# ---- ucsbece154b_victim_swap_ctrl ----
Fig. 1: ucsbece154b_victim_swap_ctrl, wiring by layer
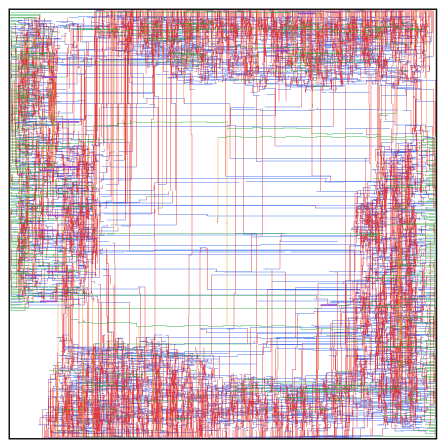

File: config.mk
export PLATFORM = sky130hd
export DESIGN_NAME = ucsbece154b_victim_swap_ctrl
export DESIGN_NICKNAME = d
export VERILOG_FILES = /design/src/rtl/ucsbece154b_victim_swap_ctrl.sv
export SDC_FILE = /design/constraint.sdc
export NUM_CORES = 1
export LEC_CHECK = 0
export CAP_MARGIN = 30
export CORE_AREA = 5 5 382 384
export DETAILED_ROUTE_END_ITERATION = 16
export DIE_AREA = 0 0 387 389
export GPL_ROUTABILITY_DRIVEN = 0
export SLEW_MARGIN = 20
export SYNTH_ARGS = -nofsm -noshare
export SYNTH_HDL_FRONTEND = slang
export SYNTH_SLANG_ARGS = --single-unit
File: constraint.sdc
create_clock -name clk_i -period 1.9 [get_ports clk_i]
set_input_delay 0.19 -clock clk_i [delete_from_list [all_inputs] [get_ports clk_i]]
set_output_delay 0.19 -clock clk_i [all_outputs]
set_load 0.01 [all_outputs]
File: src/rtl/ucsbece154b_victim_swap_ctrl.sv
// L1 miss controller: probes the victim cache, falls back to memory, swaps the evicted line in.
// Optional hit/miss counters are enabled by defining VICTIM_SWAP_STATS_EN.
module ucsbece154b_victim_swap_ctrl #(
    parameter int unsigned ADDR_WIDTH = 56,
    parameter int unsigned LINE_WIDTH = 128
) (
    input  logic                  clk_i,
    input  logic                  rst_ni,
    input  logic                  flush_i,
    input  logic                  miss_valid_i,
    output logic                  miss_ready_o,
    input  logic [ADDR_WIDTH-1:0] miss_addr_i,
    input  logic                  evict_valid_i,
    input  logic [ADDR_WIDTH-1:0] evict_addr_i,
    input  logic [LINE_WIDTH-1:0] evict_data_i,
    output logic                  fill_valid_o,
    output logic [ADDR_WIDTH-1:0] fill_addr_o,
    output logic [LINE_WIDTH-1:0] fill_data_o,
    output logic                  fill_from_victim_o,
    output logic                  vc_en_o,
    output logic                  vc_flush_o,
    output logic [ADDR_WIDTH-1:0] vc_raddr_o,
    input  logic                  vc_hit_i,
    input  logic [LINE_WIDTH-1:0] vc_rdata_i,
    output logic                  vc_we_o,
    output logic [ADDR_WIDTH-1:0] vc_waddr_o,
    output logic [LINE_WIDTH-1:0] vc_wdata_o,
    output logic                  mem_req_valid_o,
    input  logic                  mem_req_ready_i,
    output logic [ADDR_WIDTH-1:0] mem_req_addr_o,
    input  logic                  mem_resp_valid_i,
    input  logic [LINE_WIDTH-1:0] mem_resp_data_i
`ifdef VICTIM_SWAP_STATS_EN
    ,
    output logic [31:0]           stat_vc_hits_o,
    output logic [31:0]           stat_vc_misses_o
`endif
);

    localparam int unsigned OFFSET_W = $clog2(LINE_WIDTH / 8);

    typedef enum logic [2:0] {
        S_IDLE,
        S_PROBE,
        S_MEM_REQ,
        S_MEM_WAIT,
        S_WRITE_VC,
        S_RESP,
        S_DRAIN
    } state_e;

    state_e                state_q, state_d;
    logic [ADDR_WIDTH-1:0] miss_addr_q, miss_addr_d;
    logic [ADDR_WIDTH-1:0] evict_addr_q, evict_addr_d;
    logic [LINE_WIDTH-1:0] evict_data_q, evict_data_d;
    logic                  evict_valid_q, evict_valid_d;
    logic                  hit_q, hit_d;
    logic [LINE_WIDTH-1:0] line_q, line_d;

    logic                  miss_ready_d;
    logic                  fill_valid_d;
    logic [ADDR_WIDTH-1:0] fill_addr_d;
    logic [LINE_WIDTH-1:0] fill_data_d;
    logic                  fill_from_victim_d;
    logic [ADDR_WIDTH-1:0] vc_raddr_d;
    logic                  vc_we_d;
    logic [ADDR_WIDTH-1:0] vc_waddr_d;
    logic [LINE_WIDTH-1:0] vc_wdata_d;
    logic                  mem_req_valid_d;
    logic [ADDR_WIDTH-1:0] mem_req_addr_d;

    assign vc_flush_o = flush_i;

    // Next state, captured miss context and next values of the registered outputs
    always_comb begin
        state_d       = state_q;
        miss_addr_d   = miss_addr_q;
        evict_addr_d  = evict_addr_q;
        evict_data_d  = evict_data_q;
        evict_valid_d = evict_valid_q;
        hit_d         = hit_q;
        line_d        = line_q;

        case (state_q)
            S_IDLE: begin
                if (miss_valid_i && miss_ready_o) begin
                    miss_addr_d   = miss_addr_i;
                    evict_valid_d = evict_valid_i;
                    evict_addr_d  = evict_addr_i;
                    evict_data_d  = evict_data_i;
                    state_d       = S_PROBE;
                end
            end
            S_PROBE: begin
                hit_d  = vc_hit_i;
                line_d = vc_rdata_i;
                if (vc_hit_i) begin
                    state_d = evict_valid_q ? S_WRITE_VC : S_RESP;
                end else begin
                    state_d = S_MEM_REQ;
                end
            end
            S_MEM_REQ: begin
                if (mem_req_ready_i) begin
                    state_d = S_MEM_WAIT;
                end
            end
            S_MEM_WAIT: begin
                if (mem_resp_valid_i) begin
                    line_d  = mem_resp_data_i;
                    state_d = evict_valid_q ? S_WRITE_VC : S_RESP;
                end
            end
            S_WRITE_VC: state_d = S_RESP;
            S_RESP:     state_d = S_IDLE;
            S_DRAIN: begin
                if (mem_resp_valid_i) begin
                    state_d = S_IDLE;
                end
            end
            default:    state_d = S_IDLE;
        endcase

        // Flush overrides; an accepted memory request must still have its response drained.
        // IDLE keeps its handshake since miss_ready_o was already presented for this cycle.
        if (flush_i) begin
            case (state_q)
                S_MEM_REQ:                   state_d = mem_req_ready_i ? S_DRAIN : S_IDLE;
                S_MEM_WAIT:                  state_d = mem_resp_valid_i ? S_IDLE : S_DRAIN;
                S_PROBE, S_WRITE_VC, S_RESP: state_d = S_IDLE;
                default: begin
                end
            endcase
        end

        miss_ready_d       = (state_d == S_IDLE);
        mem_req_valid_d    = (state_d == S_MEM_REQ);
        mem_req_addr_d     = '0;
        vc_we_d            = (state_d == S_WRITE_VC);
        vc_waddr_d         = '0;
        vc_wdata_d         = '0;
        fill_valid_d       = (state_d == S_RESP);
        fill_addr_d        = '0;
        fill_data_d        = '0;
        fill_from_victim_d = 1'b0;

        if (mem_req_valid_d) begin
            mem_req_addr_d = {miss_addr_d[ADDR_WIDTH-1:OFFSET_W], {OFFSET_W{1'b0}}};
        end
        if (vc_we_d) begin
            vc_waddr_d = evict_addr_d;
            vc_wdata_d = evict_data_d;
        end
        if (fill_valid_d) begin
            fill_addr_d        = miss_addr_d;
            fill_data_d        = line_d;
            fill_from_victim_d = hit_d;
        end

        // Outside PROBE, point the probe at the evicted line so any LRU touch is harmless
        vc_raddr_d = (state_d == S_PROBE) ? miss_addr_d : evict_addr_d;
    end

    always_ff @(posedge clk_i) begin
        if (!rst_ni) begin
            state_q            <= S_IDLE;
            miss_addr_q        <= '0;
            evict_addr_q       <= '0;
            evict_data_q       <= '0;
            evict_valid_q      <= 1'b0;
            hit_q              <= 1'b0;
            line_q             <= '0;
            miss_ready_o       <= 1'b0;
            fill_valid_o       <= 1'b0;
            fill_addr_o        <= '0;
            fill_data_o        <= '0;
            fill_from_victim_o <= 1'b0;
            vc_en_o            <= 1'b0;
            vc_raddr_o         <= '0;
            vc_we_o            <= 1'b0;
            vc_waddr_o         <= '0;
            vc_wdata_o         <= '0;
            mem_req_valid_o    <= 1'b0;
            mem_req_addr_o     <= '0;
        end else begin
            state_q            <= state_d;
            miss_addr_q        <= miss_addr_d;
            evict_addr_q       <= evict_addr_d;
            evict_data_q       <= evict_data_d;
            evict_valid_q      <= evict_valid_d;
            hit_q              <= hit_d;
            line_q             <= line_d;
            miss_ready_o       <= miss_ready_d;
            fill_valid_o       <= fill_valid_d;
            fill_addr_o        <= fill_addr_d;
            fill_data_o        <= fill_data_d;
            fill_from_victim_o <= fill_from_victim_d;
            vc_en_o            <= 1'b1;
            vc_raddr_o         <= vc_raddr_d;
            vc_we_o            <= vc_we_d;
            vc_waddr_o         <= vc_waddr_d;
            vc_wdata_o         <= vc_wdata_d;
            mem_req_valid_o    <= mem_req_valid_d;
            mem_req_addr_o     <= mem_req_addr_d;
        end
    end

`ifdef VICTIM_SWAP_STATS_EN
    // Saturating probe outcome counters; flush leaves them alone
    always_ff @(posedge clk_i) begin
        if (!rst_ni) begin
            stat_vc_hits_o   <= '0;
            stat_vc_misses_o <= '0;
        end else if (state_q == S_PROBE) begin
            if (vc_hit_i) begin
                if (stat_vc_hits_o != 32'hFFFF_FFFF) begin
                    stat_vc_hits_o <= stat_vc_hits_o + 32'd1;
                end
            end else begin
                if (stat_vc_misses_o != 32'hFFFF_FFFF) begin
                    stat_vc_misses_o <= stat_vc_misses_o + 32'd1;
                end
            end
        end
    end
`endif

endmodule

# ---- secuenciador_suma ----
$ cat src/rtl/secuenciador_suma.sv
// Multi-word add/subtract sequencer: one shared N-bit ripple adder is reused
// over W cycles, least-significant word first, to build an N*W-bit result with NZCV.

module n_sumador_completo #(
    parameter int N = 8
) (
    input  logic [N-1:0] a_i,
    input  logic [N-1:0] b_i,
    input  logic         cin_i,
    output logic [N-1:0] s_o,
    output logic [3:0]   flag_o
);
    logic c_msb;
    logic c_out;

    always_comb begin
        logic carry;
        carry = cin_i;
        c_msb = cin_i;
        s_o   = '0;
        for (int i = 0; i < N; i++) begin
            if (i == N - 1) c_msb = carry;
            s_o[i] = a_i[i] ^ b_i[i] ^ carry;
            carry  = (a_i[i] & b_i[i]) | (carry & (a_i[i] ^ b_i[i]));
        end
        c_out = carry;
    end

    // Overflow is the carry into the sign bit disagreeing with the carry out.
    assign flag_o = {s_o[N-1], (s_o == '0), c_out, c_out ^ c_msb};
endmodule

module secuenciador_suma #(
    parameter int N = 8,
    parameter int W = 4
) (
    input  logic           clk,
    input  logic           rst_n,
    input  logic           start,
    input  logic           op,
    input  logic [N*W-1:0] A,
    input  logic [N*W-1:0] B,
    output logic [N*W-1:0] result,
    output logic [3:0]     flag,
    output logic           busy,
    output logic           done
);
    localparam int             IW   = (W > 1) ? $clog2(W) : 1;
    localparam logic [IW-1:0]  LAST = IW'(W - 1);

    typedef enum logic [1:0] {IDLE, RUN, DONE} state_t;

    state_t         state_q;
    logic [N*W-1:0] a_q, b_q, result_q;
    logic [IW-1:0]  idx_q;
    logic           carry_q, zacc_q, busy_q, done_q;
    logic [3:0]     flag_q;

    logic [N-1:0]   sum_d;
    logic [3:0]     add_flag_d;
    logic           zacc_d;
    logic           accept_d;

    n_sumador_completo #(.N(N)) u_adder (
        .a_i    (a_q[idx_q*N +: N]),
        .b_i    (b_q[idx_q*N +: N]),
        .cin_i  (carry_q),
        .s_o    (sum_d),
        .flag_o (add_flag_d)
    );

    // The adder's own N/Z only see one word; Z must span every word.
    assign zacc_d   = zacc_q & (sum_d == '0);
    assign accept_d = start && (state_q == IDLE || state_q == DONE);

    // busy/done are registered copies of the state, so they lag it by one edge.
    always_ff @(posedge clk or negedge rst_n) begin
        if (!rst_n) begin
            state_q  <= IDLE;
            a_q      <= '0;
            b_q      <= '0;
            result_q <= '0;
            idx_q    <= '0;
            carry_q  <= 1'b0;
            zacc_q   <= 1'b0;
            flag_q   <= 4'b0000;
            busy_q   <= 1'b0;
            done_q   <= 1'b0;
        end else begin
            busy_q <= (state_q == RUN);
            done_q <= (state_q == DONE);
            if (accept_d) begin
                a_q     <= A;
                b_q     <= op ? ~B : B;
                carry_q <= op;
                idx_q   <= '0;
                zacc_q  <= 1'b1;
                state_q <= RUN;
            end else begin
                case (state_q)
                    RUN: begin
                        result_q[idx_q*N +: N] <= sum_d;
                        carry_q <= add_flag_d[1];
                        zacc_q  <= zacc_d;
                        idx_q   <= idx_q + IW'(1);
                        if (idx_q == LAST) begin
                            flag_q  <= {sum_d[N-1], zacc_d, add_flag_d[1], add_flag_d[0]};
                            state_q <= DONE;
                        end
                    end
                    DONE:    state_q <= IDLE;
                    default: state_q <= IDLE;
                endcase
            end
        end
    end

    assign result = result_q;
    assign flag   = flag_q;
    assign busy   = busy_q;
    assign done   = done_q;
endmodule

$ cat config.mk
export PLATFORM = sky130hd
export DESIGN_NAME = secuenciador_suma
export DESIGN_NICKNAME = d
export VERILOG_FILES = /design/src/rtl/secuenciador_suma.sv
export SDC_FILE = /design/constraint.sdc
export NUM_CORES = 1
export LEC_CHECK = 0
export CAP_MARGIN = 20
export CORE_UTILIZATION = 55
export DETAILED_ROUTE_END_ITERATION = 16
export PLACE_DENSITY = 0.93
export REMOVE_ABC_BUFFERS = 1
export SYNTH_ARGS = -nofsm -noshare
export SYNTH_HDL_FRONTEND = slang
export SYNTH_SLANG_ARGS = --single-unit
$ cat constraint.sdc
create_clock -name clk -period 12.65 [get_ports clk]
set_input_delay 2.53 -clock clk [delete_from_list [all_inputs] [get_ports clk]]
set_output_delay 2.53 -clock clk [all_outputs]
set_load 0.01 [all_outputs]
# ---- cordic_rotation_engine_flat ----
### config.mk
export PLATFORM = sky130hd
export DESIGN_NAME = cordic_rotation_engine_flat
export DESIGN_NICKNAME = d
export VERILOG_FILES = /design/src/rtl/cordic_rotation_engine_if.sv /design/src/rtl/cordic_rotation_engine.sv /design/src/flat_wrapper.sv
export SDC_FILE = /design/constraint.sdc
export NUM_CORES = 1
export LEC_CHECK = 0
export ABC_AREA = 1
export ABC_CLOCK_PERIOD_IN_PS = 6200
export CORE_ASPECT_RATIO = 1.2
export CORE_UTILIZATION = 40
export CTS_CLUSTER_DIAMETER = 60
export CTS_CLUSTER_SIZE = 28
export DETAILED_ROUTE_END_ITERATION = 10
export PLACE_DENSITY = 0.64
export SLEW_MARGIN = 10
export SYNTH_ARGS = -nofsm -noshare
export SYNTH_HDL_FRONTEND = slang
export SYNTH_SLANG_ARGS = --single-unit
### constraint.sdc
create_clock -name clk -period 6.2 [get_ports clk]
set_input_delay 0.62 -clock clk [delete_from_list [all_inputs] [get_ports clk]]
set_output_delay 0.62 -clock clk [all_outputs]
set_load 0.1 [all_outputs]
### src/rtl/cordic_rotation_engine_if.sv
// Handshake and result bundle for cordic_rotation_engine.
// The master side issues requests and hosts the combinational angle ROM.
// The slave side is the engine itself.
interface cordic_rotation_engine_if #(
  parameter int FIXED_WIDTH = 16,
  parameter int ITERATIONS  = 9
);
  localparam int IDX_W = $clog2(ITERATIONS);

  logic                          start;
  logic signed [FIXED_WIDTH-1:0] angle_in;
  logic        [IDX_W-1:0]       rom_idx;
  logic signed [FIXED_WIDTH-1:0] rom_angle;
  logic signed [FIXED_WIDTH-1:0] cos_out;
  logic signed [FIXED_WIDTH-1:0] sin_out;
  logic                          busy;
  logic                          done;

  modport master (
    output start, angle_in, rom_angle,
    input  rom_idx, cos_out, sin_out, busy, done
  );

  modport slave (
    input  start, angle_in, rom_angle,
    output rom_idx, cos_out, sin_out, busy, done
  );
endinterface

### src/rtl/cordic_rotation_engine.sv
// Iterative rotation-mode CORDIC that computes cos/sin of a signed 2.14 angle.
// It performs one micro-rotation per clock, and the atan table lives outside the block.
// Optional macro CORDIC_QUADRANT_FOLD_EN folds angles beyond +/-pi/2 into the
// convergence range. The results are then negated.
module cordic_rotation_engine #(
  parameter int FIXED_WIDTH = 16,
  parameter int ITERATIONS  = 9
) (
  input logic                    clk,
  input logic                    rst_n,
  cordic_rotation_engine_if.slave bus
);
  localparam int IDX_W = $clog2(ITERATIONS);
  localparam int XW    = FIXED_WIDTH + 2;

  localparam logic [IDX_W-1:0]     LAST_IDX = IDX_W'(ITERATIONS - 1);
  localparam logic signed [XW-1:0] K_INIT   = XW'(9949);
  localparam logic signed [XW-1:0] SAT_MAX  = XW'((2 ** (FIXED_WIDTH - 1)) - 1);
  localparam logic signed [XW-1:0] SAT_MIN  = XW'(-(2 ** (FIXED_WIDTH - 1)));

  typedef enum logic [1:0] {
    IDLE = 2'd0,
    RUN  = 2'd1,
    DONE = 2'd2
  } state_t;

  state_t                  state_r;
  logic [IDX_W-1:0]        counter_r;
  logic signed [XW-1:0]    x_r, y_r, z_r;
  logic signed [FIXED_WIDTH-1:0] cos_r, sin_r;
  logic                    busy_r, done_r;

  logic                    d_pos_s;
  logic signed [XW-1:0]    x_sh_s, y_sh_s, rom_ext_s;
  logic signed [XW-1:0]    x_next_s, y_next_s, z_next_s;
  logic signed [XW-1:0]    z_load_s, cos_pre_s, sin_pre_s;

`ifdef CORDIC_QUADRANT_FOLD_EN
  localparam logic signed [XW-1:0] FOLD_HI   = XW'(25736);
  localparam logic signed [XW-1:0] FOLD_LO   = XW'(-25736);
  localparam logic signed [XW-1:0] FOLD_SPAN = XW'(51472);
  logic                    fold_r;
  logic                    fold_load_s;
  logic signed [XW-1:0]    angle_ext_s;
`endif

  // Clamp a wide intermediate into the signed output range.
  function automatic logic signed [FIXED_WIDTH-1:0] sat(input logic signed [XW-1:0] v);
    if (v > SAT_MAX) begin
      return SAT_MAX[FIXED_WIDTH-1:0];
    end else if (v < SAT_MIN) begin
      return SAT_MIN[FIXED_WIDTH-1:0];
    end else begin
      return v[FIXED_WIDTH-1:0];
    end
  endfunction

  // Single micro-rotation datapath driven by the current z sign and iteration index.
  always_comb begin
    d_pos_s   = ~z_r[XW-1];
    x_sh_s    = x_r >>> counter_r;
    y_sh_s    = y_r >>> counter_r;
    rom_ext_s = XW'(bus.rom_angle);
    if (d_pos_s) begin
      x_next_s = x_r - y_sh_s;
      y_next_s = y_r + x_sh_s;
      z_next_s = z_r - rom_ext_s;
    end else begin
      x_next_s = x_r + y_sh_s;
      y_next_s = y_r - x_sh_s;
      z_next_s = z_r + rom_ext_s;
    end
  end

`ifdef CORDIC_QUADRANT_FOLD_EN
  // Fold far angles back by pi and remember to flip the final vector.
  always_comb begin
    angle_ext_s = XW'(bus.angle_in);
    if (angle_ext_s > FOLD_HI) begin
      z_load_s    = angle_ext_s - FOLD_SPAN;
      fold_load_s = 1'b1;
    end else if (angle_ext_s < FOLD_LO) begin
      z_load_s    = angle_ext_s + FOLD_SPAN;
      fold_load_s = 1'b1;
    end else begin
      z_load_s    = angle_ext_s;
      fold_load_s = 1'b0;
    end
  end

  // Negate the final rotation result when the angle was folded.
  always_comb begin
    if (fold_r) begin
      cos_pre_s = -x_next_s;
      sin_pre_s = -y_next_s;
    end else begin
      cos_pre_s = x_next_s;
      sin_pre_s = y_next_s;
    end
  end

  // Fold flag is captured together with the operand load.
  always_ff @(posedge clk or negedge rst_n) begin
    if (!rst_n) begin
      fold_r <= 1'b0;
    end else if (state_r == IDLE && bus.start) begin
      fold_r <= fold_load_s;
    end else begin
      fold_r <= fold_r;
    end
  end
`else
  // Angle is used as-is; the final vector needs no correction.
  always_comb begin
    z_load_s  = XW'(bus.angle_in);
    cos_pre_s = x_next_s;
    sin_pre_s = y_next_s;
  end
`endif

  // Control FSM plus iteration registers and registered outputs.
  always_ff @(posedge clk or negedge rst_n) begin
    if (!rst_n) begin
      state_r   <= IDLE;
      counter_r <= '0;
      x_r       <= '0;
      y_r       <= '0;
      z_r       <= '0;
      cos_r     <= '0;
      sin_r     <= '0;
      busy_r    <= 1'b0;
      done_r    <= 1'b0;
    end else begin
      case (state_r)
        IDLE: begin
          done_r <= 1'b0;
          if (bus.start) begin
            x_r       <= K_INIT;
            y_r       <= '0;
            z_r       <= z_load_s;
            counter_r <= '0;
            busy_r    <= 1'b1;
            state_r   <= RUN;
          end else begin
            busy_r  <= 1'b0;
            state_r <= IDLE;
          end
        end
        RUN: begin
          x_r <= x_next_s;
          y_r <= y_next_s;
          z_r <= z_next_s;
          if (counter_r == LAST_IDX) begin
            counter_r <= '0;
            cos_r     <= sat(cos_pre_s);
            sin_r     <= sat(sin_pre_s);
            done_r    <= 1'b1;
            state_r   <= DONE;
          end else begin
            counter_r <= counter_r + IDX_W'(1);
            state_r   <= RUN;
          end
        end
        DONE: begin
          done_r  <= 1'b0;
          busy_r  <= 1'b0;
          state_r <= IDLE;
        end
        default: begin
          counter_r <= '0;
          done_r    <= 1'b0;
          busy_r    <= 1'b0;
          state_r   <= IDLE;
        end
      endcase
    end
  end

  assign bus.rom_idx = counter_r;
  assign bus.cos_out = cos_r;
  assign bus.sin_out = sin_r;
  assign bus.busy    = busy_r;
  assign bus.done    = done_r;

endmodule

### src/flat_wrapper.sv
// flat-port wrapper written by rule: the top's interface ports become plain ports
module cordic_rotation_engine_flat 
#(
  parameter int FIXED_WIDTH = 16,
  parameter int ITERATIONS  = 9
)
  (clk, rst_n, bus_start, bus_angle_in, bus_rom_angle, bus_rom_idx, bus_cos_out, bus_sin_out, bus_busy, bus_done);
  cordic_rotation_engine_if #(.FIXED_WIDTH(FIXED_WIDTH), .ITERATIONS(ITERATIONS)) bus_i ();
  input logic clk;
  input logic rst_n;
  input wire logic [$bits(bus_i.start)-1:0] bus_start;
  input wire logic [$bits(bus_i.angle_in)-1:0] bus_angle_in;
  input wire logic [$bits(bus_i.rom_angle)-1:0] bus_rom_angle;
  output wire logic [$bits(bus_i.rom_idx)-1:0] bus_rom_idx;
  output wire logic [$bits(bus_i.cos_out)-1:0] bus_cos_out;
  output wire logic [$bits(bus_i.sin_out)-1:0] bus_sin_out;
  output wire logic [$bits(bus_i.busy)-1:0] bus_busy;
  output wire logic [$bits(bus_i.done)-1:0] bus_done;
  assign bus_i.start = bus_start;
  assign bus_i.angle_in = bus_angle_in;
  assign bus_i.rom_angle = bus_rom_angle;
  assign bus_rom_idx = bus_i.rom_idx;
  assign bus_cos_out = bus_i.cos_out;
  assign bus_sin_out = bus_i.sin_out;
  assign bus_busy = bus_i.busy;
  assign bus_done = bus_i.done;
  cordic_rotation_engine #(.FIXED_WIDTH(FIXED_WIDTH), .ITERATIONS(ITERATIONS)) u_core (.clk(clk), .rst_n(rst_n), .bus(bus_i));
endmodule

==> screenshots <==
Cell outlines without signal wires.
panel A
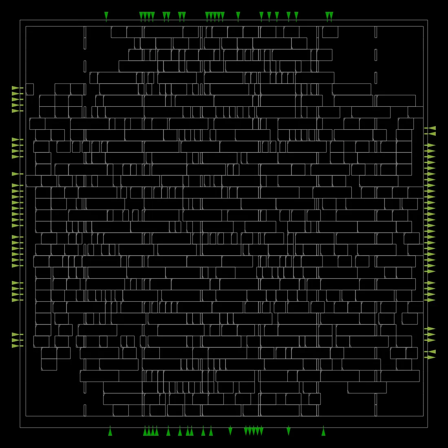
panel B
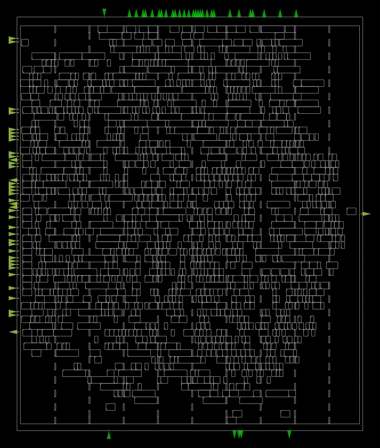
panel C
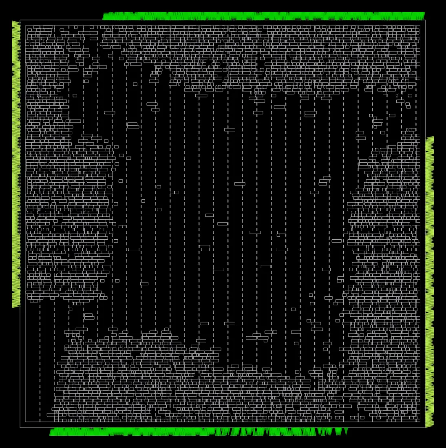
| from | picture |
|---|---|
| cordic_rotation_engine_flat | panel B |
| ucsbece154b_victim_swap_ctrl | panel C |
| secuenciador_suma | panel A |

Fig. 2: ucsbece154b_victim_swap_ctrl, clock distribution
The bar under the picture is 100 microns long.
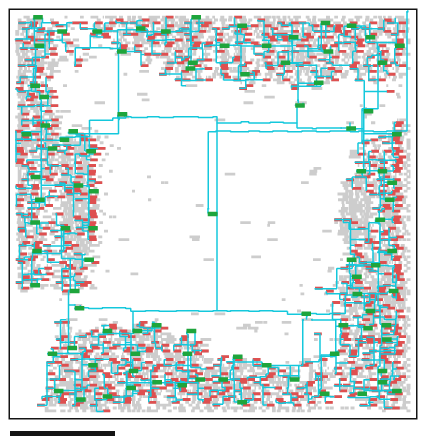
[clock wires] cyan | length: 11,600 microns
[clock drivers] green | count: 94
[flip-flops] red | count: 855
flops lie: spread over the die
clk latency late pin: 0.70 ns
skew final: 0.02650 ns

About Fig. 1:
[metal 4] orange | wire length: 4,780 microns
[metal 1] blue | wire length: 57.7 mm
[metal 5] purple | wire length: 176 microns
[metal 2] red | wire length: 72.6 mm
[metal 3] green | wire length: 12,000 microns

==> qor.txt, ucsbece154b_victim_swap_ctrl <==
GR met1 Demand/Resource -> 21.35%
Hold Violations, Final -> 0
Bufs and invs on worst path -> 6
clock slew at the register clock pins of the worst setup and hold paths -> 0.06 ns
average wire per cell in the routed design -> 25.37 microns
violations in the final reports -> negative setup slack
top logic cell family in the synthesized netlist -> simple AND/OR/NAND/NOR gates
Crit. End Element -> flop
fraction of post-synthesis cell area in the top cell type by area -> 61.35%
most used logic cell in the final layout -> clkdlybuf4s50_1
met1 WL -> 57,680 microns
kind of start point of the critical path -> flop
Data arrival, critical path -> 2.81 ns
count of instantiated cells in the yosys netlist -> 2,460
result of the run -> finished, violations left
Vert. Die Dim -> 389 microns
Post-DP HPWL -> 95,520 microns
number of setup violations in the final report -> 826
number of port buffers -> 986
layout cell share with drive strength beyond 1 -> 31.50%
dpl ws -> -0.5920 ns
Final Worst Setup Slack -> -0.2792 ns
DR top layer -> met5
library cell contributing the largest single delay on the critical path -> dfxtp_4
max-slew headroom at the worst pin -> 57.03%
most numerous logic cells after layout -> clkdlybuf4s50_1, dfxtp_1, nor2_1, nor3_2, buf_4
area reported by Yosys stat -> 0.02790 sq mm
count of flip-flops with a built-in enable after synthesis -> 0
area fraction in mux cells -> 8.722%
worst-case hold slack -> 0.1010 ns
wire length reported by the detailed router -> 147,300 microns
met3 track utilization from global routing -> 5.875%
worst min-delay path startpoint -> miss_addr_i[1]
worst setup path endpoint -> fill_data_o[115]
shortest clock period the worst path allows after layout -> 2.179 ns
Slew Limit Fails -> 0
area share of and-or/or-and cells after synthesis -> 6.135%
required time at the worst-slack endpoint -> 2.53 ns
TNS Setup -> -104.82 ns
max-capacitance violation count -> 0
critical register-to-register path startpoint -> state_q[1]
cell chain of the critical path -> mux2i_4, o32ai_4, buf_4, nand4_1, buf_6, buf_12, buf_16, buf_12, buf_16, nor3_2
largest cells by area after synthesis -> dfxtp_1, nor3_2, mux2i_1
tally of yosys warning messages -> 0
logic depth of the worst path, buffers included -> 10
Synth-to-Final Area Change -> 88.32%
[ucsbece154b_victim_swap_ctrl: area by class of cell]
type / instances / area (sq um) / share of cell area [%]
Clock buffer: 134 / 2714 / 5.165
Antenna cell: 12 / 30.03 / 0.05715
Clock inverter: 37 / 529.3 / 1.007
Inverter: 3 / 18.77 / 0.03572
Timing Repair Buffer: 1488 / 17250 / 32.83
Tap cell: 1903 / 2381 / 4.531
Multi-Input combinational cell: 1375 / 12490 / 23.78
Sequential cell: 855 / 17130 / 32.60
Fig. 3: secuenciador_suma, the metal 3 layer
The bar under the picture is 20 microns long.
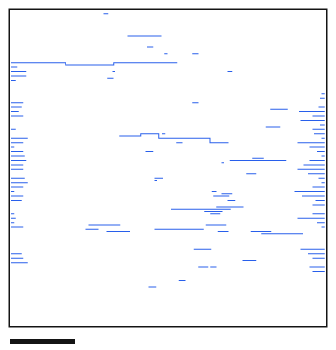
main direction: horizontal
nets with wire on the layer: 88
longest straight run: 19.3 microns
wire length on this layer: 494 microns
met3 track utilization from global routing: 3.902%
via total after detailed routing: 3,618

Fig. 4: secuenciador_suma, close-up of the layout
Window x 28 to 68, y 9 to 49 microns. Cells in grey, sequential cells in the stronger grey; small squares are vias.
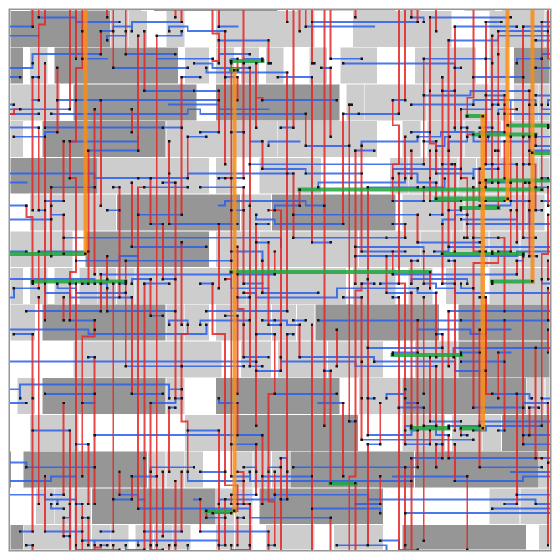
[metal 2] red
[metal 4] orange
[metal 3] green
[metal 1] blue
most frequent: nand2_1 (42), dfrtp_1 (23)
sequential cells in the window: 23
netlist names of flops here include: `a_q` (10), `flag` (4), `b_q` (2)
cells with their middle in the window: 126

==> qor.txt, secuenciador_suma <==
clock slew at the register clock pins of the worst setup and hold paths -> 0.10 ns
fraction of met2 tracks used by global routing -> 41.55%
warning total across the stage logs -> 32
path type of the worst min-delay path -> flop to flop
largest stage delay on the critical path -> 0.66 ns
instance tally after logic synthesis -> 443
max-slew headroom at the worst pin -> 41.10%
max-capacitance violation count -> 0
origin of the worst setup path -> idx_q[0]
finished layout cell area -> 0.006230 sq mm
most numerous logic cells after layout -> nand2_1, dfrtp_1, clkdlybuf4s50_1, o21ai_0, xnor2_1
most frequent cell after synthesis -> nand2_1
Post-DP HPWL -> 7918 microns
layout cell share with drive strength beyond 1 -> 8.103%
Vert. Die Dim -> 96.70 microns
# clk buffers -> 10
fraction of post-synthesis cell area in the top cell type by area -> 54.79%
sequential share of cell area -> 43.38%
top cells by instance count after synthesis -> nand2_1, dfrtp_1, o21ai_0
synthesized flop and latch total -> 108
number of unique standard cell types used by synthesis -> 32
share of the cycle needed by the critical path after routing -> 41.83%
number of antenna violations at the first check in global routing -> 0
number of sinks driven by the clock tree -> 108
setup slack, reg-to-reg -> 7.36 ns
kind of start point of the critical path -> flop
count of instantiated cells in the yosys netlist -> 443
average wire per cell in the routed design -> 16.84 microns
Comb area -> 0.002044 sq mm
largest cells by area after synthesis -> dfrtp_1, nand2_1, mux4_2
clk latency late pin -> 0.37 ns
signal buffers share of area -> 17.35%
CTS max path bufs -> 2
number of placed instances, taps included -> 634
Synth-to-Final Area Change -> 26.31%
count of inverters not on the clock network in the layout -> 18
initial standard-cell utilization of the core -> 56.56%
worst setup path endpoint -> flag[2]
worst min-delay path startpoint -> a_q[22]
required time at the worst-slack endpoint -> 12.97 ns
shortest clock period the worst path allows after layout -> 5.292 ns
library cell contributing the largest single delay on the critical path -> dfrtp_1
tally of yosys warning messages -> 0
Setup Crit Path Kind -> flop to flop
count of buffers not belonging to the clock network in the layout -> 109
RSZ-0062 raised after global routing -> false
most used logic cell in the final layout -> nand2_1
proportion of cell area occupied by multi-input gates -> 32.82%
Crit. End Element -> flop
detailed route wirelength on metal2 -> 5532 microns
number of DRC violations after detailed-routing iteration 0 -> 157
result of the run -> finished, final reports clean
-- secuenciador_suma: logic make-up (layout without fill, tap and decap cells) --
logic type,Yosys count,count (layout),synth area share (%)
xor+xnor,33,33,5.860
simple gates,155,155,13.01
mux,18,18,7.763
buf+inv,43,143,3.805
flops,108,108,54.79
fa+ha+maj,14,14,4.769
compound gates,72,72,9.995
-- secuenciador_suma: worst max-delay path, delay by kind of cell (launching register included) --
kind,cells,cell delay (ns)
AND-OR/OR-AND,1,0.22
AND/OR/NAND/NOR,1,0.44
flip-flops,1,0.66
multiplexers,1,0.28
buffers and inverters,5,0.67
adder cells (fa/ha/maj),8,2.96
Fig. 5: cordic_rotation_engine_flat, clock distribution
The bar under the picture is 50 microns long.
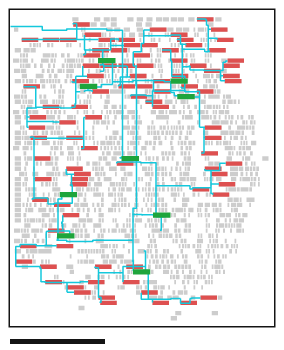
[clock wires] cyan | length: 1,470 microns
[flip-flops] red | count: 94
[clock drivers] green | count: 9
flops lie: spread over the die
skew final: 0.01097 ns
clk latency late pin: 0.36 ns

==> qor.txt, cordic_rotation_engine_flat <==
most frequent cell after synthesis -> nand2_1
# nets final -> 1,500
logic depth of the worst path, buffers included -> 28
finished layout cell area -> 0.01018 sq mm
Synth-to-Final Area Change -> 12.50%
initial standard-cell utilization of the core -> 41.27%
most used cell along the critical path -> nand2_1
most used routing layer -> met2
Bufs and invs on worst path -> 6
Post-CTS Setup Bufs -> 0
via count of the first global-routing pass -> 9,027
met3 routed WL -> 1090 microns
peak fanout along the critical path -> 38
total nets after synthesis -> 1,460
GR met1 Demand/Resource -> 28.64%
Seq share, synth -> 26.00%
Slew Limit Fails -> 0
cell family contributing the most delay on the critical path -> simple AND/OR/NAND/NOR gates
library cell contributing the largest single delay on the critical path -> o311ai_0
number of DRC violations after detailed-routing iteration 0 -> 599
met3 track utilization from global routing -> 2.789%
Data arrival, critical path -> 5.23 ns
required time at the worst-slack endpoint -> 6.45 ns
DR top layer -> met4
Post-DP Area -> 0.009888 sq mm
count of flip-flops with a built-in enable after synthesis -> 0
Setup Crit Path Kind -> flop to flop
share of async-settable or async-resettable flops after synthesis -> 100.0%
TNS Setup -> 0 ns
number of ports placed on the die boundary -> 73
RSZ-0062 raised after global routing -> false
result of the run -> finished, final reports clean
via total after detailed routing -> 9,160
Critical R2R Capture -> u_core.bus.cos_out[7]
fraction of met2 tracks used by global routing -> 44.37%
number of setup violations in the final report -> 0
path type of the worst min-delay path -> primary input to asynchronous set/reset pin
share of the cycle needed by the critical path after routing -> 80.44%
worst-case hold slack -> 0.2499 ns
-- cordic_rotation_engine_flat: area by class of cell --
| cell class | instances | area, sq um |
|---|---|---|
| fill | 2284 | 11750 |
| multi-input combinational | 1115 | 5995 |
| sequential | 94 | 2352 |
| timing repair buffer | 84 | 808.3 |
| inverter | 102 | 390.4 |
| tap | 274 | 342.8 |
| clock buffer | 9 | 225.2 |
| clock inverter | 7 | 66.31 |
-- cordic_rotation_engine_flat: kinds of logic after synthesis --
group	synth area share, %
fa+ha+maj	8.407
xor+xnor	7.259
buf+inv	7.896
compound gates	12.38
simple gates	38.07
flops	26.00

# ---- hex_uart_dump ----
Fig. 6: hex_uart_dump, cell outlines without signal wires
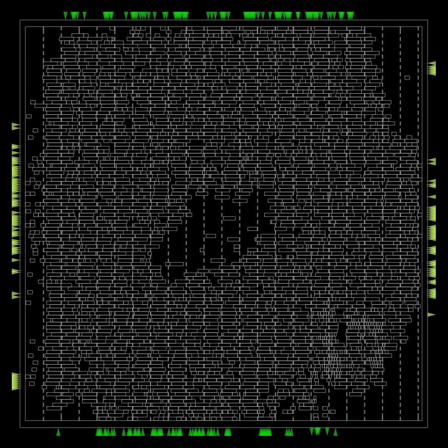

<file path="src/rtl/hex_uart_dump.sv">
// rtl/hex_uart_dump.sv - hex-dump UART transmitter with word FIFO and 8N1 serializer
//
// Buffers DATA_WIDTH-bit words and sends each one as uppercase ASCII hex,
// most significant nibble first, optionally followed by CR LF.
//
// Ports:
//   clk        system clock, rising edge
//   rstn       asynchronous active-low reset
//   word_valid producer offers word
//   word_ready FIFO has room (registered state only)
//   word       data word to dump
//   TxD        8N1 serial output, idle high
//   busy       FIFO non-empty or a character in flight
//   level      FIFO occupancy
module hex_uart_dump #(
  parameter int DATA_WIDTH   = 256,
  parameter int FIFO_DEPTH   = 4,
  parameter int CLKS_PER_BIT = 868,
  parameter int APPEND_CRLF  = 1
) (
  input  logic                         clk,
  input  logic                         rstn,
  input  logic                         word_valid,
  output logic                         word_ready,
  input  logic [DATA_WIDTH-1:0]        word,
  output logic                         TxD,
  output logic                         busy,
  output logic [$clog2(FIFO_DEPTH):0]  level
);

  localparam int NIBBLES = DATA_WIDTH / 4;
  localparam int AW      = $clog2(FIFO_DEPTH);
  localparam int LW      = AW + 1;
  localparam int CW      = (NIBBLES > 1) ? $clog2(NIBBLES) : 1;
  localparam int BW      = $clog2(CLKS_PER_BIT);

  typedef enum logic [2:0] {S_IDLE, S_LOAD, S_SEND, S_CR, S_LF} state_t;

  function automatic logic [7:0] hex_char(input logic [3:0] n);
    return (n < 4'd10) ? (8'h30 + {4'h0, n}) : (8'h37 + {4'h0, n});
  endfunction

  // ---------------- FIFO ----------------
  logic [DATA_WIDTH-1:0] mem [FIFO_DEPTH];
  logic [AW-1:0]         wr_ptr;
  logic [AW-1:0]         rd_ptr;
  logic                  push;
  logic                  pop;

  assign word_ready = (level != LW'(FIFO_DEPTH));
  assign push       = word_valid && word_ready;

  always_ff @(posedge clk) begin
    if (push) mem[wr_ptr] <= word;
  end

  always_ff @(posedge clk or negedge rstn) begin
    if (!rstn) begin
      wr_ptr <= '0;
      rd_ptr <= '0;
      level  <= '0;
    end else begin
      if (push) wr_ptr <= wr_ptr + AW'(1);
      if (pop)  rd_ptr <= rd_ptr + AW'(1);
      if (push && !pop)      level <= level + LW'(1);
      else if (!push && pop) level <= level - LW'(1);
    end
  end

  // ---------------- UART ----------------
  logic          tx_start_q;
  logic [7:0]    tx_byte_q;
  logic          tx_active;
  logic [3:0]    bit_idx;
  logic [BW-1:0] baud_cnt;
  logic [7:0]    tx_data;
  logic          tx_done;

  // Combinational done lets the FSM react on the very edge the stop bit ends,
  // which keeps the inter-character overhead at two cycles.
  assign tx_done = tx_active && (baud_cnt == BW'(CLKS_PER_BIT - 1)) && (bit_idx == 4'd9);

  always_ff @(posedge clk or negedge rstn) begin
    if (!rstn) begin
      TxD       <= 1'b1;
      tx_active <= 1'b0;
      bit_idx   <= '0;
      baud_cnt  <= '0;
      tx_data   <= '0;
    end else if (!tx_active) begin
      if (tx_start_q) begin
        tx_active <= 1'b1;
        baud_cnt  <= '0;
        bit_idx   <= '0;
        tx_data   <= tx_byte_q;
        TxD       <= 1'b0;
      end
    end else if (baud_cnt == BW'(CLKS_PER_BIT - 1)) begin
      baud_cnt <= '0;
      if (bit_idx == 4'd9) begin
        tx_active <= 1'b0;
      end else begin
        bit_idx <= bit_idx + 4'd1;
        // bit_idx 0..7 moves onto data bit bit_idx; 8 moves onto the stop bit
        TxD     <= (bit_idx == 4'd8) ? 1'b1 : tx_data[bit_idx[2:0]];
      end
    end else begin
      baud_cnt <= baud_cnt + BW'(1);
    end
  end

  // ---------------- FSM ----------------
  state_t                state, state_n;
  logic [CW-1:0]         char_idx, char_idx_n;
  logic [DATA_WIDTH-1:0] shreg, shreg_n;
  logic                  sent, sent_n;
  logic                  start_n;
  logic [7:0]            byte_n;
  logic                  fetch;

  always_ff @(posedge clk or negedge rstn) begin
    if (!rstn) begin
      state      <= S_IDLE;
      char_idx   <= '0;
      shreg      <= '0;
      sent       <= 1'b0;
      tx_start_q <= 1'b0;
      tx_byte_q  <= '0;
    end else begin
      state      <= state_n;
      char_idx   <= char_idx_n;
      shreg      <= shreg_n;
      sent       <= sent_n;
      tx_start_q <= start_n;
      tx_byte_q  <= byte_n;
    end
  end

  always_comb begin
    state_n    = state;
    char_idx_n = char_idx;
    shreg_n    = shreg;
    sent_n     = sent;
    start_n    = 1'b0;
    byte_n     = tx_byte_q;
    pop        = 1'b0;
    fetch      = 1'b0;
    case (state)
      S_IDLE: fetch = 1'b1;
      S_LOAD: begin
        start_n = 1'b1;
        byte_n  = hex_char(shreg[DATA_WIDTH-1 -: 4]);
        state_n = S_SEND;
      end
      S_SEND: begin
        if (tx_done) begin
          if (char_idx != CW'(NIBBLES - 1)) begin
            char_idx_n = char_idx + CW'(1);
            shreg_n    = shreg << 4;
            state_n    = S_LOAD;
          end else if (APPEND_CRLF != 0) begin
            sent_n  = 1'b0;
            state_n = S_CR;
          end else begin
            fetch = 1'b1;
          end
        end
      end
      S_CR: begin
        // sent marks that the start pulse went out; afterwards wait for done
        if (!sent) begin
          start_n = 1'b1;
          byte_n  = 8'h0D;
          sent_n  = 1'b1;
        end else if (tx_done) begin
          sent_n  = 1'b0;
          state_n = S_LF;
        end
      end
      S_LF: begin
        if (!sent) begin
          start_n = 1'b1;
          byte_n  = 8'h0A;
          sent_n  = 1'b1;
        end else if (tx_done) begin
          sent_n = 1'b0;
          fetch  = 1'b1;
        end
      end
      default: state_n = S_IDLE;
    endcase
    // End of a word acts as IDLE for one cycle: pop a backlogged word at once.
    if (fetch) begin
      if (level != '0) begin
        pop        = 1'b1;
        shreg_n    = mem[rd_ptr];
        char_idx_n = '0;
        state_n    = S_LOAD;
      end else begin
        state_n = S_IDLE;
      end
    end
  end

  assign busy = (level != '0) || (state != S_IDLE);

endmodule

</file>
<file path="config.mk">
export PLATFORM = sky130hd
export DESIGN_NAME = hex_uart_dump
export DESIGN_NICKNAME = d
export VERILOG_FILES = /design/src/rtl/hex_uart_dump.sv
export SDC_FILE = /design/constraint.sdc
export NUM_CORES = 1
export LEC_CHECK = 0
export CAP_MARGIN = 20
export CORE_MARGIN = 4
export CORE_UTILIZATION = 55
export DETAILED_ROUTE_END_ITERATION = 7
export PLACE_DENSITY = 0.76
export SLEW_MARGIN = 15
export SYNTH_ARGS = -nofsm -noshare
export SYNTH_HDL_FRONTEND = slang
export SYNTH_SLANG_ARGS = --single-unit
</file>
<file path="constraint.sdc">
create_clock -name clk -period 16.2 [get_ports clk]
set_clock_uncertainty 0.2 [all_clocks]
set_input_delay 3.24 -clock clk [delete_from_list [all_inputs] [get_ports clk]]
set_output_delay 3.24 -clock clk [all_outputs]
set_load 0.01 [all_outputs]
</file>
# ---- process_control ----
`config.mk`:
```
export PLATFORM = sky130hd
export DESIGN_NAME = process_control
export DESIGN_NICKNAME = d
export VERILOG_FILES = /design/src/rtl/process_control.sv
export SDC_FILE = /design/constraint.sdc
export NUM_CORES = 1
export LEC_CHECK = 0
export ABC_AREA = 1
export ABC_CLOCK_PERIOD_IN_PS = 2400
export CAP_MARGIN = 25
export CORE_AREA = 2 2 58 66
export DETAILED_ROUTE_END_ITERATION = 8
export DIE_AREA = 0 0 60 68
export PLACE_DENSITY = 0.78
export SYNTH_ARGS = -nofsm -noshare
export SYNTH_HDL_FRONTEND = slang
export SYNTH_SLANG_ARGS = --single-unit
```
`constraint.sdc`:
```
create_clock -name clk -period 2.4 [get_ports clk]
set_input_delay 0.48 -clock clk [delete_from_list [all_inputs] [get_ports clk]]
set_output_delay 0.48 -clock clk [all_outputs]
set_load 0.01 [all_outputs]
```
`src/rtl/process_control.sv`:
```
// Top-level session sequencer: login (access control), menu, game and scoreboard modes.
// Routes the shared buttons, switches, LCD and LEDs to the active sub-block and tracks session and game slot.
module process_control (
    input  logic        clk,
    input  logic        rst,
    input  logic [2:0]  buttons,
    input  logic        access_control_fb,
    input  logic        game_fb,
    input  logic        scoreboard_fb,
    output logic [2:0]  buttons_select,
    output logic        switches_select,
    output logic [2:0]  lcd_control,
    output logic [1:0]  led_control,
    output logic [15:0] userid,
    output logic [3:0]  game_score_select
);

    typedef enum logic [1:0] {
        ACCESS     = 2'b00,
        MENU       = 2'b01,
        GAME       = 2'b10,
        SCOREBOARD = 2'b11
    } state_t;

    state_t state;

    logic buttons_idle;
    assign buttons_idle = (buttons == 3'b000);

    // NOTE: sequential state uses non-blocking assignments so every register samples pre-edge values.
    always_ff @(posedge clk or negedge rst) begin
        if (!rst) begin
            state             <= ACCESS;
            userid            <= 16'h0000;
            game_score_select <= 4'h0;
        end else begin
            case (state)
                ACCESS: begin
                    if (access_control_fb && buttons_idle) begin
                        state             <= MENU;
                        userid            <= userid + 16'd1;
                        game_score_select <= 4'h0;
                    end
                end
                MENU: begin
                    // Logout wins over any other button held at the same time.
                    if (buttons[2])
                        state <= ACCESS;
                    else if (buttons[0])
                        state <= GAME;
                    else if (buttons[1])
                        state <= SCOREBOARD;
                end
                GAME: begin
                    if (game_fb && buttons_idle) begin
                        state <= MENU;
                        if (game_score_select != 4'hF)
                            game_score_select <= game_score_select + 4'h1;
                    end
                end
                SCOREBOARD: begin
                    if (scoreboard_fb && buttons_idle)
                        state <= MENU;
                end
                default: state <= ACCESS;
            endcase
        end
    end

    // NOTE: every output gets a default before the case so the decode can never infer a latch.
    always_comb begin
        buttons_select  = 3'b001;
        switches_select = 1'b1;
        lcd_control     = 3'b001;
        led_control     = 2'b01;
        case (state)
            MENU: begin
                buttons_select  = 3'b000;
                switches_select = 1'b0;
                lcd_control     = 3'b010;
                led_control     = 2'b00;
            end
            GAME: begin
                buttons_select  = 3'b010;
                switches_select = 1'b0;
                lcd_control     = 3'b011;
                led_control     = 2'b10;
            end
            SCOREBOARD: begin
                buttons_select  = 3'b100;
                switches_select = 1'b0;
                lcd_control     = 3'b100;
                led_control     = 2'b11;
            end
            default: begin
                buttons_select  = 3'b001;
                switches_select = 1'b1;
                lcd_control     = 3'b001;
                led_control     = 2'b01;
            end
        endcase
    end

endmodule

```
# ---- mcu_bank_ctrl_flat ----
**config.mk**
```make
export PLATFORM = sky130hd
export DESIGN_NAME = mcu_bank_ctrl_flat
export DESIGN_NICKNAME = d
export VERILOG_FILES = /design/src/rtl/mcu_bank_ctrl_if.sv /design/src/rtl/mcu_bank_ctrl.sv /design/src/flat_wrapper.sv
export SDC_FILE = /design/constraint.sdc
export NUM_CORES = 1
export LEC_CHECK = 0
export ABC_CLOCK_PERIOD_IN_PS = 2000
export CAP_MARGIN = 30
export CORE_UTILIZATION = 48
export DETAILED_ROUTE_END_ITERATION = 10
export PLACE_DENSITY = 0.85
export SKIP_CTS_REPAIR_TIMING = 1
export SYNTH_ARGS = -nofsm -noshare
export SYNTH_HDL_FRONTEND = slang
export SYNTH_SLANG_ARGS = --single-unit
```
**constraint.sdc**
```tcl
create_clock -name clk -period 2 [get_ports clk]
set_clock_uncertainty 0.2 [all_clocks]
set_input_delay 0.4 -clock clk [delete_from_list [all_inputs] [get_ports clk]]
set_output_delay 0.4 -clock clk [all_outputs]
set_load 0.01 [all_outputs]
```
**src/rtl/mcu_bank_ctrl_if.sv**
```systemverilog
// ---------------------------------------------------------------------------
// mcu_bank_ctrl_if
// Host <-> bank-sequencer bundle for the convolution line-buffer ring.
//   i_sop, i_eop : mode code {i_eop,i_sop} (00 LOAD, 01 PROC, 10 OUT, 11 illegal)
//   i_chblk      : block-change strobe; only its rising edge is significant
//   o_we         : per-bank write enable (NB bits)
//   o_state      : 00 LOAD, 01 PROC, 10 OUT, 11 IDLE
//   o_substate   : current PROC sub-phase
//   o_memSelect  : bank selected for load/readout
//   o_err        : sticky illegal-code flag
// master = host side (drives the code), slave = sequencer side.
// ---------------------------------------------------------------------------
interface mcu_bank_ctrl_if #(
    parameter int K = 3
);
    localparam int NB  = K + 2;
    localparam int SUB = K / 2 + 1;
    localparam int BW  = ($clog2(NB)  < 1) ? 1 : $clog2(NB);
    localparam int SW  = ($clog2(SUB) < 1) ? 1 : $clog2(SUB);

    logic          i_sop;
    logic          i_eop;
    logic          i_chblk;
    logic [NB-1:0] o_we;
    logic [1:0]    o_state;
    logic [SW-1:0] o_substate;
    logic [BW-1:0] o_memSelect;
    logic          o_err;

    modport master (
        output i_sop, i_eop, i_chblk,
        input  o_we, o_state, o_substate, o_memSelect, o_err
    );

    modport slave (
        input  i_sop, i_eop, i_chblk,
        output o_we, o_state, o_substate, o_memSelect, o_err
    );
endinterface

```
**src/rtl/mcu_bank_ctrl.sv**
```systemverilog
// ---------------------------------------------------------------------------
// mcu_bank_ctrl
// Sequencer for a ring of K+2 line-buffer banks: K banks feed the kernel,
// one bank loads incoming rows (load pointer wp) and one drains results
// (out pointer op). The host mode code selects LOAD/PROC/OUT; entering a
// phase advances that phase's pointer (or the PROC sub-phase), and a rising
// edge of i_chblk inside LOAD/OUT advances the active pointer.
// Ports:
//   clk  : clock
//   rst  : asynchronous active-high reset
//   bus  : mcu_bank_ctrl_if.slave (mode code, chblk strobe, bank controls)
// ---------------------------------------------------------------------------
module mcu_bank_ctrl #(
    parameter int K = 3
) (
    input  logic               clk,
    input  logic               rst,
    mcu_bank_ctrl_if.slave     bus
);
    localparam int NB  = K + 2;
    localparam int SUB = K / 2 + 1;
    localparam int BW  = ($clog2(NB)  < 1) ? 1 : $clog2(NB);
    localparam int SW  = ($clog2(SUB) < 1) ? 1 : $clog2(SUB);

    localparam logic [1:0]    ST_LOAD = 2'b00;
    localparam logic [1:0]    ST_PROC = 2'b01;
    localparam logic [1:0]    ST_OUT  = 2'b10;
    localparam logic [1:0]    ST_IDLE = 2'b11;

    localparam logic [BW-1:0] PTR_MAX = BW'(NB - 1);
    localparam logic [BW-1:0] PTR_ONE = BW'(1);
    localparam logic [SW-1:0] SUB_MAX = SW'(SUB - 1);
    localparam logic [SW-1:0] SUB_ONE = SW'(1);
    localparam logic [NB-1:0] WE_ONE  = NB'(1);

    logic [1:0]    r_state;
    logic [1:0]    w_state_nxt;
    logic [1:0]    w_code;
    logic          w_legal;
    logic          w_entry;
    logic          w_edge;
    logic [BW-1:0] r_wp;
    logic [BW-1:0] w_wp_nxt;
    logic [BW-1:0] r_op;
    logic [BW-1:0] w_op_nxt;
    logic [SW-1:0] r_sub;
    logic [SW-1:0] w_sub_nxt;
    logic          r_chblk_q;
    logic          r_err;
    logic [NB-1:0] w_we;
    logic [BW-1:0] w_sel;

    // Ring pointers wrap at NB-1 rather than at a power of two.
    function automatic logic [BW-1:0] f_ptr_inc(input logic [BW-1:0] p);
        return (p == PTR_MAX) ? {BW{1'b0}} : (p + PTR_ONE);
    endfunction

    function automatic logic [SW-1:0] f_sub_inc(input logic [SW-1:0] s);
        return (s == SUB_MAX) ? {SW{1'b0}} : (s + SUB_ONE);
    endfunction

    // State register: IDLE out of reset, then follows the legal mode code.
    always_ff @(posedge clk or posedge rst) begin
        if (rst) begin
            r_state <= ST_IDLE;
        end else begin
            r_state <= w_state_nxt;
        end
    end

    // Next-state decode; illegal code 11 holds the current state.
    always_comb begin
        w_code      = {bus.i_eop, bus.i_sop};
        w_legal     = (w_code != ST_IDLE);
        w_state_nxt = r_state;
        w_entry     = 1'b0;
        if (w_legal) begin
            w_state_nxt = w_code;
            w_entry     = (w_code != r_state);
        end else begin
            w_state_nxt = r_state;
            w_entry     = 1'b0;
        end
    end

    // Pointer/sub-phase update; an entry takes precedence over a chblk edge
    // so a coincident edge never produces a second advance.
    always_comb begin
        w_edge    = bus.i_chblk & ~r_chblk_q;
        w_wp_nxt  = r_wp;
        w_op_nxt  = r_op;
        w_sub_nxt = r_sub;
        if (w_entry) begin
            case (w_state_nxt)
                ST_LOAD: w_wp_nxt  = f_ptr_inc(r_wp);
                ST_PROC: w_sub_nxt = f_sub_inc(r_sub);
                ST_OUT:  w_op_nxt  = f_ptr_inc(r_op);
                default: w_wp_nxt  = r_wp;
            endcase
        end else if (w_edge) begin
            case (r_state)
                ST_LOAD: w_wp_nxt = f_ptr_inc(r_wp);
                ST_OUT:  w_op_nxt = f_ptr_inc(r_op);
                default: w_wp_nxt = r_wp;
            endcase
        end else begin
            w_wp_nxt = r_wp;
        end
    end

    // Datapath registers: pointers, sub-phase, strobe history, sticky error.
    always_ff @(posedge clk or posedge rst) begin
        if (rst) begin
            r_wp      <= PTR_MAX;
            r_op      <= PTR_MAX;
            r_sub     <= SUB_MAX;
            r_chblk_q <= 1'b0;
            r_err     <= 1'b0;
        end else begin
            r_wp      <= w_wp_nxt;
            r_op      <= w_op_nxt;
            r_sub     <= w_sub_nxt;
            r_chblk_q <= bus.i_chblk;
            r_err     <= r_err | ~w_legal;
        end
    end

    // Output decode from registered state and pointers. In PROC every bank
    // except the load and drain banks feeds the kernel; when wp==op only one
    // bit ends up cleared.
    always_comb begin
        w_we  = {NB{1'b0}};
        w_sel = {BW{1'b0}};
        case (r_state)
            ST_LOAD: begin
                w_we  = WE_ONE << r_wp;
                w_sel = r_wp;
            end
            ST_PROC: begin
                w_we        = {NB{1'b1}};
                w_we[r_wp]  = 1'b0;
                w_we[r_op]  = 1'b0;
                w_sel       = {BW{1'b0}};
            end
            ST_OUT: begin
                w_we  = {NB{1'b0}};
                w_sel = r_op;
            end
            default: begin
                w_we  = {NB{1'b0}};
                w_sel = {BW{1'b0}};
            end
        endcase
    end

    assign bus.o_we        = w_we;
    assign bus.o_memSelect = w_sel;
    assign bus.o_state     = r_state;
    assign bus.o_substate  = r_sub;
    assign bus.o_err       = r_err;

endmodule

```
**src/flat_wrapper.sv**
```systemverilog
// flat-port wrapper written by rule: the top's interface ports become plain ports
module mcu_bank_ctrl_flat 
#(
    parameter int K = 3
)
  (clk, rst, bus_i_sop, bus_i_eop, bus_i_chblk, bus_o_we, bus_o_state, bus_o_substate, bus_o_memSelect, bus_o_err);
  mcu_bank_ctrl_if #(.K(K)) bus_i ();
  input  logic clk;
  input  logic rst;
  input wire logic [$bits(bus_i.i_sop)-1:0] bus_i_sop;
  input wire logic [$bits(bus_i.i_eop)-1:0] bus_i_eop;
  input wire logic [$bits(bus_i.i_chblk)-1:0] bus_i_chblk;
  output wire logic [$bits(bus_i.o_we)-1:0] bus_o_we;
  output wire logic [$bits(bus_i.o_state)-1:0] bus_o_state;
  output wire logic [$bits(bus_i.o_substate)-1:0] bus_o_substate;
  output wire logic [$bits(bus_i.o_memSelect)-1:0] bus_o_memSelect;
  output wire logic [$bits(bus_i.o_err)-1:0] bus_o_err;
  assign bus_i.i_sop = bus_i_sop;
  assign bus_i.i_eop = bus_i_eop;
  assign bus_i.i_chblk = bus_i_chblk;
  assign bus_o_we = bus_i.o_we;
  assign bus_o_state = bus_i.o_state;
  assign bus_o_substate = bus_i.o_substate;
  assign bus_o_memSelect = bus_i.o_memSelect;
  assign bus_o_err = bus_i.o_err;
  mcu_bank_ctrl #(.K(K)) u_core (.clk(clk), .rst(rst), .bus(bus_i));
endmodule
```
Fig. 7: mcu_bank_ctrl_flat, where the registers sit
Other sequential cells in the stronger grey, the rest of the logic in the fainter grey.
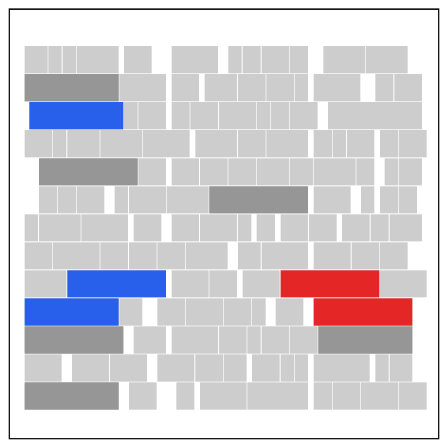
[`u_core.r_op`] blue | placed flops: 3
[`u_core.bus.o_state`] red | placed flops: 2
not coloured: 6

==> qor.txt, mcu_bank_ctrl_flat <==
result of the run -> finished, violations left
violations in the final reports -> negative setup slack
Bufs and invs on worst path -> 3
largest cells by area after synthesis -> dfrtp_1, dfstp_2, ha_1
Post-DP Area -> 0.001122 sq mm
number of sinks driven by the clock tree -> 11
worst-case hold slack -> 0.2561 ns
Final Worst Setup Slack -> -0.2767 ns
warning total across the stage logs -> 31
layout cell share with drive strength beyond 1 -> 48.89%
number of setup violations in the final report -> 9
chip area -> 0.001726 sq mm
area reported by Yosys stat -> 750.7 sq um
number of port buffers -> 16
peak fanout along the critical path -> 4
synthesized-area fraction occupied by and/or/nand/nor cells -> 15.17%
clk latency late pin -> 0.27 ns
top cells by instance count after synthesis -> nor2_1, inv_1, ha_1
logic depth of the worst path, buffers included -> 5
number of unique standard cell types used by synthesis -> 30
mcu_bank_ctrl_flat: routing by layer:
| layer | vias up | global-route usage (%) | part of all wire, % |
|---|---|---|---|
| met5 | - | 0 | 0 |
| met4 | 0 | 5.806 | 2.0 |
| met3 | 7 | 5.217 | 6.8 |
| met2 | 50 | 45.31 | 50 |
| met1 | 423 | 34.90 | 41 |
| li1 | 394 | - | - |
mcu_bank_ctrl_flat: cell type report:
type	instances	area [sq um]
multi-input combinational	58	471.7
sequential	11	282.8
clock buffer	4	26.28
inverter	8	36.28
fill	54	102.6
timing repair buffer	54	444.2
tap	15	18.77
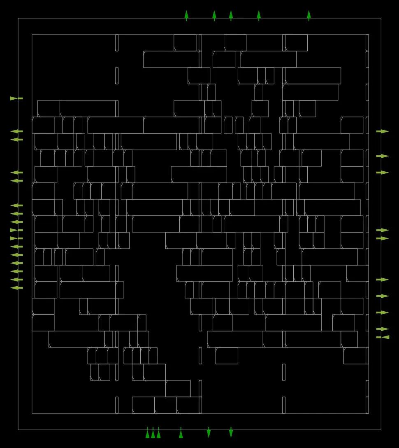
Fig. 8. Cell outlines without signal wires (process_control).
cell row count: 23
Filler Cells Inserted: 333
sequential share of cell area: 30.88%

==> qor.txt, process_control <==
result of the run -> finished, final reports clean
placeable core area -> 0.003482 sq mm
tally of nets with antenna violations remaining after routing -> 0
number of port buffers -> 36
number of cells on the worst reg-to-reg path -> 7
finished layout cell area -> 0.001783 sq mm
cell resize tally after clock tree synthesis -> 0
Pwr per Cell Area -> 719.9 mW/mm^2
worst min-delay path startpoint -> userid[15]
DIE WIDTH -> 60 microns
area leader, netlist -> dfrtp_1
Post-DP Area -> 0.001728 sq mm
Synth-to-Final Area Change -> 34.18%
fraction of met2 tracks used by global routing -> 23.10%
Final GP Congestion -> 0.7707
max-capacitance violation count -> 0
cts hold-fix bufs -> 0
number of antenna violations at the first check in global routing -> 0
number of unique standard cell types used by synthesis -> 22
Seq share, synth -> 41.43%
combinational cell fraction of total power -> 42.7%
peak fanout along the critical path -> 9
primary flip-flop cell chosen by synthesis mapping -> dfrtp_1
via count of the first global-routing pass -> 1,006
cell area after synthesis -> 0.001329 sq mm
# clk buffers -> 4
TNS Setup -> 0 ns
-- process_control: power by group through the flow --
stage / logic [W] / registers [W] / clock network (W)
global placement: 0.000543 / 0.000474 / 0
detailed placement: 0.000546 / 0.000476 / 0
finish: 0.000548 / 0.000469 / 0.000266
CTS: 0.000553 / 0.000468 / 0.000277
global route: 0.000610 / 0.000478 / 0.000289
floorplan: 0.000293 / 0.000477 / 0
-- process_control: metrics by stage --
stage               power (W)  setup WS [ns]
global placement     0.001017         0.4264
detailed placement   0.001022         0.4195
global route         0.001376        0.01492
finish               0.001284         0.1190
CTS                  0.001298         0.1101
floorplan           0.0007696         0.8580
Fig. 9: hex_uart_dump, close-up of the layout
Window x 138 to 178, y 75 to 115 microns. Cells in grey, sequential cells in the stronger grey; small squares are vias.
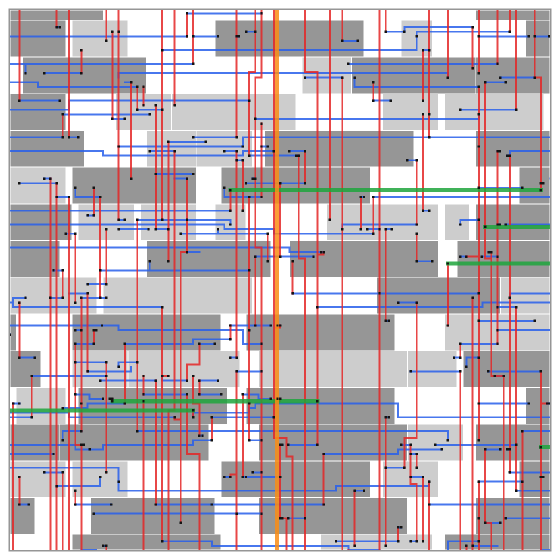
[metal 3] green
[metal 4] orange
[metal 2] red
[metal 1] blue
most frequent: edfxtp_1 (15), mux2_2 (6), dfrtp_1 (6)
cells with their middle in the window: 48
netlist names of flops here include: `mem` (15), `shreg` (6)
sequential cells in the window: 21

Fig. 10: hex_uart_dump, the metal 3 layer
The bar under the picture is 100 microns long.
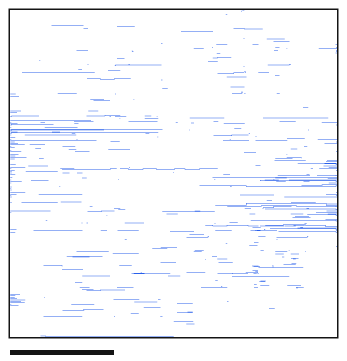
share of all routed wire: 5.7%
nets with wire on the layer: 212
wire length on this layer: 5,660 microns
longest straight run: 147 microns
main direction: horizontal

## Picture notes: Fig. 6
sequential share of cell area: 63.73%
utilization after layout: 64.40%
placeable core area: 0.09347 sq mm
tapcell count: 1,254
cell row count: 112

==> qor.txt, hex_uart_dump <==
internal power consumption -> 0.006294 W
logic depth of the worst path, buffers included -> 3
primary flip-flop cell chosen by synthesis mapping -> edfxtp_1
DIE WIDTH -> 315.3 microns
area leader, netlist -> edfxtp_1
Tightest Pin Transition -> 1.291 ns
chip area -> 0.09939 sq mm
Worst IR Drop VDD -> 0.09559 mV
Post-DP HPWL -> 56,430 microns
cell family contributing the most delay on the critical path -> simple AND/OR/NAND/NOR gates
most frequent cell after synthesis -> edfxtp_1
Pwr per Cell Area -> 134.0 mW/mm^2
number of antenna violations at the first check in global routing -> 33
Setup Crit Path Kind -> flop to primary output
Post-DP Area -> 0.05575 sq mm
non-filler instance count after layout -> 4,115
largest stage delay on the critical path -> 0.51 ns
cell resize tally after clock tree synthesis -> 0
top logic cell family in the synthesized netlist -> multiplexers
clock slew at the register clock pins of the worst setup and hold paths -> 0.06 ns
Final GP Congestion -> 0.7278
CTS max path bufs -> 3
share of async-settable or async-resettable flops after synthesis -> 22.89%
worst min-delay path startpoint -> TxD
fraction of post-synthesis cell area in the top cell type by area -> 59.22%
Synth-to-Final Area Change -> 15.94%
DRC errors left -> 0
layout cell share with drive strength beyond 1 -> 22.04%
number of port buffers -> 264
Hold Path Sink -> TxD
origin of the worst setup path -> level[0]
switching power as a share of total power -> 21.95%
max-slew headroom at the worst pin -> 13.94%
warning total across the stage logs -> 59
number of unique standard cell types used by synthesis -> 60
area fraction in mux cells -> 22.40%
signal buffers share of area -> 4.872%
most used routing layer -> met2
result of the run -> finished, final reports clean
count of antenna diodes in the layout -> 21
worst setup path endpoint -> busy
share of power burned in registers -> 54.1%
via count of the first global-routing pass -> 26,225
initial standard-cell utilization of the core -> 55.55%
largest cells by area after synthesis -> edfxtp_1, dfrtp_1, mux4_2
critical register-to-register path startpoint -> bit_idx[1]
library cell contributing the largest single delay on the critical path -> clkdlybuf4s50_1
cell area after synthesis -> 0.05192 sq mm
Final Worst Setup Slack -> 10.57 ns
count of buffers not belonging to the clock network in the layout -> 288
Critical R2R Capture -> shreg[194]
clk latency late pin -> 0.72 ns
required time at the worst-slack endpoint -> 12.76 ns
Vias per Instance -> 5.793
share of the cycle needed by the critical path after routing -> 34.74%
number of cells on the worst reg-to-reg path -> 10
Hold Violations, Final -> 0
dpl ws -> 9.835 ns
number of setup violations in the final report -> 0
## hex_uart_dump: metrics by stage
stage / utilization, % / total power, W / hold WS, ns
2_1_floorplan: - / 0.004919 / 0.2436
3_3_place_gp: 59.64 / 0.005082 / 0.2657
3_5_place_dp: 59.65 / 0.005131 / 0.2706
4_1_cts: 64.32 / 0.008159 / 0.2846
5_1_grt: 64.37 / 0.008372 / 0.3145
6_report: 64.40 / 0.008065 / 0.2797
## hex_uart_dump: state kept, by name, summed over array words and instances (netlist names), 4 cells and up
register / flops
baud_cnt: 10
tx_data: 7
mem: 1024
tx_byte_q: 7
char_idx: 6
shreg: 256
bit_idx: 4

==> notes/layouts.md <==
Pictures saved along the way, in no particular order.

Wiring by layer.
(a)
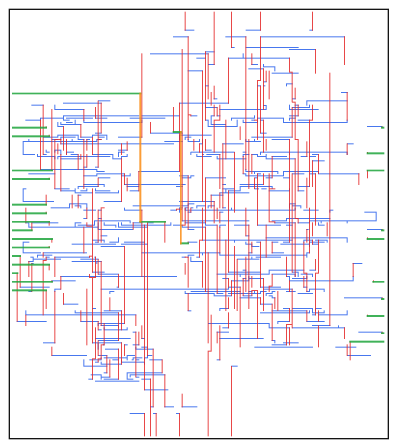
(b)
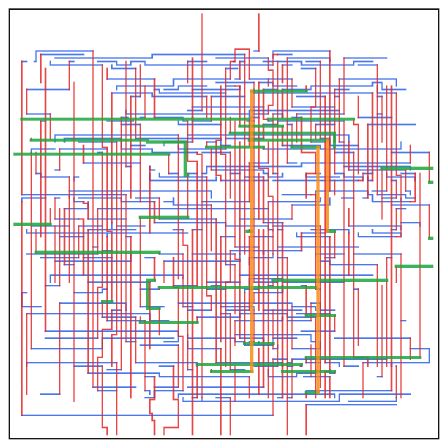
(c)
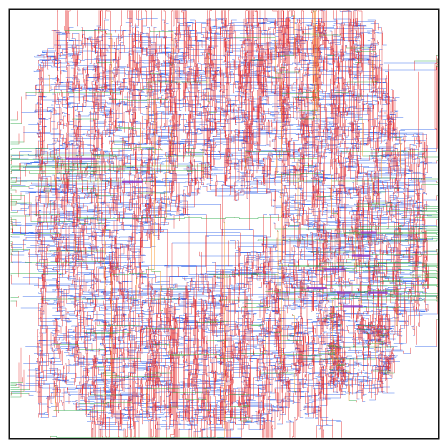
| picture | from |
|---|---|
| (b) | mcu_bank_ctrl_flat |
| (c) | hex_uart_dump |
| (a) | process_control |

Key to (a):
[metal 2] red | wire length: 1,220 microns
[metal 1] blue | wire length: 1,280 microns
[metal 4] orange | wire length: 38.1 microns
[metal 3] green | wire length: 118 microns


# ---- keypad_value_encoder_flat ----
Fig. 11: keypad_value_encoder_flat, close-up of the layout
Window x 31 to 71, y 11 to 51 microns. Cells in grey, sequential cells in the stronger grey; small squares are vias.
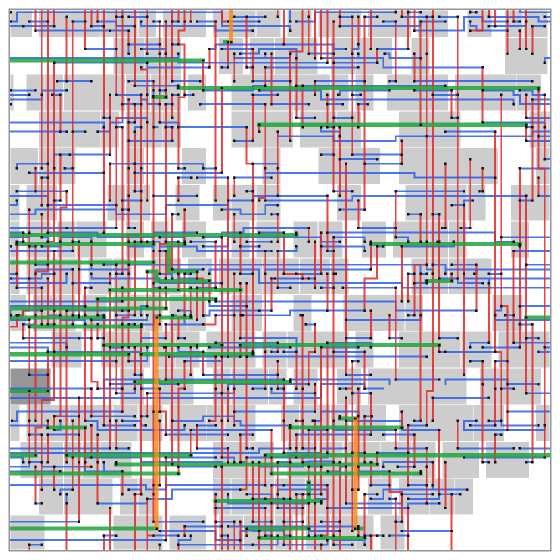

## config.mk

```make
export PLATFORM = sky130hd
export DESIGN_NAME = keypad_value_encoder_flat
export DESIGN_NICKNAME = d
export VERILOG_FILES = /design/src/rtl/keypad_value_encoder_pkg.sv /design/src/rtl/keypad_value_encoder_if.sv /design/src/rtl/keypad_value_encoder_ps2_digit_map.sv /design/src/rtl/keypad_value_encoder.sv /design/src/flat_wrapper.sv
export SDC_FILE = /design/constraint.sdc
export NUM_CORES = 1
export LEC_CHECK = 0
export CAP_MARGIN = 30
export CORE_MARGIN = 4
export CORE_UTILIZATION = 57
export DETAILED_ROUTE_END_ITERATION = 12
export PLACE_DENSITY = 0.79
export SYNTH_ARGS = -nofsm -noshare
export SYNTH_HDL_FRONTEND = slang
export SYNTH_SLANG_ARGS = --single-unit
```

## constraint.sdc

```tcl
create_clock -name clk -period 5.14 [get_ports clk]
set_input_delay 0.514 -clock clk [delete_from_list [all_inputs] [get_ports clk]]
set_output_delay 0.514 -clock clk [all_outputs]
set_load 0.01 [all_outputs]
```

## src/rtl/keypad_value_encoder_pkg.sv

```systemverilog
// Shared definitions for the keypad value encoder: scan codes,
// display sentinels, FSM states and small arithmetic helpers.
package keypad_value_encoder_pkg;

    // PS/2 set-2 make codes for the decimal digits 0..9
    localparam logic [7:0] KEY_D0    = 8'h45;
    localparam logic [7:0] KEY_D1    = 8'h16;
    localparam logic [7:0] KEY_D2    = 8'h1E;
    localparam logic [7:0] KEY_D3    = 8'h26;
    localparam logic [7:0] KEY_D4    = 8'h25;
    localparam logic [7:0] KEY_D5    = 8'h2E;
    localparam logic [7:0] KEY_D6    = 8'h36;
    localparam logic [7:0] KEY_D7    = 8'h3D;
    localparam logic [7:0] KEY_D8    = 8'h3E;
    localparam logic [7:0] KEY_D9    = 8'h46;

    // Control keys
    localparam logic [7:0] KEY_ENTER = 8'h5A;
    localparam logic [7:0] KEY_BKSP  = 8'h66;
    localparam logic [7:0] KEY_ESC   = 8'h76;

    // Sentinels understood by the value-to-7-segment decoder
    localparam logic [13:0] DISP_EMPTY = 14'd10001;
    localparam logic [13:0] DISP_ERROR = 14'd10002;

    typedef enum logic [1:0] {
        EMPTY = 2'd0,
        ENTRY = 2'd1,
        DONE  = 2'd2,
        ERROR = 2'd3
    } state_e;

    // Decoded key classification
    typedef struct packed {
        logic       is_digit;
        logic [3:0] digit;
        logic       is_enter;
        logic       is_bksp;
        logic       is_esc;
    } key_info_t;

    // acc*10 built from shifts; operands stay at or below 999 so the
    // 14-bit result never wraps.
    function automatic logic [13:0] mul10(input logic [13:0] a);
        return (a << 3) + (a << 1);
    endfunction

endpackage

```

## src/rtl/keypad_value_encoder_if.sv

```systemverilog
// Key strobe input and display/result outputs of the keypad value encoder.
interface keypad_value_encoder_if;

    logic        key_valid;
    logic [7:0]  key_code;
    logic [13:0] disp_value;
    logic [13:0] result;
    logic        result_valid;
    logic [2:0]  digit_count;
    logic        error;

    // Upstream side: delivers key strobes, observes the encoder outputs
    modport master (
        output key_valid,
        output key_code,
        input  disp_value,
        input  result,
        input  result_valid,
        input  digit_count,
        input  error
    );

    // Encoder side
    modport slave (
        input  key_valid,
        input  key_code,
        output disp_value,
        output result,
        output result_valid,
        output digit_count,
        output error
    );

endinterface

```

## src/rtl/keypad_value_encoder_ps2_digit_map.sv

```systemverilog
// Combinational classification of a PS/2 make code into digit/control keys.
module ps2_digit_map
    import keypad_value_encoder_pkg::*;
(
    input  logic [7:0] key_code,
    output key_info_t  key_info
);

    // Decode the make code; unmapped codes yield an all-zero classification
    always_comb begin
        key_info = '0;
        case (key_code)
            KEY_D0:    begin key_info.is_digit = 1'b1; key_info.digit = 4'd0; end
            KEY_D1:    begin key_info.is_digit = 1'b1; key_info.digit = 4'd1; end
            KEY_D2:    begin key_info.is_digit = 1'b1; key_info.digit = 4'd2; end
            KEY_D3:    begin key_info.is_digit = 1'b1; key_info.digit = 4'd3; end
            KEY_D4:    begin key_info.is_digit = 1'b1; key_info.digit = 4'd4; end
            KEY_D5:    begin key_info.is_digit = 1'b1; key_info.digit = 4'd5; end
            KEY_D6:    begin key_info.is_digit = 1'b1; key_info.digit = 4'd6; end
            KEY_D7:    begin key_info.is_digit = 1'b1; key_info.digit = 4'd7; end
            KEY_D8:    begin key_info.is_digit = 1'b1; key_info.digit = 4'd8; end
            KEY_D9:    begin key_info.is_digit = 1'b1; key_info.digit = 4'd9; end
            KEY_ENTER: key_info.is_enter = 1'b1;
            KEY_BKSP:  key_info.is_bksp  = 1'b1;
            KEY_ESC:   key_info.is_esc   = 1'b1;
            default:   key_info = '0;
        endcase
    end

endmodule

```

## src/rtl/keypad_value_encoder.sv

```systemverilog
// Keypad value encoder: assembles up to MAX_DIGITS decimal digits from
// PS/2 make codes into a binary value and drives a display word.
module keypad_value_encoder
    import keypad_value_encoder_pkg::*;
#(
    parameter int MAX_DIGITS = 4
) (
    input  logic                  clk,
    input  logic                  reset,
    keypad_value_encoder_if.slave bus
);

    localparam logic [2:0] MAX_CNT = 3'(MAX_DIGITS);

    key_info_t   key_s;

    state_e      state_q, state_d;
    logic [13:0] acc_q, acc_d;
    logic [2:0]  count_q, count_d;
    logic [13:0] result_q, result_d;
    logic        result_valid_q, result_valid_d;
    logic [13:0] disp_value_q, disp_value_d;
    logic        error_q, error_d;
    logic [13:0] acc_div10;

    ps2_digit_map u_map (
        .key_code (bus.key_code),
        .key_info (key_s)
    );

    // Constant divide by ten for backspace; combinational on 14 bits
    always_comb begin
        acc_div10 = acc_q / 14'd10;
    end

    // Next-state, accumulator and registered-output logic
    always_comb begin
        state_d        = state_q;
        acc_d          = acc_q;
        count_d        = count_q;
        result_d       = result_q;
        result_valid_d = 1'b0;

        if (bus.key_valid) begin
            case (state_q)
                EMPTY: begin
                    if (key_s.is_digit) begin
                        state_d = ENTRY;
                        acc_d   = {10'd0, key_s.digit};
                        count_d = 3'd1;
                    end else begin
                        state_d = EMPTY;
                    end
                end
                ENTRY: begin
                    if (key_s.is_digit) begin
                        if (count_q < MAX_CNT) begin
                            acc_d   = mul10(acc_q) + {10'd0, key_s.digit};
                            count_d = count_q + 3'd1;
                        end else begin
                            state_d = ERROR;
                        end
                    end else if (key_s.is_bksp) begin
                        acc_d   = acc_div10;
                        count_d = count_q - 3'd1;
                        // Removing the last digit returns to the empty display
                        if (count_q == 3'd1) begin
                            state_d = EMPTY;
                            acc_d   = 14'd0;
                        end else begin
                            state_d = ENTRY;
                        end
                    end else if (key_s.is_enter) begin
                        result_d       = acc_q;
                        result_valid_d = 1'b1;
                        state_d        = DONE;
                        acc_d          = 14'd0;
                        count_d        = 3'd0;
                    end else if (key_s.is_esc) begin
                        state_d = EMPTY;
                        acc_d   = 14'd0;
                        count_d = 3'd0;
                    end else begin
                        state_d = ENTRY;
                    end
                end
                DONE: begin
                    if (key_s.is_digit) begin
                        state_d = ENTRY;
                        acc_d   = {10'd0, key_s.digit};
                        count_d = 3'd1;
                    end else if (key_s.is_esc) begin
                        state_d = EMPTY;
                        acc_d   = 14'd0;
                        count_d = 3'd0;
                    end else begin
                        state_d = DONE;
                    end
                end
                ERROR: begin
                    if (key_s.is_esc) begin
                        state_d = EMPTY;
                        acc_d   = 14'd0;
                        count_d = 3'd0;
                    end else begin
                        state_d = ERROR;
                    end
                end
                default: begin
                    state_d = EMPTY;
                    acc_d   = 14'd0;
                    count_d = 3'd0;
                end
            endcase
        end else begin
            state_d = state_q;
        end

        // Display word follows the state being entered so it lands with the key
        case (state_d)
            EMPTY:   disp_value_d = DISP_EMPTY;
            ENTRY:   disp_value_d = acc_d;
            DONE:    disp_value_d = result_d;
            ERROR:   disp_value_d = DISP_ERROR;
            default: disp_value_d = DISP_EMPTY;
        endcase

        error_d = (state_d == ERROR);
    end

    // State and output registers with synchronous reset taking priority
    always_ff @(posedge clk) begin
        if (reset) begin
            state_q        <= EMPTY;
            acc_q          <= 14'd0;
            count_q        <= 3'd0;
            result_q       <= 14'd0;
            result_valid_q <= 1'b0;
            disp_value_q   <= DISP_EMPTY;
            error_q        <= 1'b0;
        end else begin
            state_q        <= state_d;
            acc_q          <= acc_d;
            count_q        <= count_d;
            result_q       <= result_d;
            result_valid_q <= result_valid_d;
            disp_value_q   <= disp_value_d;
            error_q        <= error_d;
        end
    end

    assign bus.disp_value   = disp_value_q;
    assign bus.result       = result_q;
    assign bus.result_valid = result_valid_q;
    assign bus.digit_count  = count_q;
    assign bus.error        = error_q;

endmodule
```

## src/flat_wrapper.sv

```systemverilog
// flat-port wrapper written by rule: the top's interface ports become plain ports
module keypad_value_encoder_flat import keypad_value_encoder_pkg::*;
#(
    parameter int MAX_DIGITS = 4
)
  (clk, reset, bus_key_valid, bus_key_code, bus_disp_value, bus_result, bus_result_valid, bus_digit_count, bus_error);
  keypad_value_encoder_if bus_i ();
  input  logic clk;
  input  logic reset;
  input wire logic [$bits(bus_i.key_valid)-1:0] bus_key_valid;
  input wire logic [$bits(bus_i.key_code)-1:0] bus_key_code;
  output wire logic [$bits(bus_i.disp_value)-1:0] bus_disp_value;
  output wire logic [$bits(bus_i.result)-1:0] bus_result;
  output wire logic [$bits(bus_i.result_valid)-1:0] bus_result_valid;
  output wire logic [$bits(bus_i.digit_count)-1:0] bus_digit_count;
  output wire logic [$bits(bus_i.error)-1:0] bus_error;
  assign bus_i.key_valid = bus_key_valid;
  assign bus_i.key_code = bus_key_code;
  assign bus_disp_value = bus_i.disp_value;
  assign bus_result = bus_i.result;
  assign bus_result_valid = bus_i.result_valid;
  assign bus_digit_count = bus_i.digit_count;
  assign bus_error = bus_i.error;
  keypad_value_encoder #(.MAX_DIGITS(MAX_DIGITS)) u_core (.clk(clk), .reset(reset), .bus(bus_i));
endmodule
```

# ---- tx_sched ----
## src/rtl/tx_sched.sv

```systemverilog
// Transmit scheduler: scans NUM_MB mailboxes for the best CAN priority key,
// raises the LLC transmission request and tracks done/abort per mailbox.
module tx_sched #(
    parameter int NUM_MB = 4,
    parameter int IDX_W  = 2
) (
    input  logic                 clock,
    input  logic                 reset,
    input  logic                 initreqr,
    input  logic [NUM_MB-1:0]    txreq,
    input  logic [NUM_MB-1:0]    txabort,
    input  logic [NUM_MB*29-1:0] mbid,
    input  logic [NUM_MB-1:0]    mbext,
    input  logic                 trans,
    input  logic                 sucftranc,
    input  logic                 arblost,
    output logic                 traregbit,
    output logic [IDX_W-1:0]     selmb,
    output logic [NUM_MB-1:0]    pending,
    output logic [NUM_MB-1:0]    txdone,
    output logic [NUM_MB-1:0]    txabrtd,
    output logic [1:0]           sched_state
);

    // Handshake: txreq/txabort are single-cycle pulses with no back-pressure;
    // traregbit stays high until the LLC raises trans, which hands the frame
    // to the MAC; sucftranc/arblost close the frame and are only honoured in TX.

    typedef enum logic [1:0] {
        IDLE = 2'd0,
        ARB  = 2'd1,
        REQ  = 2'd2,
        TX   = 2'd3
    } state_t;

    state_t             state, state_n;
    logic [IDX_W-1:0]   idx, idx_n;
    logic [IDX_W-1:0]   best, best_n;
    logic               bestvalid, bestvalid_n;
    logic [29:0]        bestkey, bestkey_n;
    logic               abortflag, abortflag_n;
    logic               trareg_n;
    logic [IDX_W-1:0]   selmb_n;
    logic [NUM_MB-1:0]  pending_n, done_n, abrtd_n;
    logic [NUM_MB-1:0]  clr, abort_acc, sel_oh;
    logic [29:0]        key [NUM_MB];
    logic               take, cand_valid;
    logic [IDX_W-1:0]   cand_idx;
    logic [29:0]        cand_key;

    // Standard frames zero the extended bits, so they beat extended frames
    // sharing the same base ID.
    always_comb begin
        for (int k = 0; k < NUM_MB; k++) begin
            key[k] = {mbid[29*k+18 +: 11], mbext[k],
                      mbext[k] ? mbid[29*k +: 18] : 18'b0};
        end
    end

    always_comb begin
        sel_oh        = '0;
        sel_oh[selmb] = 1'b1;
    end

    // Strict less-than keeps the lower index on equal keys.
    always_comb begin
        take       = pending[idx] && (!bestvalid || (key[idx] < bestkey));
        cand_valid = take || bestvalid;
        cand_idx   = take ? idx : best;
        cand_key   = take ? key[idx] : bestkey;
    end

    always_comb begin
        state_n     = state;
        idx_n       = idx;
        best_n      = best;
        bestvalid_n = bestvalid;
        bestkey_n   = bestkey;
        abortflag_n = abortflag;
        trareg_n    = traregbit;
        selmb_n     = selmb;
        done_n      = '0;
        abrtd_n     = '0;
        clr         = '0;
        abort_acc   = txabort & ~(((state == REQ) || (state == TX)) ? sel_oh : '0);

        case (state)
            IDLE: begin
                trareg_n = 1'b0;
                if (pending != '0) begin
                    state_n     = ARB;
                    idx_n       = '0;
                    bestvalid_n = 1'b0;
                end
            end
            ARB: begin
                best_n      = cand_idx;
                bestvalid_n = cand_valid;
                bestkey_n   = cand_key;
                if (idx == IDX_W'(NUM_MB - 1)) begin
                    // A winner aborted mid-scan is dropped; IDLE re-arbitrates.
                    if (cand_valid && pending[cand_idx] && !txabort[cand_idx]) begin
                        selmb_n  = cand_idx;
                        trareg_n = 1'b1;
                        state_n  = REQ;
                    end else begin
                        state_n = IDLE;
                    end
                end else begin
                    idx_n = idx + 1'b1;
                end
            end
            REQ: begin
                if (trans) begin
                    state_n  = TX;
                    trareg_n = 1'b0;
                    if (txabort[selmb]) abortflag_n = 1'b1;
                end else if (txabort[selmb]) begin
                    clr      = sel_oh;
                    abrtd_n  = sel_oh;
                    trareg_n = 1'b0;
                    state_n  = IDLE;
                end
            end
            TX: begin
                trareg_n = 1'b0;
                if (txabort[selmb]) abortflag_n = 1'b1;
                if (sucftranc) begin
                    done_n      = sel_oh;
                    clr         = sel_oh;
                    abortflag_n = 1'b0;
                    state_n     = IDLE;
                end else if (arblost) begin
                    if (abortflag || txabort[selmb]) begin
                        abrtd_n = sel_oh;
                        clr     = sel_oh;
                    end
                    abortflag_n = 1'b0;
                    state_n     = IDLE;
                end
            end
            default: state_n = IDLE;
        endcase

        abrtd_n   = abrtd_n | abort_acc;
        clr       = clr | abort_acc;
        pending_n = (pending & ~clr) | (txreq & ~txabort);
    end

    always_ff @(posedge clock) begin
        if (reset || initreqr) begin
            state     <= IDLE;
            idx       <= '0;
            best      <= '0;
            bestvalid <= 1'b0;
            bestkey   <= '0;
            abortflag <= 1'b0;
            traregbit <= 1'b0;
            selmb     <= '0;
            pending   <= '0;
            txdone    <= '0;
            txabrtd   <= '0;
        end else begin
            state     <= state_n;
            idx       <= idx_n;
            best      <= best_n;
            bestvalid <= bestvalid_n;
            bestkey   <= bestkey_n;
            abortflag <= abortflag_n;
            traregbit <= trareg_n;
            selmb     <= selmb_n;
            pending   <= pending_n;
            txdone    <= done_n;
            txabrtd   <= abrtd_n;
        end
    end

    assign sched_state = state;

endmodule

```

## config.mk

```make
export PLATFORM = sky130hd
export DESIGN_NAME = tx_sched
export DESIGN_NICKNAME = d
export VERILOG_FILES = /design/src/rtl/tx_sched.sv
export SDC_FILE = /design/constraint.sdc
export NUM_CORES = 1
export LEC_CHECK = 0
export ABC_AREA = 1
export CORE_AREA = 3 3 102 104
export DETAILED_ROUTE_END_ITERATION = 10
export DIE_AREA = 0 0 105 107
export GPL_ROUTABILITY_DRIVEN = 0
export GPL_TIMING_DRIVEN = 0
export PLACE_DENSITY = 0.81
export SYNTH_ARGS = -nofsm -noshare
export SYNTH_HDL_FRONTEND = slang
export SYNTH_SLANG_ARGS = --single-unit
```

## constraint.sdc

```tcl
create_clock -name clock -period 3.1 [get_ports clock]
set_input_delay 0.465 -clock clock [delete_from_list [all_inputs] [get_ports clock]]
set_output_delay 0.465 -clock clock [all_outputs]
set_load 0.02 [all_outputs]
```

# ---- rf_dot_engine ----
==> src/rtl/rf_pkg.sv <==
// -----------------------------------------------------------------------------
// rf_pkg
//   Shared constants and types for the rf register file and the blocks that
//   read it.
//   Contents:
//     RF_BW, RF_DEPTH, RF_AW, RF_ACC_W : default operand width, file depth,
//                                        address width, accumulator width
//     state_t                          : dot-engine FSM states
//     operand_t / acc_t                : signed operand and accumulator types
// -----------------------------------------------------------------------------
package rf_pkg;

    localparam int RF_BW    = 8;
    localparam int RF_DEPTH = 256;
    localparam int RF_AW    = $clog2(RF_DEPTH);
    // Wide enough that DEPTH full-scale products can never overflow.
    localparam int RF_ACC_W = 2 * RF_BW + RF_AW;

    typedef enum logic [1:0] {
        IDLE  = 2'd0,
        RUN   = 2'd1,
        DRAIN = 2'd2
    } state_t;

    typedef logic signed [RF_BW-1:0]    operand_t;
    typedef logic signed [RF_ACC_W-1:0] acc_t;

endpackage : rf_pkg

==> src/rtl/rf_mac.sv <==
// -----------------------------------------------------------------------------
// rf_mac
//   Registered signed multiply-accumulate. Each enabled cycle adds a*b
//   (sign-extended to ACC_W) into the accumulator; clr zeroes it and takes
//   priority over en.
//   Ports:
//     clk, rst      : clock, synchronous active-high reset
//     clr           : clear accumulator on the next edge
//     en            : accumulate a*b on the next edge
//     a, b          : signed BW-bit operands
//     sum_next      : acc + a*b, i.e. the value the accumulator takes when en
// -----------------------------------------------------------------------------
module rf_mac
    import rf_pkg::*;
#(
    parameter int BW    = RF_BW,
    parameter int ACC_W = RF_ACC_W
) (
    input  logic                    clk,
    input  logic                    rst,
    input  logic                    clr,
    input  logic                    en,
    input  logic signed [BW-1:0]    a,
    input  logic signed [BW-1:0]    b,
    output logic signed [ACC_W-1:0] sum_next
);

    logic signed [2*BW-1:0]  prod;
    logic signed [ACC_W-1:0] prod_ext;
    logic signed [ACC_W-1:0] acc_d;
    logic signed [ACC_W-1:0] acc_q;

    // NOTE: every signal written in an always_comb gets a default on entry so
    // no path can leave it unassigned and infer a latch.
    always_comb begin
        prod     = a * b;
        prod_ext = {{(ACC_W - 2*BW){prod[2*BW-1]}}, prod};
        sum_next = acc_q + prod_ext;
        acc_d    = acc_q;
        if (clr) begin
            acc_d = '0;
        end else if (en) begin
            acc_d = sum_next;
        end
    end

    // NOTE: sequential state is updated with non-blocking assignments only,
    // so every flop samples pre-edge values regardless of block ordering.
    always_ff @(posedge clk) begin
        if (rst) begin
            acc_q <= '0;
        end else begin
            acc_q <= acc_d;
        end
    end

endmodule : rf_mac

==> src/rtl/rf_dot_engine.sv <==
// -----------------------------------------------------------------------------
// rf_dot_engine
//   Streams two operand vectors out of the rf register file through its two
//   synchronous read ports (one pair per cycle), computes their signed dot
//   product and presents it with a one-cycle done pulse.
//   Ports:
//     clk, rst                 : clock, synchronous active-high reset
//     start                    : request a dot product (sampled in IDLE only)
//     base_a, base_b           : first addresses of vectors A and B
//     len                      : element count, values above DEPTH saturate
//     busy                     : high while RUN or DRAIN
//     done                     : one-cycle pulse when result updates
//     result                   : signed dot product, held until next done
//     rf_chip_en               : rf chip enable, high while busy
//     rf_read_addr_1/2         : A/B read addresses to rf
//     rf_data_out_1/2          : A/B read data from rf, one cycle after address
// -----------------------------------------------------------------------------
module rf_dot_engine
    import rf_pkg::*;
#(
    parameter int BW    = RF_BW,
    parameter int DEPTH = RF_DEPTH,
    parameter int AW    = $clog2(DEPTH),
    parameter int ACC_W = 2 * BW + AW
) (
    input  logic                    clk,
    input  logic                    rst,
    input  logic                    start,
    input  logic [AW-1:0]           base_a,
    input  logic [AW-1:0]           base_b,
    input  logic [AW:0]             len,
    output logic                    busy,
    output logic                    done,
    output logic signed [ACC_W-1:0] result,
    output logic                    rf_chip_en,
    output logic [AW-1:0]           rf_read_addr_1,
    output logic [AW-1:0]           rf_read_addr_2,
    input  logic signed [BW-1:0]    rf_data_out_1,
    input  logic signed [BW-1:0]    rf_data_out_2
);

    localparam int LW = AW + 1;

    state_t                  state_q,  state_d;
    logic [AW-1:0]           addr_a_q, addr_a_d;
    logic [AW-1:0]           addr_b_q, addr_b_d;
    logic [LW-1:0]           remain_q, remain_d;
    logic                    valid_q,  valid_d;
    logic                    done_q,   done_d;
    logic signed [ACC_W-1:0] result_q, result_d;

    logic [LW-1:0]           len_sat;
    logic                    mac_clr;
    logic                    mac_en;
    logic signed [ACC_W-1:0] mac_sum_next;

    // Requests longer than the file are clamped to one full pass.
    assign len_sat = (len > LW'(DEPTH)) ? LW'(DEPTH) : len;

    // -------------------------------------------------------------------------
    // State / datapath register
    // -------------------------------------------------------------------------
    always_ff @(posedge clk) begin
        if (rst) begin
            state_q  <= IDLE;
            addr_a_q <= '0;
            addr_b_q <= '0;
            remain_q <= '0;
            valid_q  <= 1'b0;
            done_q   <= 1'b0;
            result_q <= '0;
        end else begin
            state_q  <= state_d;
            addr_a_q <= addr_a_d;
            addr_b_q <= addr_b_d;
            remain_q <= remain_d;
            valid_q  <= valid_d;
            done_q   <= done_d;
            result_q <= result_d;
        end
    end

    // -------------------------------------------------------------------------
    // Next-state logic
    // -------------------------------------------------------------------------
    always_comb begin
        state_d = state_q;
        case (state_q)
            IDLE: begin
                if (start && (len_sat != '0)) begin
                    state_d = RUN;
                end
            end
            RUN: begin
                // remain_q counts pairs still to issue, including this one.
                if (remain_q == LW'(1)) begin
                    state_d = DRAIN;
                end
            end
            DRAIN: begin
                state_d = IDLE;
            end
            default: begin
                state_d = IDLE;
            end
        endcase
    end

    // -------------------------------------------------------------------------
    // Datapath next values
    // -------------------------------------------------------------------------
    always_comb begin
        addr_a_d = addr_a_q;
        addr_b_d = addr_b_q;
        remain_d = remain_q;
        result_d = result_q;
        done_d   = 1'b0;
        mac_clr  = 1'b0;
        // A pair issued this cycle has its rf data valid next cycle.
        valid_d  = (state_q == RUN);

        case (state_q)
            IDLE: begin
                if (start) begin
                    if (len_sat != '0) begin
                        addr_a_d = base_a;
                        addr_b_d = base_b;
                        remain_d = len_sat;
                        mac_clr  = 1'b1;
                    end else begin
                        result_d = '0;
                        done_d   = 1'b1;
                    end
                end
            end
            RUN: begin
                // AW-bit counters wrap mod DEPTH on their own.
                addr_a_d = addr_a_q + AW'(1);
                addr_b_d = addr_b_q + AW'(1);
                remain_d = remain_q - LW'(1);
            end
            DRAIN: begin
                // The last product is on the rf outputs now; capture the
                // final sum directly so result and done appear together.
                result_d = mac_sum_next;
                done_d   = 1'b1;
            end
            default: begin
            end
        endcase
    end

    // -------------------------------------------------------------------------
    // FSM outputs
    // -------------------------------------------------------------------------
    always_comb begin
        busy       = (state_q != IDLE);
        rf_chip_en = (state_q != IDLE);
    end

    assign mac_en         = valid_q;
    assign done           = done_q;
    assign result         = result_q;
    assign rf_read_addr_1 = addr_a_q;
    assign rf_read_addr_2 = addr_b_q;

    rf_mac #(
        .BW    (BW),
        .ACC_W (ACC_W)
    ) u_mac (
        .clk      (clk),
        .rst      (rst),
        .clr      (mac_clr),
        .en       (mac_en),
        .a        (rf_data_out_1),
        .b        (rf_data_out_2),
        .sum_next (mac_sum_next)
    );

endmodule : rf_dot_engine
==> config.mk <==
export PLATFORM = sky130hd
export DESIGN_NAME = rf_dot_engine
export DESIGN_NICKNAME = d
export VERILOG_FILES = /design/src/rtl/rf_pkg.sv /design/src/rtl/rf_mac.sv /design/src/rtl/rf_dot_engine.sv
export SDC_FILE = /design/constraint.sdc
export NUM_CORES = 1
export LEC_CHECK = 0
export ABC_AREA = 0
export CORE_MARGIN = 5
export CORE_UTILIZATION = 39
export CTS_CLUSTER_DIAMETER = 150
export DETAILED_ROUTE_END_ITERATION = 8
export GPL_TIMING_DRIVEN = 1
export PLACE_DENSITY = 0.59
export SLEW_MARGIN = 20
export SYNTH_ARGS = -nofsm -noshare
export SYNTH_HDL_FRONTEND = slang
export SYNTH_SLANG_ARGS = --single-unit
==> constraint.sdc <==
create_clock -name clk -period 6.3 [get_ports clk]
set_input_delay 1.26 -clock clk [delete_from_list [all_inputs] [get_ports clk]]
set_output_delay 1.26 -clock clk [all_outputs]
set_load 0.01 [all_outputs]
# ---- i2s_frame_feeder ----
==> src/rtl/i2s_pkg.sv <==
// Shared types and default constants for the I2S frame feeder.
package i2s_pkg;

  localparam int unsigned I2S_DATA_BIT        = 16;
  localparam int unsigned I2S_SCLK_COUNT      = 64;
  localparam int unsigned I2S_MCLK_SCLK_RATIO = 4;
  localparam int unsigned I2S_FIFO_DEPTH      = 4;

  typedef struct packed {
    logic [I2S_DATA_BIT-1:0] l;
    logic [I2S_DATA_BIT-1:0] r;
  } stereo_sample_t;

endpackage

==> src/rtl/i2s_sample_fifo.sv <==
// Synchronous FIFO of stereo samples; push is ignored when full, pop is ignored when empty.
module i2s_sample_fifo
  import i2s_pkg::*;
#(
  parameter int unsigned Depth    = I2S_FIFO_DEPTH,
  parameter type         sample_t = stereo_sample_t
) (
  input  logic                   clk_i,
  input  logic                   rst_ni,
  input  logic                   push_i,
  input  sample_t                data_i,
  input  logic                   pop_i,
  output sample_t                data_o,
  output logic                   full_o,
  output logic                   empty_o,
  output logic [$clog2(Depth):0] level_o
);

  localparam int unsigned PtrW = $clog2(Depth);
  localparam int unsigned LvlW = PtrW + 1;

  sample_t           mem_q [Depth];
  logic [PtrW-1:0]   wptr_q, wptr_d;
  logic [PtrW-1:0]   rptr_q, rptr_d;
  logic [LvlW-1:0]   level_q, level_d;
  logic              do_push, do_pop;

  assign full_o  = (level_q == LvlW'(Depth));
  assign empty_o = (level_q == '0);
  assign level_o = level_q;
  assign data_o  = mem_q[rptr_q];

  assign do_push = push_i && !full_o;
  assign do_pop  = pop_i && !empty_o;

  // Depth is a power of two, so the pointers wrap naturally.
  always_comb begin
    wptr_d  = wptr_q;
    rptr_d  = rptr_q;
    level_d = level_q;
    if (do_push) wptr_d = wptr_q + 1'b1;
    if (do_pop)  rptr_d = rptr_q + 1'b1;
    if (do_push && !do_pop)      level_d = level_q + 1'b1;
    else if (!do_push && do_pop) level_d = level_q - 1'b1;
  end

  always_ff @(posedge clk_i or negedge rst_ni) begin
    if (!rst_ni) begin
      wptr_q  <= '0;
      rptr_q  <= '0;
      level_q <= '0;
    end else begin
      wptr_q  <= wptr_d;
      rptr_q  <= rptr_d;
      level_q <= level_d;
    end
  end

  always_ff @(posedge clk_i) begin
    if (do_push) mem_q[wptr_q] <= data_i;
  end

endmodule

==> src/rtl/i2s_frame_feeder.sv <==
// Buffers stereo samples and generates BCLK/LRCLK, frame load and bit shift strobes from MCLK.
// Define I2S_FEED_HOLD_LAST_EN to hold the previous sample on underrun instead of sending zero.
module i2s_frame_feeder
  import i2s_pkg::*;
#(
  parameter int unsigned DATA_BIT        = I2S_DATA_BIT,
  parameter int unsigned SCLK_COUNT      = I2S_SCLK_COUNT,
  parameter int unsigned MCLK_SCLK_RATIO = I2S_MCLK_SCLK_RATIO,
  parameter int unsigned FIFO_DEPTH      = I2S_FIFO_DEPTH
) (
  input  logic                        i_clk_12_288,
  input  logic                        i_reset_n,
  input  logic                        i_enable,
  input  logic                        i_sample_valid,
  output logic                        o_sample_ready,
  input  logic [DATA_BIT-1:0]         i_sample_l,
  input  logic [DATA_BIT-1:0]         i_sample_r,
  output logic [DATA_BIT-1:0]         o_audio_l,
  output logic [DATA_BIT-1:0]         o_audio_r,
  output logic                        o_data_valid,
  output logic                        o_sclk_tick,
  output logic                        o_bclk,
  output logic                        o_lrclk,
  output logic                        o_underrun,
  output logic [$clog2(FIFO_DEPTH):0] o_fifo_level
);

  localparam int unsigned DivW = $clog2(MCLK_SCLK_RATIO);
  localparam int unsigned BitW = $clog2(SCLK_COUNT);

  localparam logic [DivW-1:0] DivLast  = DivW'(MCLK_SCLK_RATIO - 1);
  localparam logic [DivW-1:0] DivPop   = DivW'(MCLK_SCLK_RATIO - 2);
  localparam logic [DivW-1:0] DivHalf  = DivW'(MCLK_SCLK_RATIO / 2);
  localparam logic [BitW-1:0] BitFirst = BitW'(SCLK_COUNT - 1);
  localparam logic [BitW-1:0] BitHalf  = BitW'(SCLK_COUNT / 2);

  typedef struct packed {
    logic [DATA_BIT-1:0] l;
    logic [DATA_BIT-1:0] r;
  } frame_sample_t;

  logic [DivW-1:0] div_q, div_d;
  logic [BitW-1:0] bit_q, bit_d;
  logic            prime_q, prime_d;
  logic            boundary;
  logic            pop;
  logic            fifo_full, fifo_empty;
  frame_sample_t   fifo_head, push_data;
  frame_sample_t   audio_q, audio_d;
  logic            underrun_q, underrun_d;

  // prime_q marks the first bit period after idle as a frame boundary, so the first
  // load follows enable within one BCLK instead of a whole frame later.
  assign boundary = (bit_q == '0) || prime_q;
  assign pop      = i_enable && (div_q == DivPop) && boundary;

  always_comb begin
    div_d   = div_q;
    bit_d   = bit_q;
    prime_d = prime_q;
    if (!i_enable) begin
      div_d   = '0;
      bit_d   = BitFirst;
      prime_d = 1'b1;
    end else if (div_q == DivLast) begin
      div_d = '0;
      if (boundary) begin
        bit_d   = BitFirst;
        prime_d = 1'b0;
      end else begin
        bit_d = bit_q - 1'b1;
      end
    end else begin
      div_d = div_q + 1'b1;
    end
  end

  always_comb begin
    audio_d    = audio_q;
    underrun_d = 1'b0;
    if (pop) begin
      if (!fifo_empty) begin
        audio_d = fifo_head;
      end else begin
        underrun_d = 1'b1;
`ifdef I2S_FEED_HOLD_LAST_EN
        audio_d = audio_q;
`else
        audio_d = '0;
`endif
      end
    end
  end

  always_ff @(posedge i_clk_12_288 or negedge i_reset_n) begin
    if (!i_reset_n) begin
      div_q      <= '0;
      bit_q      <= BitFirst;
      prime_q    <= 1'b1;
      audio_q    <= '0;
      underrun_q <= 1'b0;
    end else begin
      div_q      <= div_d;
      bit_q      <= bit_d;
      prime_q    <= prime_d;
      audio_q    <= audio_d;
      underrun_q <= underrun_d;
    end
  end

  assign push_data = '{l: i_sample_l, r: i_sample_r};

  i2s_sample_fifo #(
    .Depth    (FIFO_DEPTH),
    .sample_t (frame_sample_t)
  ) u_fifo (
    .clk_i   (i_clk_12_288),
    .rst_ni  (i_reset_n),
    .push_i  (i_sample_valid),
    .data_i  (push_data),
    .pop_i   (pop),
    .data_o  (fifo_head),
    .full_o  (fifo_full),
    .empty_o (fifo_empty),
    .level_o (o_fifo_level)
  );

  // Strobes and pins decode straight from registers; idle (div 0) can never strobe.
  assign o_data_valid   = (div_q == DivLast) && boundary;
  assign o_sclk_tick    = (div_q == DivLast) && !boundary;
  assign o_bclk         = (div_q >= DivHalf);
  assign o_lrclk        = (bit_q != '0) && (bit_q <= BitHalf);
  assign o_underrun     = underrun_q;
  assign o_sample_ready = !fifo_full;
  assign o_audio_l      = audio_q.l;
  assign o_audio_r      = audio_q.r;

endmodule

==> config.mk <==
export PLATFORM = sky130hd
export DESIGN_NAME = i2s_frame_feeder
export DESIGN_NICKNAME = d
export VERILOG_FILES = /design/src/rtl/i2s_pkg.sv /design/src/rtl/i2s_sample_fifo.sv /design/src/rtl/i2s_frame_feeder.sv
export SDC_FILE = /design/constraint.sdc
export NUM_CORES = 1
export LEC_CHECK = 0
export CAP_MARGIN = 30
export CELL_PAD_IN_SITES_DETAIL_PLACEMENT = 1
export CELL_PAD_IN_SITES_GLOBAL_PLACEMENT = 1
export CORE_UTILIZATION = 37
export DETAILED_ROUTE_END_ITERATION = 10
export PLACE_DENSITY = 0.73
export SYNTH_ARGS = -nofsm -noshare
export SYNTH_HDL_FRONTEND = slang
export SYNTH_SLANG_ARGS = --single-unit
==> constraint.sdc <==
create_clock -name i_clk_12_288 -period 6.5 [get_ports i_clk_12_288]
set_input_delay 1.625 -clock i_clk_12_288 [delete_from_list [all_inputs] [get_ports i_clk_12_288]]
set_output_delay 1.625 -clock i_clk_12_288 [all_outputs]
set_load 0.005 [all_outputs]
Fig. 12: i2s_frame_feeder, clock distribution
The bar under the picture is 50 microns long.
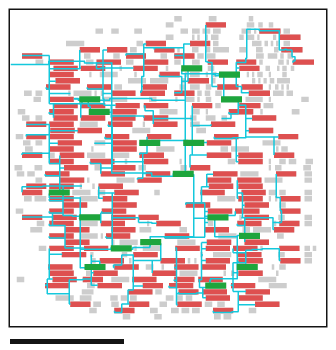
[clock drivers] green | count: 17
[clock wires] cyan | length: 1,970 microns
[flip-flops] red | count: 177
routed clock nets: 18

==> qor.txt, i2s_frame_feeder <==
count of inverters not on the clock network in the layout -> 9
count of flip-flops with a built-in enable after synthesis -> 128
fraction of post-synthesis cell area in the top cell type by area -> 55.80%
Hold Violations, Final -> 0
max-capacitance violation count -> 0
number of ports placed on the die boundary -> 77
cts hold-fix bufs -> 0
Final GP Congestion -> 0.6765
result of the run -> finished, violations left
proportion of cell area occupied by multi-input gates -> 20.00%
Synth-to-Final Area Change -> 22.14%
finished layout cell area -> 0.008413 sq mm
net switching component of the power -> 0.0009721 W
sequential share of cell area -> 60.40%
tally of yosys warning messages -> 0
TritonCTS clock tree -> done
top logic cell family in the synthesized netlist -> multiplexers
area share of xor/xnor cells in the synthesized design -> 1.144%
RSZ-0062 raised after global routing -> false
primary flip-flop cell chosen by synthesis mapping -> edfxtp_1
fraction of met2 tracks used by global routing -> 27.52%
cell row count -> 49
largest stage delay on the critical path -> 0.51 ns
TNS Setup -> 0 ns
violations in the final reports -> design-rule violations
non-filler instance count after layout -> 691
Seq share, synth -> 73.73%
cell resize tally after clock tree synthesis -> 0
number of unique standard cell types used by synthesis -> 38
instance tally after logic synthesis -> 368
setup slack, reg-to-reg -> 3.47 ns
Vias per Instance -> 5.081
worst-case hold slack -> 0.4857 ns
most used routing layer -> met2
reported combinational group power -> 0.000914 W
cell chain of the critical path -> inv_1, ha_1, or4b_4, o21ai_4, nand2_1, inv_1, clkdlybuf4s50_1
most numerous logic cells after layout -> edfxtp_1, clkdlybuf4s50_1, dfrtp_1, nand2_1, mux4_2
cell area after synthesis -> 0.006888 sq mm
Crit. End Element -> primary output
most used cell along the critical path -> inv_1
most frequent cell after synthesis -> edfxtp_1
most used logic cell in the final layout -> edfxtp_1
Worst IR Drop VDD -> 0.2086 mV
DRC errors left -> 26
number of placed instances, taps included -> 658
tally of nets with antenna violations remaining after routing -> 0
dpl ws -> 1.999 ns
area reported by Yosys stat -> 0.006888 sq mm
Data arrival, critical path -> 2.53 ns
count of buffers not belonging to the clock network in the layout -> 80
path type of the worst min-delay path -> flop to flop
max FFs per register -> 128
via total after detailed routing -> 3,511
synthesized-area fraction occupied by and/or/nand/nor cells -> 4.614%
internal power consumption -> 0.002604 W
count of instantiated cells in the yosys netlist -> 368
[i2s_frame_feeder: how the worst min path moves through the flow]
| stage | from | endpoint | slack (ns) | depth (start not counted) |
|---|---|---|---|---|
| floorplan | o_audio_l[10] | o_audio_l[10] | 0.48 | 1 |
| global placement | o_audio_r[2] | o_audio_r[2] | 0.47 | 1 |
| detailed placement | o_audio_l[12] | o_audio_l[12] | 0.47 | 1 |
| CTS | o_audio_r[2] | o_audio_r[2] | 0.50 | 1 |
| global route | o_audio_r[3] | o_audio_r[3] | 0.50 | 1 |
| finish | o_audio_r[3] | o_audio_r[3] | 0.49 | 1 |
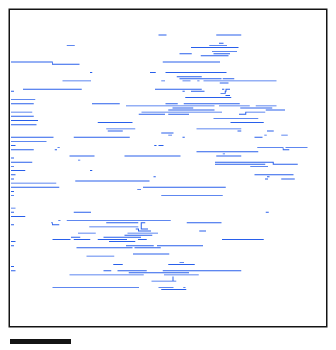
Fig. 13. The metal 3 layer (keypad_value_encoder_flat).
The bar under the picture is 20 microns long.
wire length on this layer: 1,240 microns
longest straight run: 33.6 microns
main direction: horizontal
nets with wire on the layer: 120
share of all routed wire: 8.3%

Fig. 14: keypad_value_encoder_flat, cell outlines without signal wires
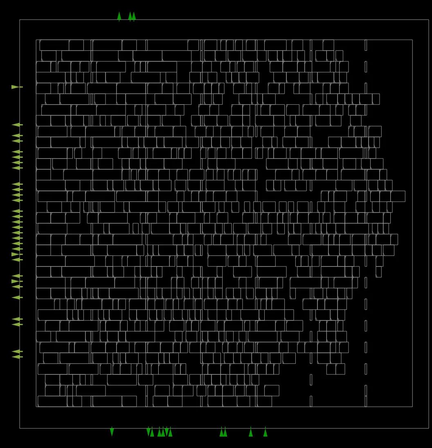
tapcell count: 108
flip-flop and latch count: 49
non-filler instance count after layout: 829

About Fig. 11:
[metal 3] green
[metal 2] red
[metal 4] orange
[metal 1] blue
most frequent: nand2_1 (24), a21oi_1 (20), nor2_1 (17)
sequential cells in the window: 0
cells with their middle in the window: 175

==> qor.txt, keypad_value_encoder_flat <==
internal power consumption -> 0.0004997 W
cell class with the largest area share -> logic gates
share of power burned in registers -> 58.3%
Post-DP Area -> 0.005617 sq mm
Setup Crit Path Kind -> primary input to flop
synthesized flop and latch total -> 49
total nets after synthesis -> 739
count of instantiated cells in the yosys netlist -> 701
worst min-delay path startpoint -> u_core.bus.result[4]
most numerous logic cells after layout -> nor2_1, nand2_1, a21oi_1, dfxtp_1, clkdlybuf4s50_1
Storage cell area -> 980.9 sq um
Comb area -> 0.003792 sq mm
Slew Limit Fails -> 0
finished layout cell area -> 0.005700 sq mm
final global-route overflow total -> 0
cell chain of the critical path -> clkdlybuf4s50_1, nor2b_1, nand2_1, nor2_1, o21ai_1, inv_1, fa_1, ha_1, a21o_1, a21oi_1, o21bai_1, a21oi_1, o21ai_0, a21oi_1, o21bai_1, a21oi_1, o21bai_1, a21oi_1, xnor2_1, nand2_1, a32oi_1, or2_2
result of the run -> finished, final reports clean
utilization after layout -> 65.05%
## keypad_value_encoder_flat: per-layer routing
metal  vias to the layer above  global-route usage, %  part of all wire [%]
met5                         -                      0                     0
met4                         0                  7.371                   1.7
met3                        34                  3.180                   8.3
met2                       280                  44.99                    45
met1                      2585                  41.23                    45
li1                       2662                      -                     -
## keypad_value_encoder_flat: worst max-delay path, delay by kind of cell
family / cells / cell delay, ns
AND/OR/NAND/NOR: 5 / 1.02
adder cells (fa/ha/maj): 2 / 0.74
XOR/XNOR: 1 / 0.09
AND-OR/OR-AND: 12 / 1.97
buffers and inverters: 2 / 0.57
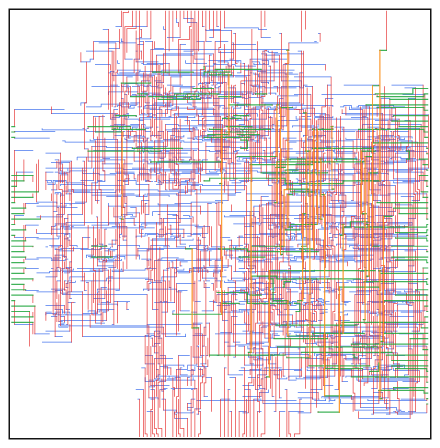
Fig. 15. Wiring by layer (tx_sched).
[metal 2] red | wire length: 8,210 microns
[metal 4] orange | wire length: 822 microns
[metal 3] green | wire length: 1,320 microns
[metal 1] blue | wire length: 6,050 microns
wire length reported by the detailed router: 16,410 microns
average wire per cell in the routed design: 18.93 microns
via total after detailed routing: 4,929

Fig. 16: tx_sched, the metal 3 layer
The bar under the picture is 20 microns long.
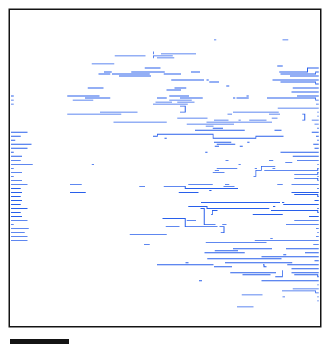
longest straight run: 26.5 microns
nets with wire on the layer: 165
share of all routed wire: 8.1%

==> qor.txt, tx_sched <==
result of the run -> finished, violations left
violations in the final reports -> negative setup slack
area reported by Yosys stat -> 0.003786 sq mm
cell family contributing the most delay on the critical path -> simple AND/OR/NAND/NOR gates
synthesized area divided by synthesized cell count -> 6.947 sq um
CTS max path bufs -> 2
Hold Crit Depth -> 2
synthesized flop and latch total -> 53
tapcell count -> 133
Filler Cells Inserted -> 751
largest cells by area after synthesis -> dfxtp_1, ha_1, inv_1
cell row count -> 36
primary flip-flop cell chosen by synthesis mapping -> dfxtp_1
Worst IR Drop VDD -> 0.1823 mV
Clock Power Share -> 21.5%
area leader, netlist -> dfxtp_1
number of port buffers -> 150
Synth-to-Final Area Change -> 75.51%
number of setup violations in the final report -> 35
Comb area -> 0.002877 sq mm
synthesized-area fraction occupied by and/or/nand/nor cells -> 23.46%
combinational cell fraction of total power -> 43.2%
number of ports placed on the die boundary -> 151
layout cell share with drive strength beyond 1 -> 25.48%
worst-case hold slack -> 0.4721 ns
post-layout power -> 0.001997 W
fraction of met2 tracks used by global routing -> 47.85%
count of instantiated cells in the yosys netlist -> 545
proportion of cell area spent on the clock network -> 1.469%
count of flip-flops with a built-in enable after synthesis -> 0
count of inverters not on the clock network in the layout -> 81
Hold Violations, Final -> 0
Final Worst Setup Slack -> -0.2882 ns
==> tx_sched: registers in the layout (all words and copies together) (netlist names) <==
name,flops
txdone,4
sched_state,2
txabrtd,4
idx,2
pending,4
best,2
traregbit,1
abortflag,1
bestkey,30
bestvalid,1
selmb,2
==> tx_sched: path summary, 6_finish.rpt <==
path	slack (ns)	from	to
setup / recovery	-0.29	idx[0]	selmb[0]
hold / removal	0.47	bestkey[7]	bestkey[7]
setup reg to reg	-0.29	idx[0]	selmb[0]
hold reg to reg	0.47	bestkey[7]	bestkey[7]
Fig. 17: rf_dot_engine, cell outlines without signal wires
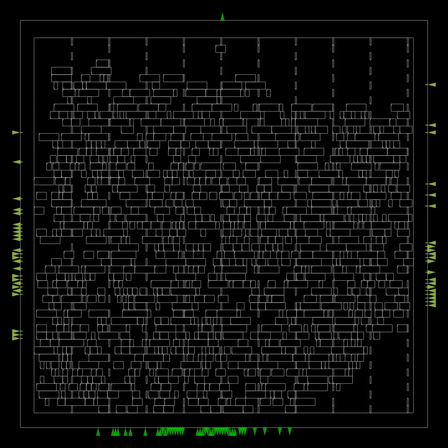
non-filler instance count after layout: 1,275
flip-flop and latch count: 77

==> qor.txt, rf_dot_engine <==
instance tally after logic synthesis -> 854
dpl ws -> -0.4946 ns
peak fanout along the critical path -> 8
met3 track utilization from global routing -> 3.221%
Worst IR Drop VDD -> 0.4892 mV
total nets after synthesis -> 1,060
number of sinks driven by the clock tree -> 77
TNS Setup -> 0 ns
top cells by instance count after synthesis -> inv_1, fa_1, dfxtp_1, nand2_1, nor2_1
TritonCTS clock tree -> done
path type of the worst min-delay path -> flop to flop
maximum achievable frequency -> 165.3 MHz
cell resize tally after clock tree synthesis -> 3
setup slack, reg-to-reg -> 1.53 ns
kind of start point of the critical path -> primary input
Filler Cells Inserted -> 1,865
synthesized-area fraction occupied by and/or/nand/nor cells -> 15.35%
share of power burned in registers -> 10.5%
count of instantiated cells in the yosys netlist -> 854
cell row count -> 51
clock-net power -> 0.000486 W
number of antenna violations at the first check in global routing -> 0
Hold Violations, Final -> 0
combinational cell fraction of total power -> 81.3%
shortest clock period the worst path allows after layout -> 6.049 ns
Hold Path Sink -> result[17]
DR top layer -> met4
skew final -> 0.007410 ns
number of ports placed on the die boundary -> 87
tally of yosys warning messages -> 0
cell area after synthesis -> 0.007710 sq mm
DIE WIDTH -> 150.6 microns
wire length reported by the detailed router -> 19,580 microns
clk latency late pin -> 0.34 ns
Pwr top -> combinational cells
Post-CTS Setup Bufs -> 0
master cell of the clock root buffer -> clkbuf_16
cell family contributing the most delay on the critical path -> adder cells
utilization after layout -> 50.45%
result of the run -> finished, final reports clean
Seq. pwr -> 0.000614 W
met3 routed WL -> 801 microns
Vert. Die Dim -> 150.6 microns
met1 WL -> 9293 microns
most used routing layer -> met2
total CTS buffers -> 9
==> rf_dot_engine: final cells by class <==
cell class                      count  area, sq um  area share [%]
Clock buffer                       12        256.5           2.612
Tap cell                          265        331.6           3.377
Multi-Input combinational cell    622         5642           57.45
Timing Repair Buffer              173         1570           15.99
Inverter                          124        467.9           4.766
Clock inverter                      2        10.01          0.1019
Sequential cell                    77         1541           15.70
==> rf_dot_engine: flip-flops by register name, summed over array words and instances (netlist names) <==
name            flops
mac_en              1
done                1
result             24
u_mac.acc_q        24
rf_read_addr_2      8
state_q             2
rf_read_addr_1      8
remain_q            9

# ---- memory_access ----
--- src/rtl/memory_access.sv ---
// Memory-access pipeline stage: drives the data-cache handshake, aligns load data and
// registers the MA/WB results, including the writeback/forwarding value.
package rv32i_types;

  typedef enum logic [6:0] {
    op_lui   = 7'b0110111,
    op_auipc = 7'b0010111,
    op_jal   = 7'b1101111,
    op_jalr  = 7'b1100111,
    op_br    = 7'b1100011,
    op_load  = 7'b0000011,
    op_store = 7'b0100011,
    op_imm   = 7'b0010011,
    op_reg   = 7'b0110011,
    op_csr   = 7'b1110011
  } rv32i_opcode;

  typedef enum logic [2:0] {
    lb  = 3'b000,
    lh  = 3'b001,
    lw  = 3'b010,
    lbu = 3'b100,
    lhu = 3'b101
  } load_funct3_t;

  typedef struct packed {
    rv32i_opcode opcode;
    logic [2:0]  aluop;
    logic        load_regfile;
  } rv32i_control_word;

endpackage

module memory_access
  import rv32i_types::*;
(
  input  logic              clk,
  input  logic              rst,
  input  rv32i_control_word ctrl_word_in,
  input  logic [31:0]       instruction_in,
  input  logic [31:0]       PC_in,
  input  logic [31:0]       alu_in,
  input  logic [31:0]       rs2_in,
  input  logic              br_en_in,
  input  logic [3:0]        mem_byte_enable_in,
  input  logic              IF_stall,
  input  logic              data_resp,
  input  logic [31:0]       data_rdata,
  output logic              data_read,
  output logic              data_write,
  output logic [31:0]       data_addr,
  output logic [31:0]       data_wdata,
  output logic [3:0]        data_mbe,
  output logic              MA_stall,
  output rv32i_control_word ctrl_word_out,
  output logic [31:0]       instruction_out,
  output logic [31:0]       PC_out,
  output logic [31:0]       alu_out,
  output logic              br_en_out,
  output logic [31:0]       mem_wb_data
);

  typedef enum logic [1:0] {StIdle, StWait, StHold} state_e;

  state_e      state_q, state_d;
  logic [31:0] rdata_buf_q;
  logic        is_load, is_store, mem_op, not_hold, advance;
  logic [31:0] load_word, shifted_word, aligned_load, wb_next;

  assign is_load  = (ctrl_word_in.opcode == op_load);
  assign is_store = (ctrl_word_in.opcode == op_store);
  assign mem_op   = is_load | is_store;
  assign not_hold = (state_q != StHold);

  assign data_addr  = {alu_in[31:2], 2'b00};
  assign data_wdata = rs2_in << {alu_in[1:0], 3'b000};
  assign data_mbe   = mem_byte_enable_in;

  // State register
  always_ff @(posedge clk) begin
    if (rst) begin
      state_q <= StIdle;
    end else begin
      state_q <= state_d;
    end
  end

  // Next-state logic
  always_comb begin
    state_d = state_q;
    unique case (state_q)
      StIdle, StWait: begin
        if (data_resp) begin
          state_d = IF_stall ? StHold : StIdle;
        end else if (mem_op) begin
          state_d = StWait;
        end
      end
      StHold: begin
        if (!IF_stall) state_d = StIdle;
      end
      default: state_d = StIdle;
    endcase
  end

  // Outputs; requests drop during reset so an abandoned access is never re-driven
  always_comb begin
    data_read  = is_load & not_hold & ~rst;
    data_write = is_store & not_hold & ~rst;
    MA_stall   = mem_op & not_hold & ~data_resp & ~rst;
  end

  // Response captured while the pipe is frozen, replayed once IF_stall drops
  always_ff @(posedge clk) begin
    if (rst) begin
      rdata_buf_q <= '0;
    end else if (not_hold && data_resp && IF_stall) begin
      rdata_buf_q <= data_rdata;
    end
  end

  assign advance      = ~MA_stall & ~IF_stall;
  assign load_word    = data_resp ? data_rdata : rdata_buf_q;
  assign shifted_word = load_word >> {alu_in[1:0], 3'b000};

  always_comb begin
    case (instruction_in[14:12])
      lb:      aligned_load = {{24{shifted_word[7]}}, shifted_word[7:0]};
      lbu:     aligned_load = {24'b0, shifted_word[7:0]};
      lh:      aligned_load = {{16{shifted_word[15]}}, shifted_word[15:0]};
      lhu:     aligned_load = {16'b0, shifted_word[15:0]};
      default: aligned_load = load_word;
    endcase
  end

  always_comb begin
    case (ctrl_word_in.opcode)
      op_load:         wb_next = aligned_load;
      op_jal, op_jalr: wb_next = PC_in + 32'd4;
      default:         wb_next = alu_in;
    endcase
  end

  always_ff @(posedge clk) begin
    if (rst) begin
      ctrl_word_out   <= '0;
      instruction_out <= '0;
      PC_out          <= '0;
      alu_out         <= '0;
      br_en_out       <= 1'b0;
      mem_wb_data     <= '0;
    end else if (advance) begin
      ctrl_word_out   <= ctrl_word_in;
      instruction_out <= instruction_in;
      PC_out          <= PC_in;
      alu_out         <= alu_in;
      br_en_out       <= br_en_in;
      mem_wb_data     <= wb_next;
    end
  end

endmodule

--- config.mk ---
export PLATFORM = sky130hd
export DESIGN_NAME = memory_access
export DESIGN_NICKNAME = d
export VERILOG_FILES = /design/src/rtl/memory_access.sv
export SDC_FILE = /design/constraint.sdc
export NUM_CORES = 1
export LEC_CHECK = 0
export CAP_MARGIN = 10
export CORE_AREA = 2 2 153 155
export DETAILED_ROUTE_END_ITERATION = 10
export DIE_AREA = 0 0 155 157
export PLACE_DENSITY = 0.77
export SETUP_SLACK_MARGIN = 0.02
export SLEW_MARGIN = 25
export SYNTH_ARGS = -nofsm -noshare
export SYNTH_HDL_FRONTEND = slang
export SYNTH_SLANG_ARGS = --single-unit
--- constraint.sdc ---
create_clock -name clk -period 3.2 [get_ports clk]
set_clock_uncertainty 0.05 [all_clocks]
set_input_delay 0.8 -clock clk [delete_from_list [all_inputs] [get_ports clk]]
set_output_delay 0.8 -clock clk [all_outputs]
set_load 0.1 [all_outputs]
==> qor.txt <==
result of the run -> finished, final reports clean
Post-DP HPWL -> 28,090 microns
# clk buffers -> 18
Logic Gate Count -> 855
flip-flop and latch count -> 174
signal buffers share of area -> 33.65%
warning total across the stage logs -> 27
number of DRC violations after detailed-routing iteration 0 -> 885
Bufs and invs on worst path -> 2
placeable core area -> 0.02250 sq mm
worst min-delay path startpoint -> rdata_buf_q[1]
number of antenna violations at the first check in global routing -> 1
origin of the worst setup path -> ctrl_word_in[9]
Setup Crit Path Kind -> primary input to primary output
Storage cell area -> 0.003483 sq mm
top logic cell family in the synthesized netlist -> AND-OR/OR-AND gates
Pleak -> 5.903 nW
TritonCTS clock tree -> done
proportion of cell area occupied by multi-input gates -> 35.50%
Clock Power Share -> 29.8%
switching power as a share of total power -> 40.89%
number of ports placed on the die boundary -> 391
fraction of met2 tracks used by global routing -> 47.45%
maximum achievable frequency -> 322.5 MHz
cell row count -> 55
Seq. pwr -> 0.00236 W
combinational cell fraction of total power -> 36.3%
pin count of the biggest net entering global routing -> 64
logic depth of the worst path, buffers included -> 5
via total after detailed routing -> 10,092
cell chain of the critical path -> clkdlybuf4s15_1, or4_4, or2_4, nor3_4, buf_12
Synth-to-Final Area Change -> 59.34%
met3 routed WL -> 2653 microns
clk latency late pin -> 0.43 ns
worst-case hold slack -> 0.4031 ns
sequential share of cell area -> 24.09%
Hold Violations, Final -> 0
number of placed instances, taps included -> 1,799
area share of xor/xnor cells in the synthesized design -> 1.062%
setup slack, reg-to-reg -> 0.86 ns
internal power consumption -> 0.004108 W
count of instantiated cells in the yosys netlist -> 1,178
-- synth_stat cells, types with 6 or more instances --
cell type	number
nand2_1	305
dfxtp_1	174
a21oi_1	162
clkbuf_1	63
nor2_1	61
mux2i_1	41
buf_4	38
buf_2	31
a211oi_1	27
o21ai_0	20
o2111ai_1	16
nor2b_1	14
nor3_1	14
nand4_1	13
a22oi_1	12
inv_1	12
nor4_1	12
a221oi_1	11
and2_1	11
mux2_2	11
or2_2	11
a311oi_1	10
o31a_1	10
nand3_1	9
xnor2_1	8
a2111oi_0	6
a221o_1	6
buf_1	6
Fig. 18: memory_access, wiring by layer
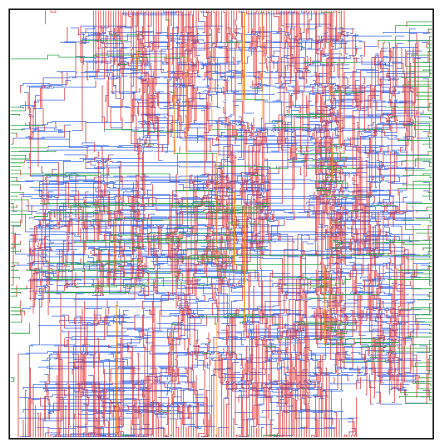
[metal 3] green | wire length: 2,650 microns
[metal 4] orange | wire length: 957 microns
[metal 2] red | wire length: 17,300 microns
[metal 1] blue | wire length: 15,300 microns

Fig. 19: memory_access, close-up of the layout
Window x 58 to 98, y 27 to 67 microns. Cells in grey, sequential cells in the stronger grey; small squares are vias.
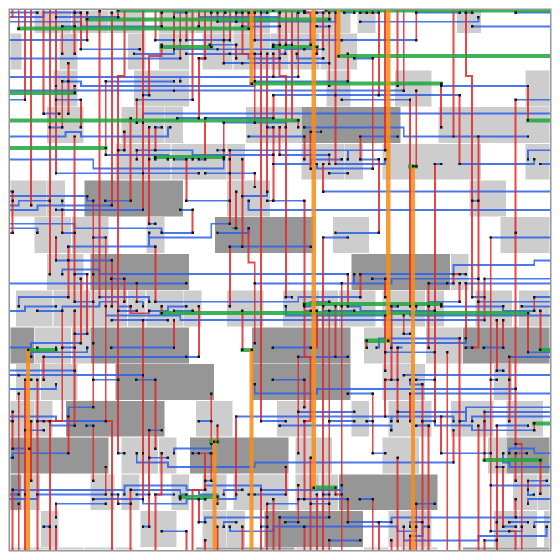
[metal 1] blue
[metal 2] red
[metal 3] green
[metal 4] orange
sequential cells in the window: 15
most frequent: buf_4 (22), nor2_1 (15), dfxtp_1 (15)
netlist names of flops here include: `mem_wb_data` (10), `alu_out` (4)
cells with their middle in the window: 114



==> gallery <==
Wiring by layer.
picture 1
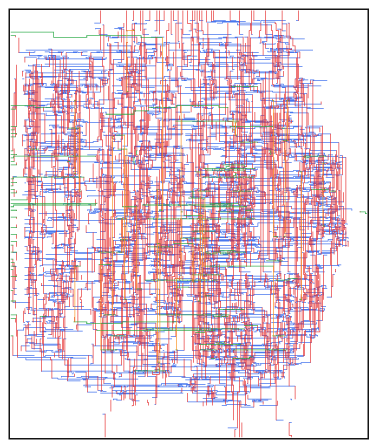
picture 2
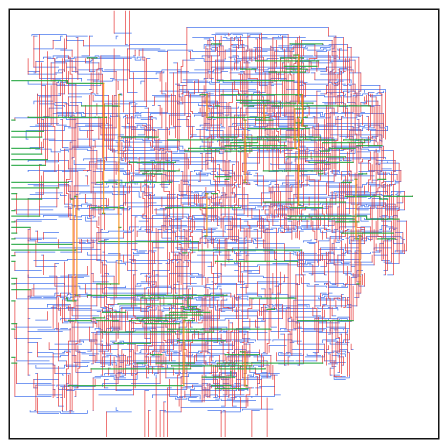
picture 3
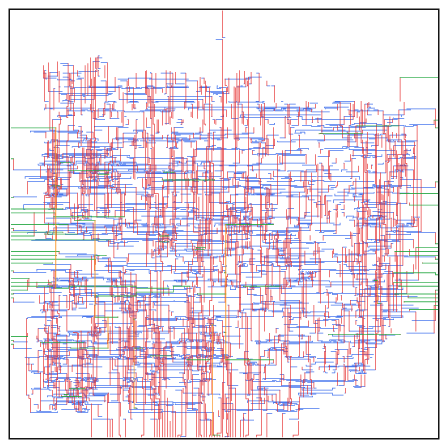
picture 4
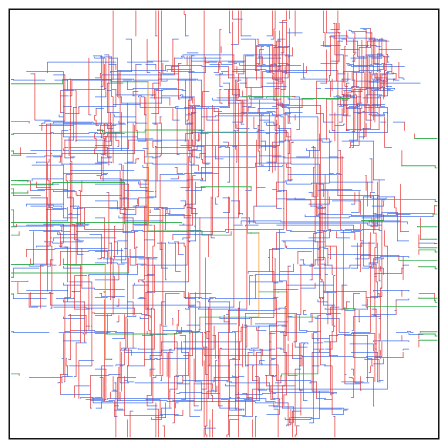
picture 5
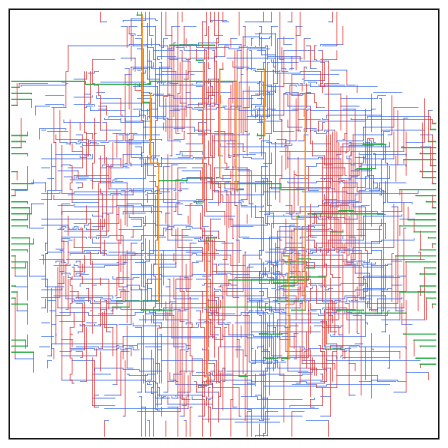
rf_dot_engine: picture 3
keypad_value_encoder_flat: picture 2
secuenciador_suma: picture 5
i2s_frame_feeder: picture 4
cordic_rotation_engine_flat: picture 1


==> gallery <==
Cell outlines without signal wires.
image #1
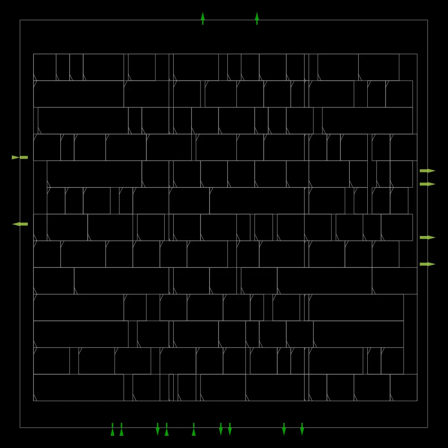
image #2
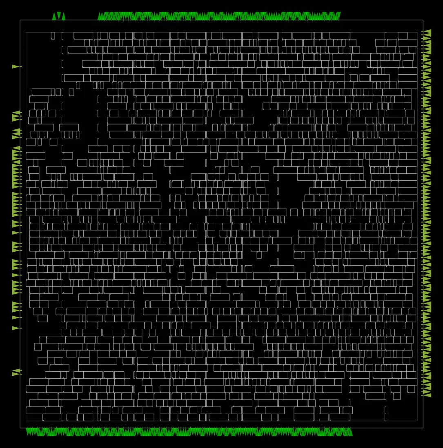
image #3
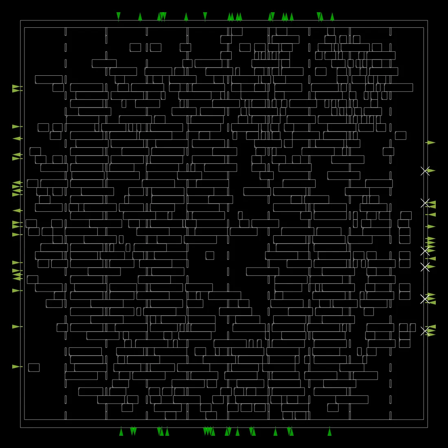
image #4
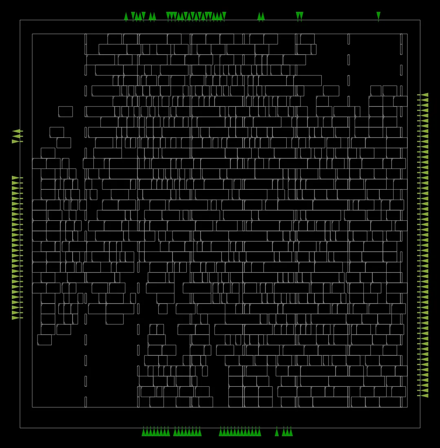
Of these, fewest cells: image #1
mcu_bank_ctrl_flat -> image #1
memory_access -> image #2
i2s_frame_feeder -> image #3
tx_sched -> image #4

Power and IR drop assume default switching activity.
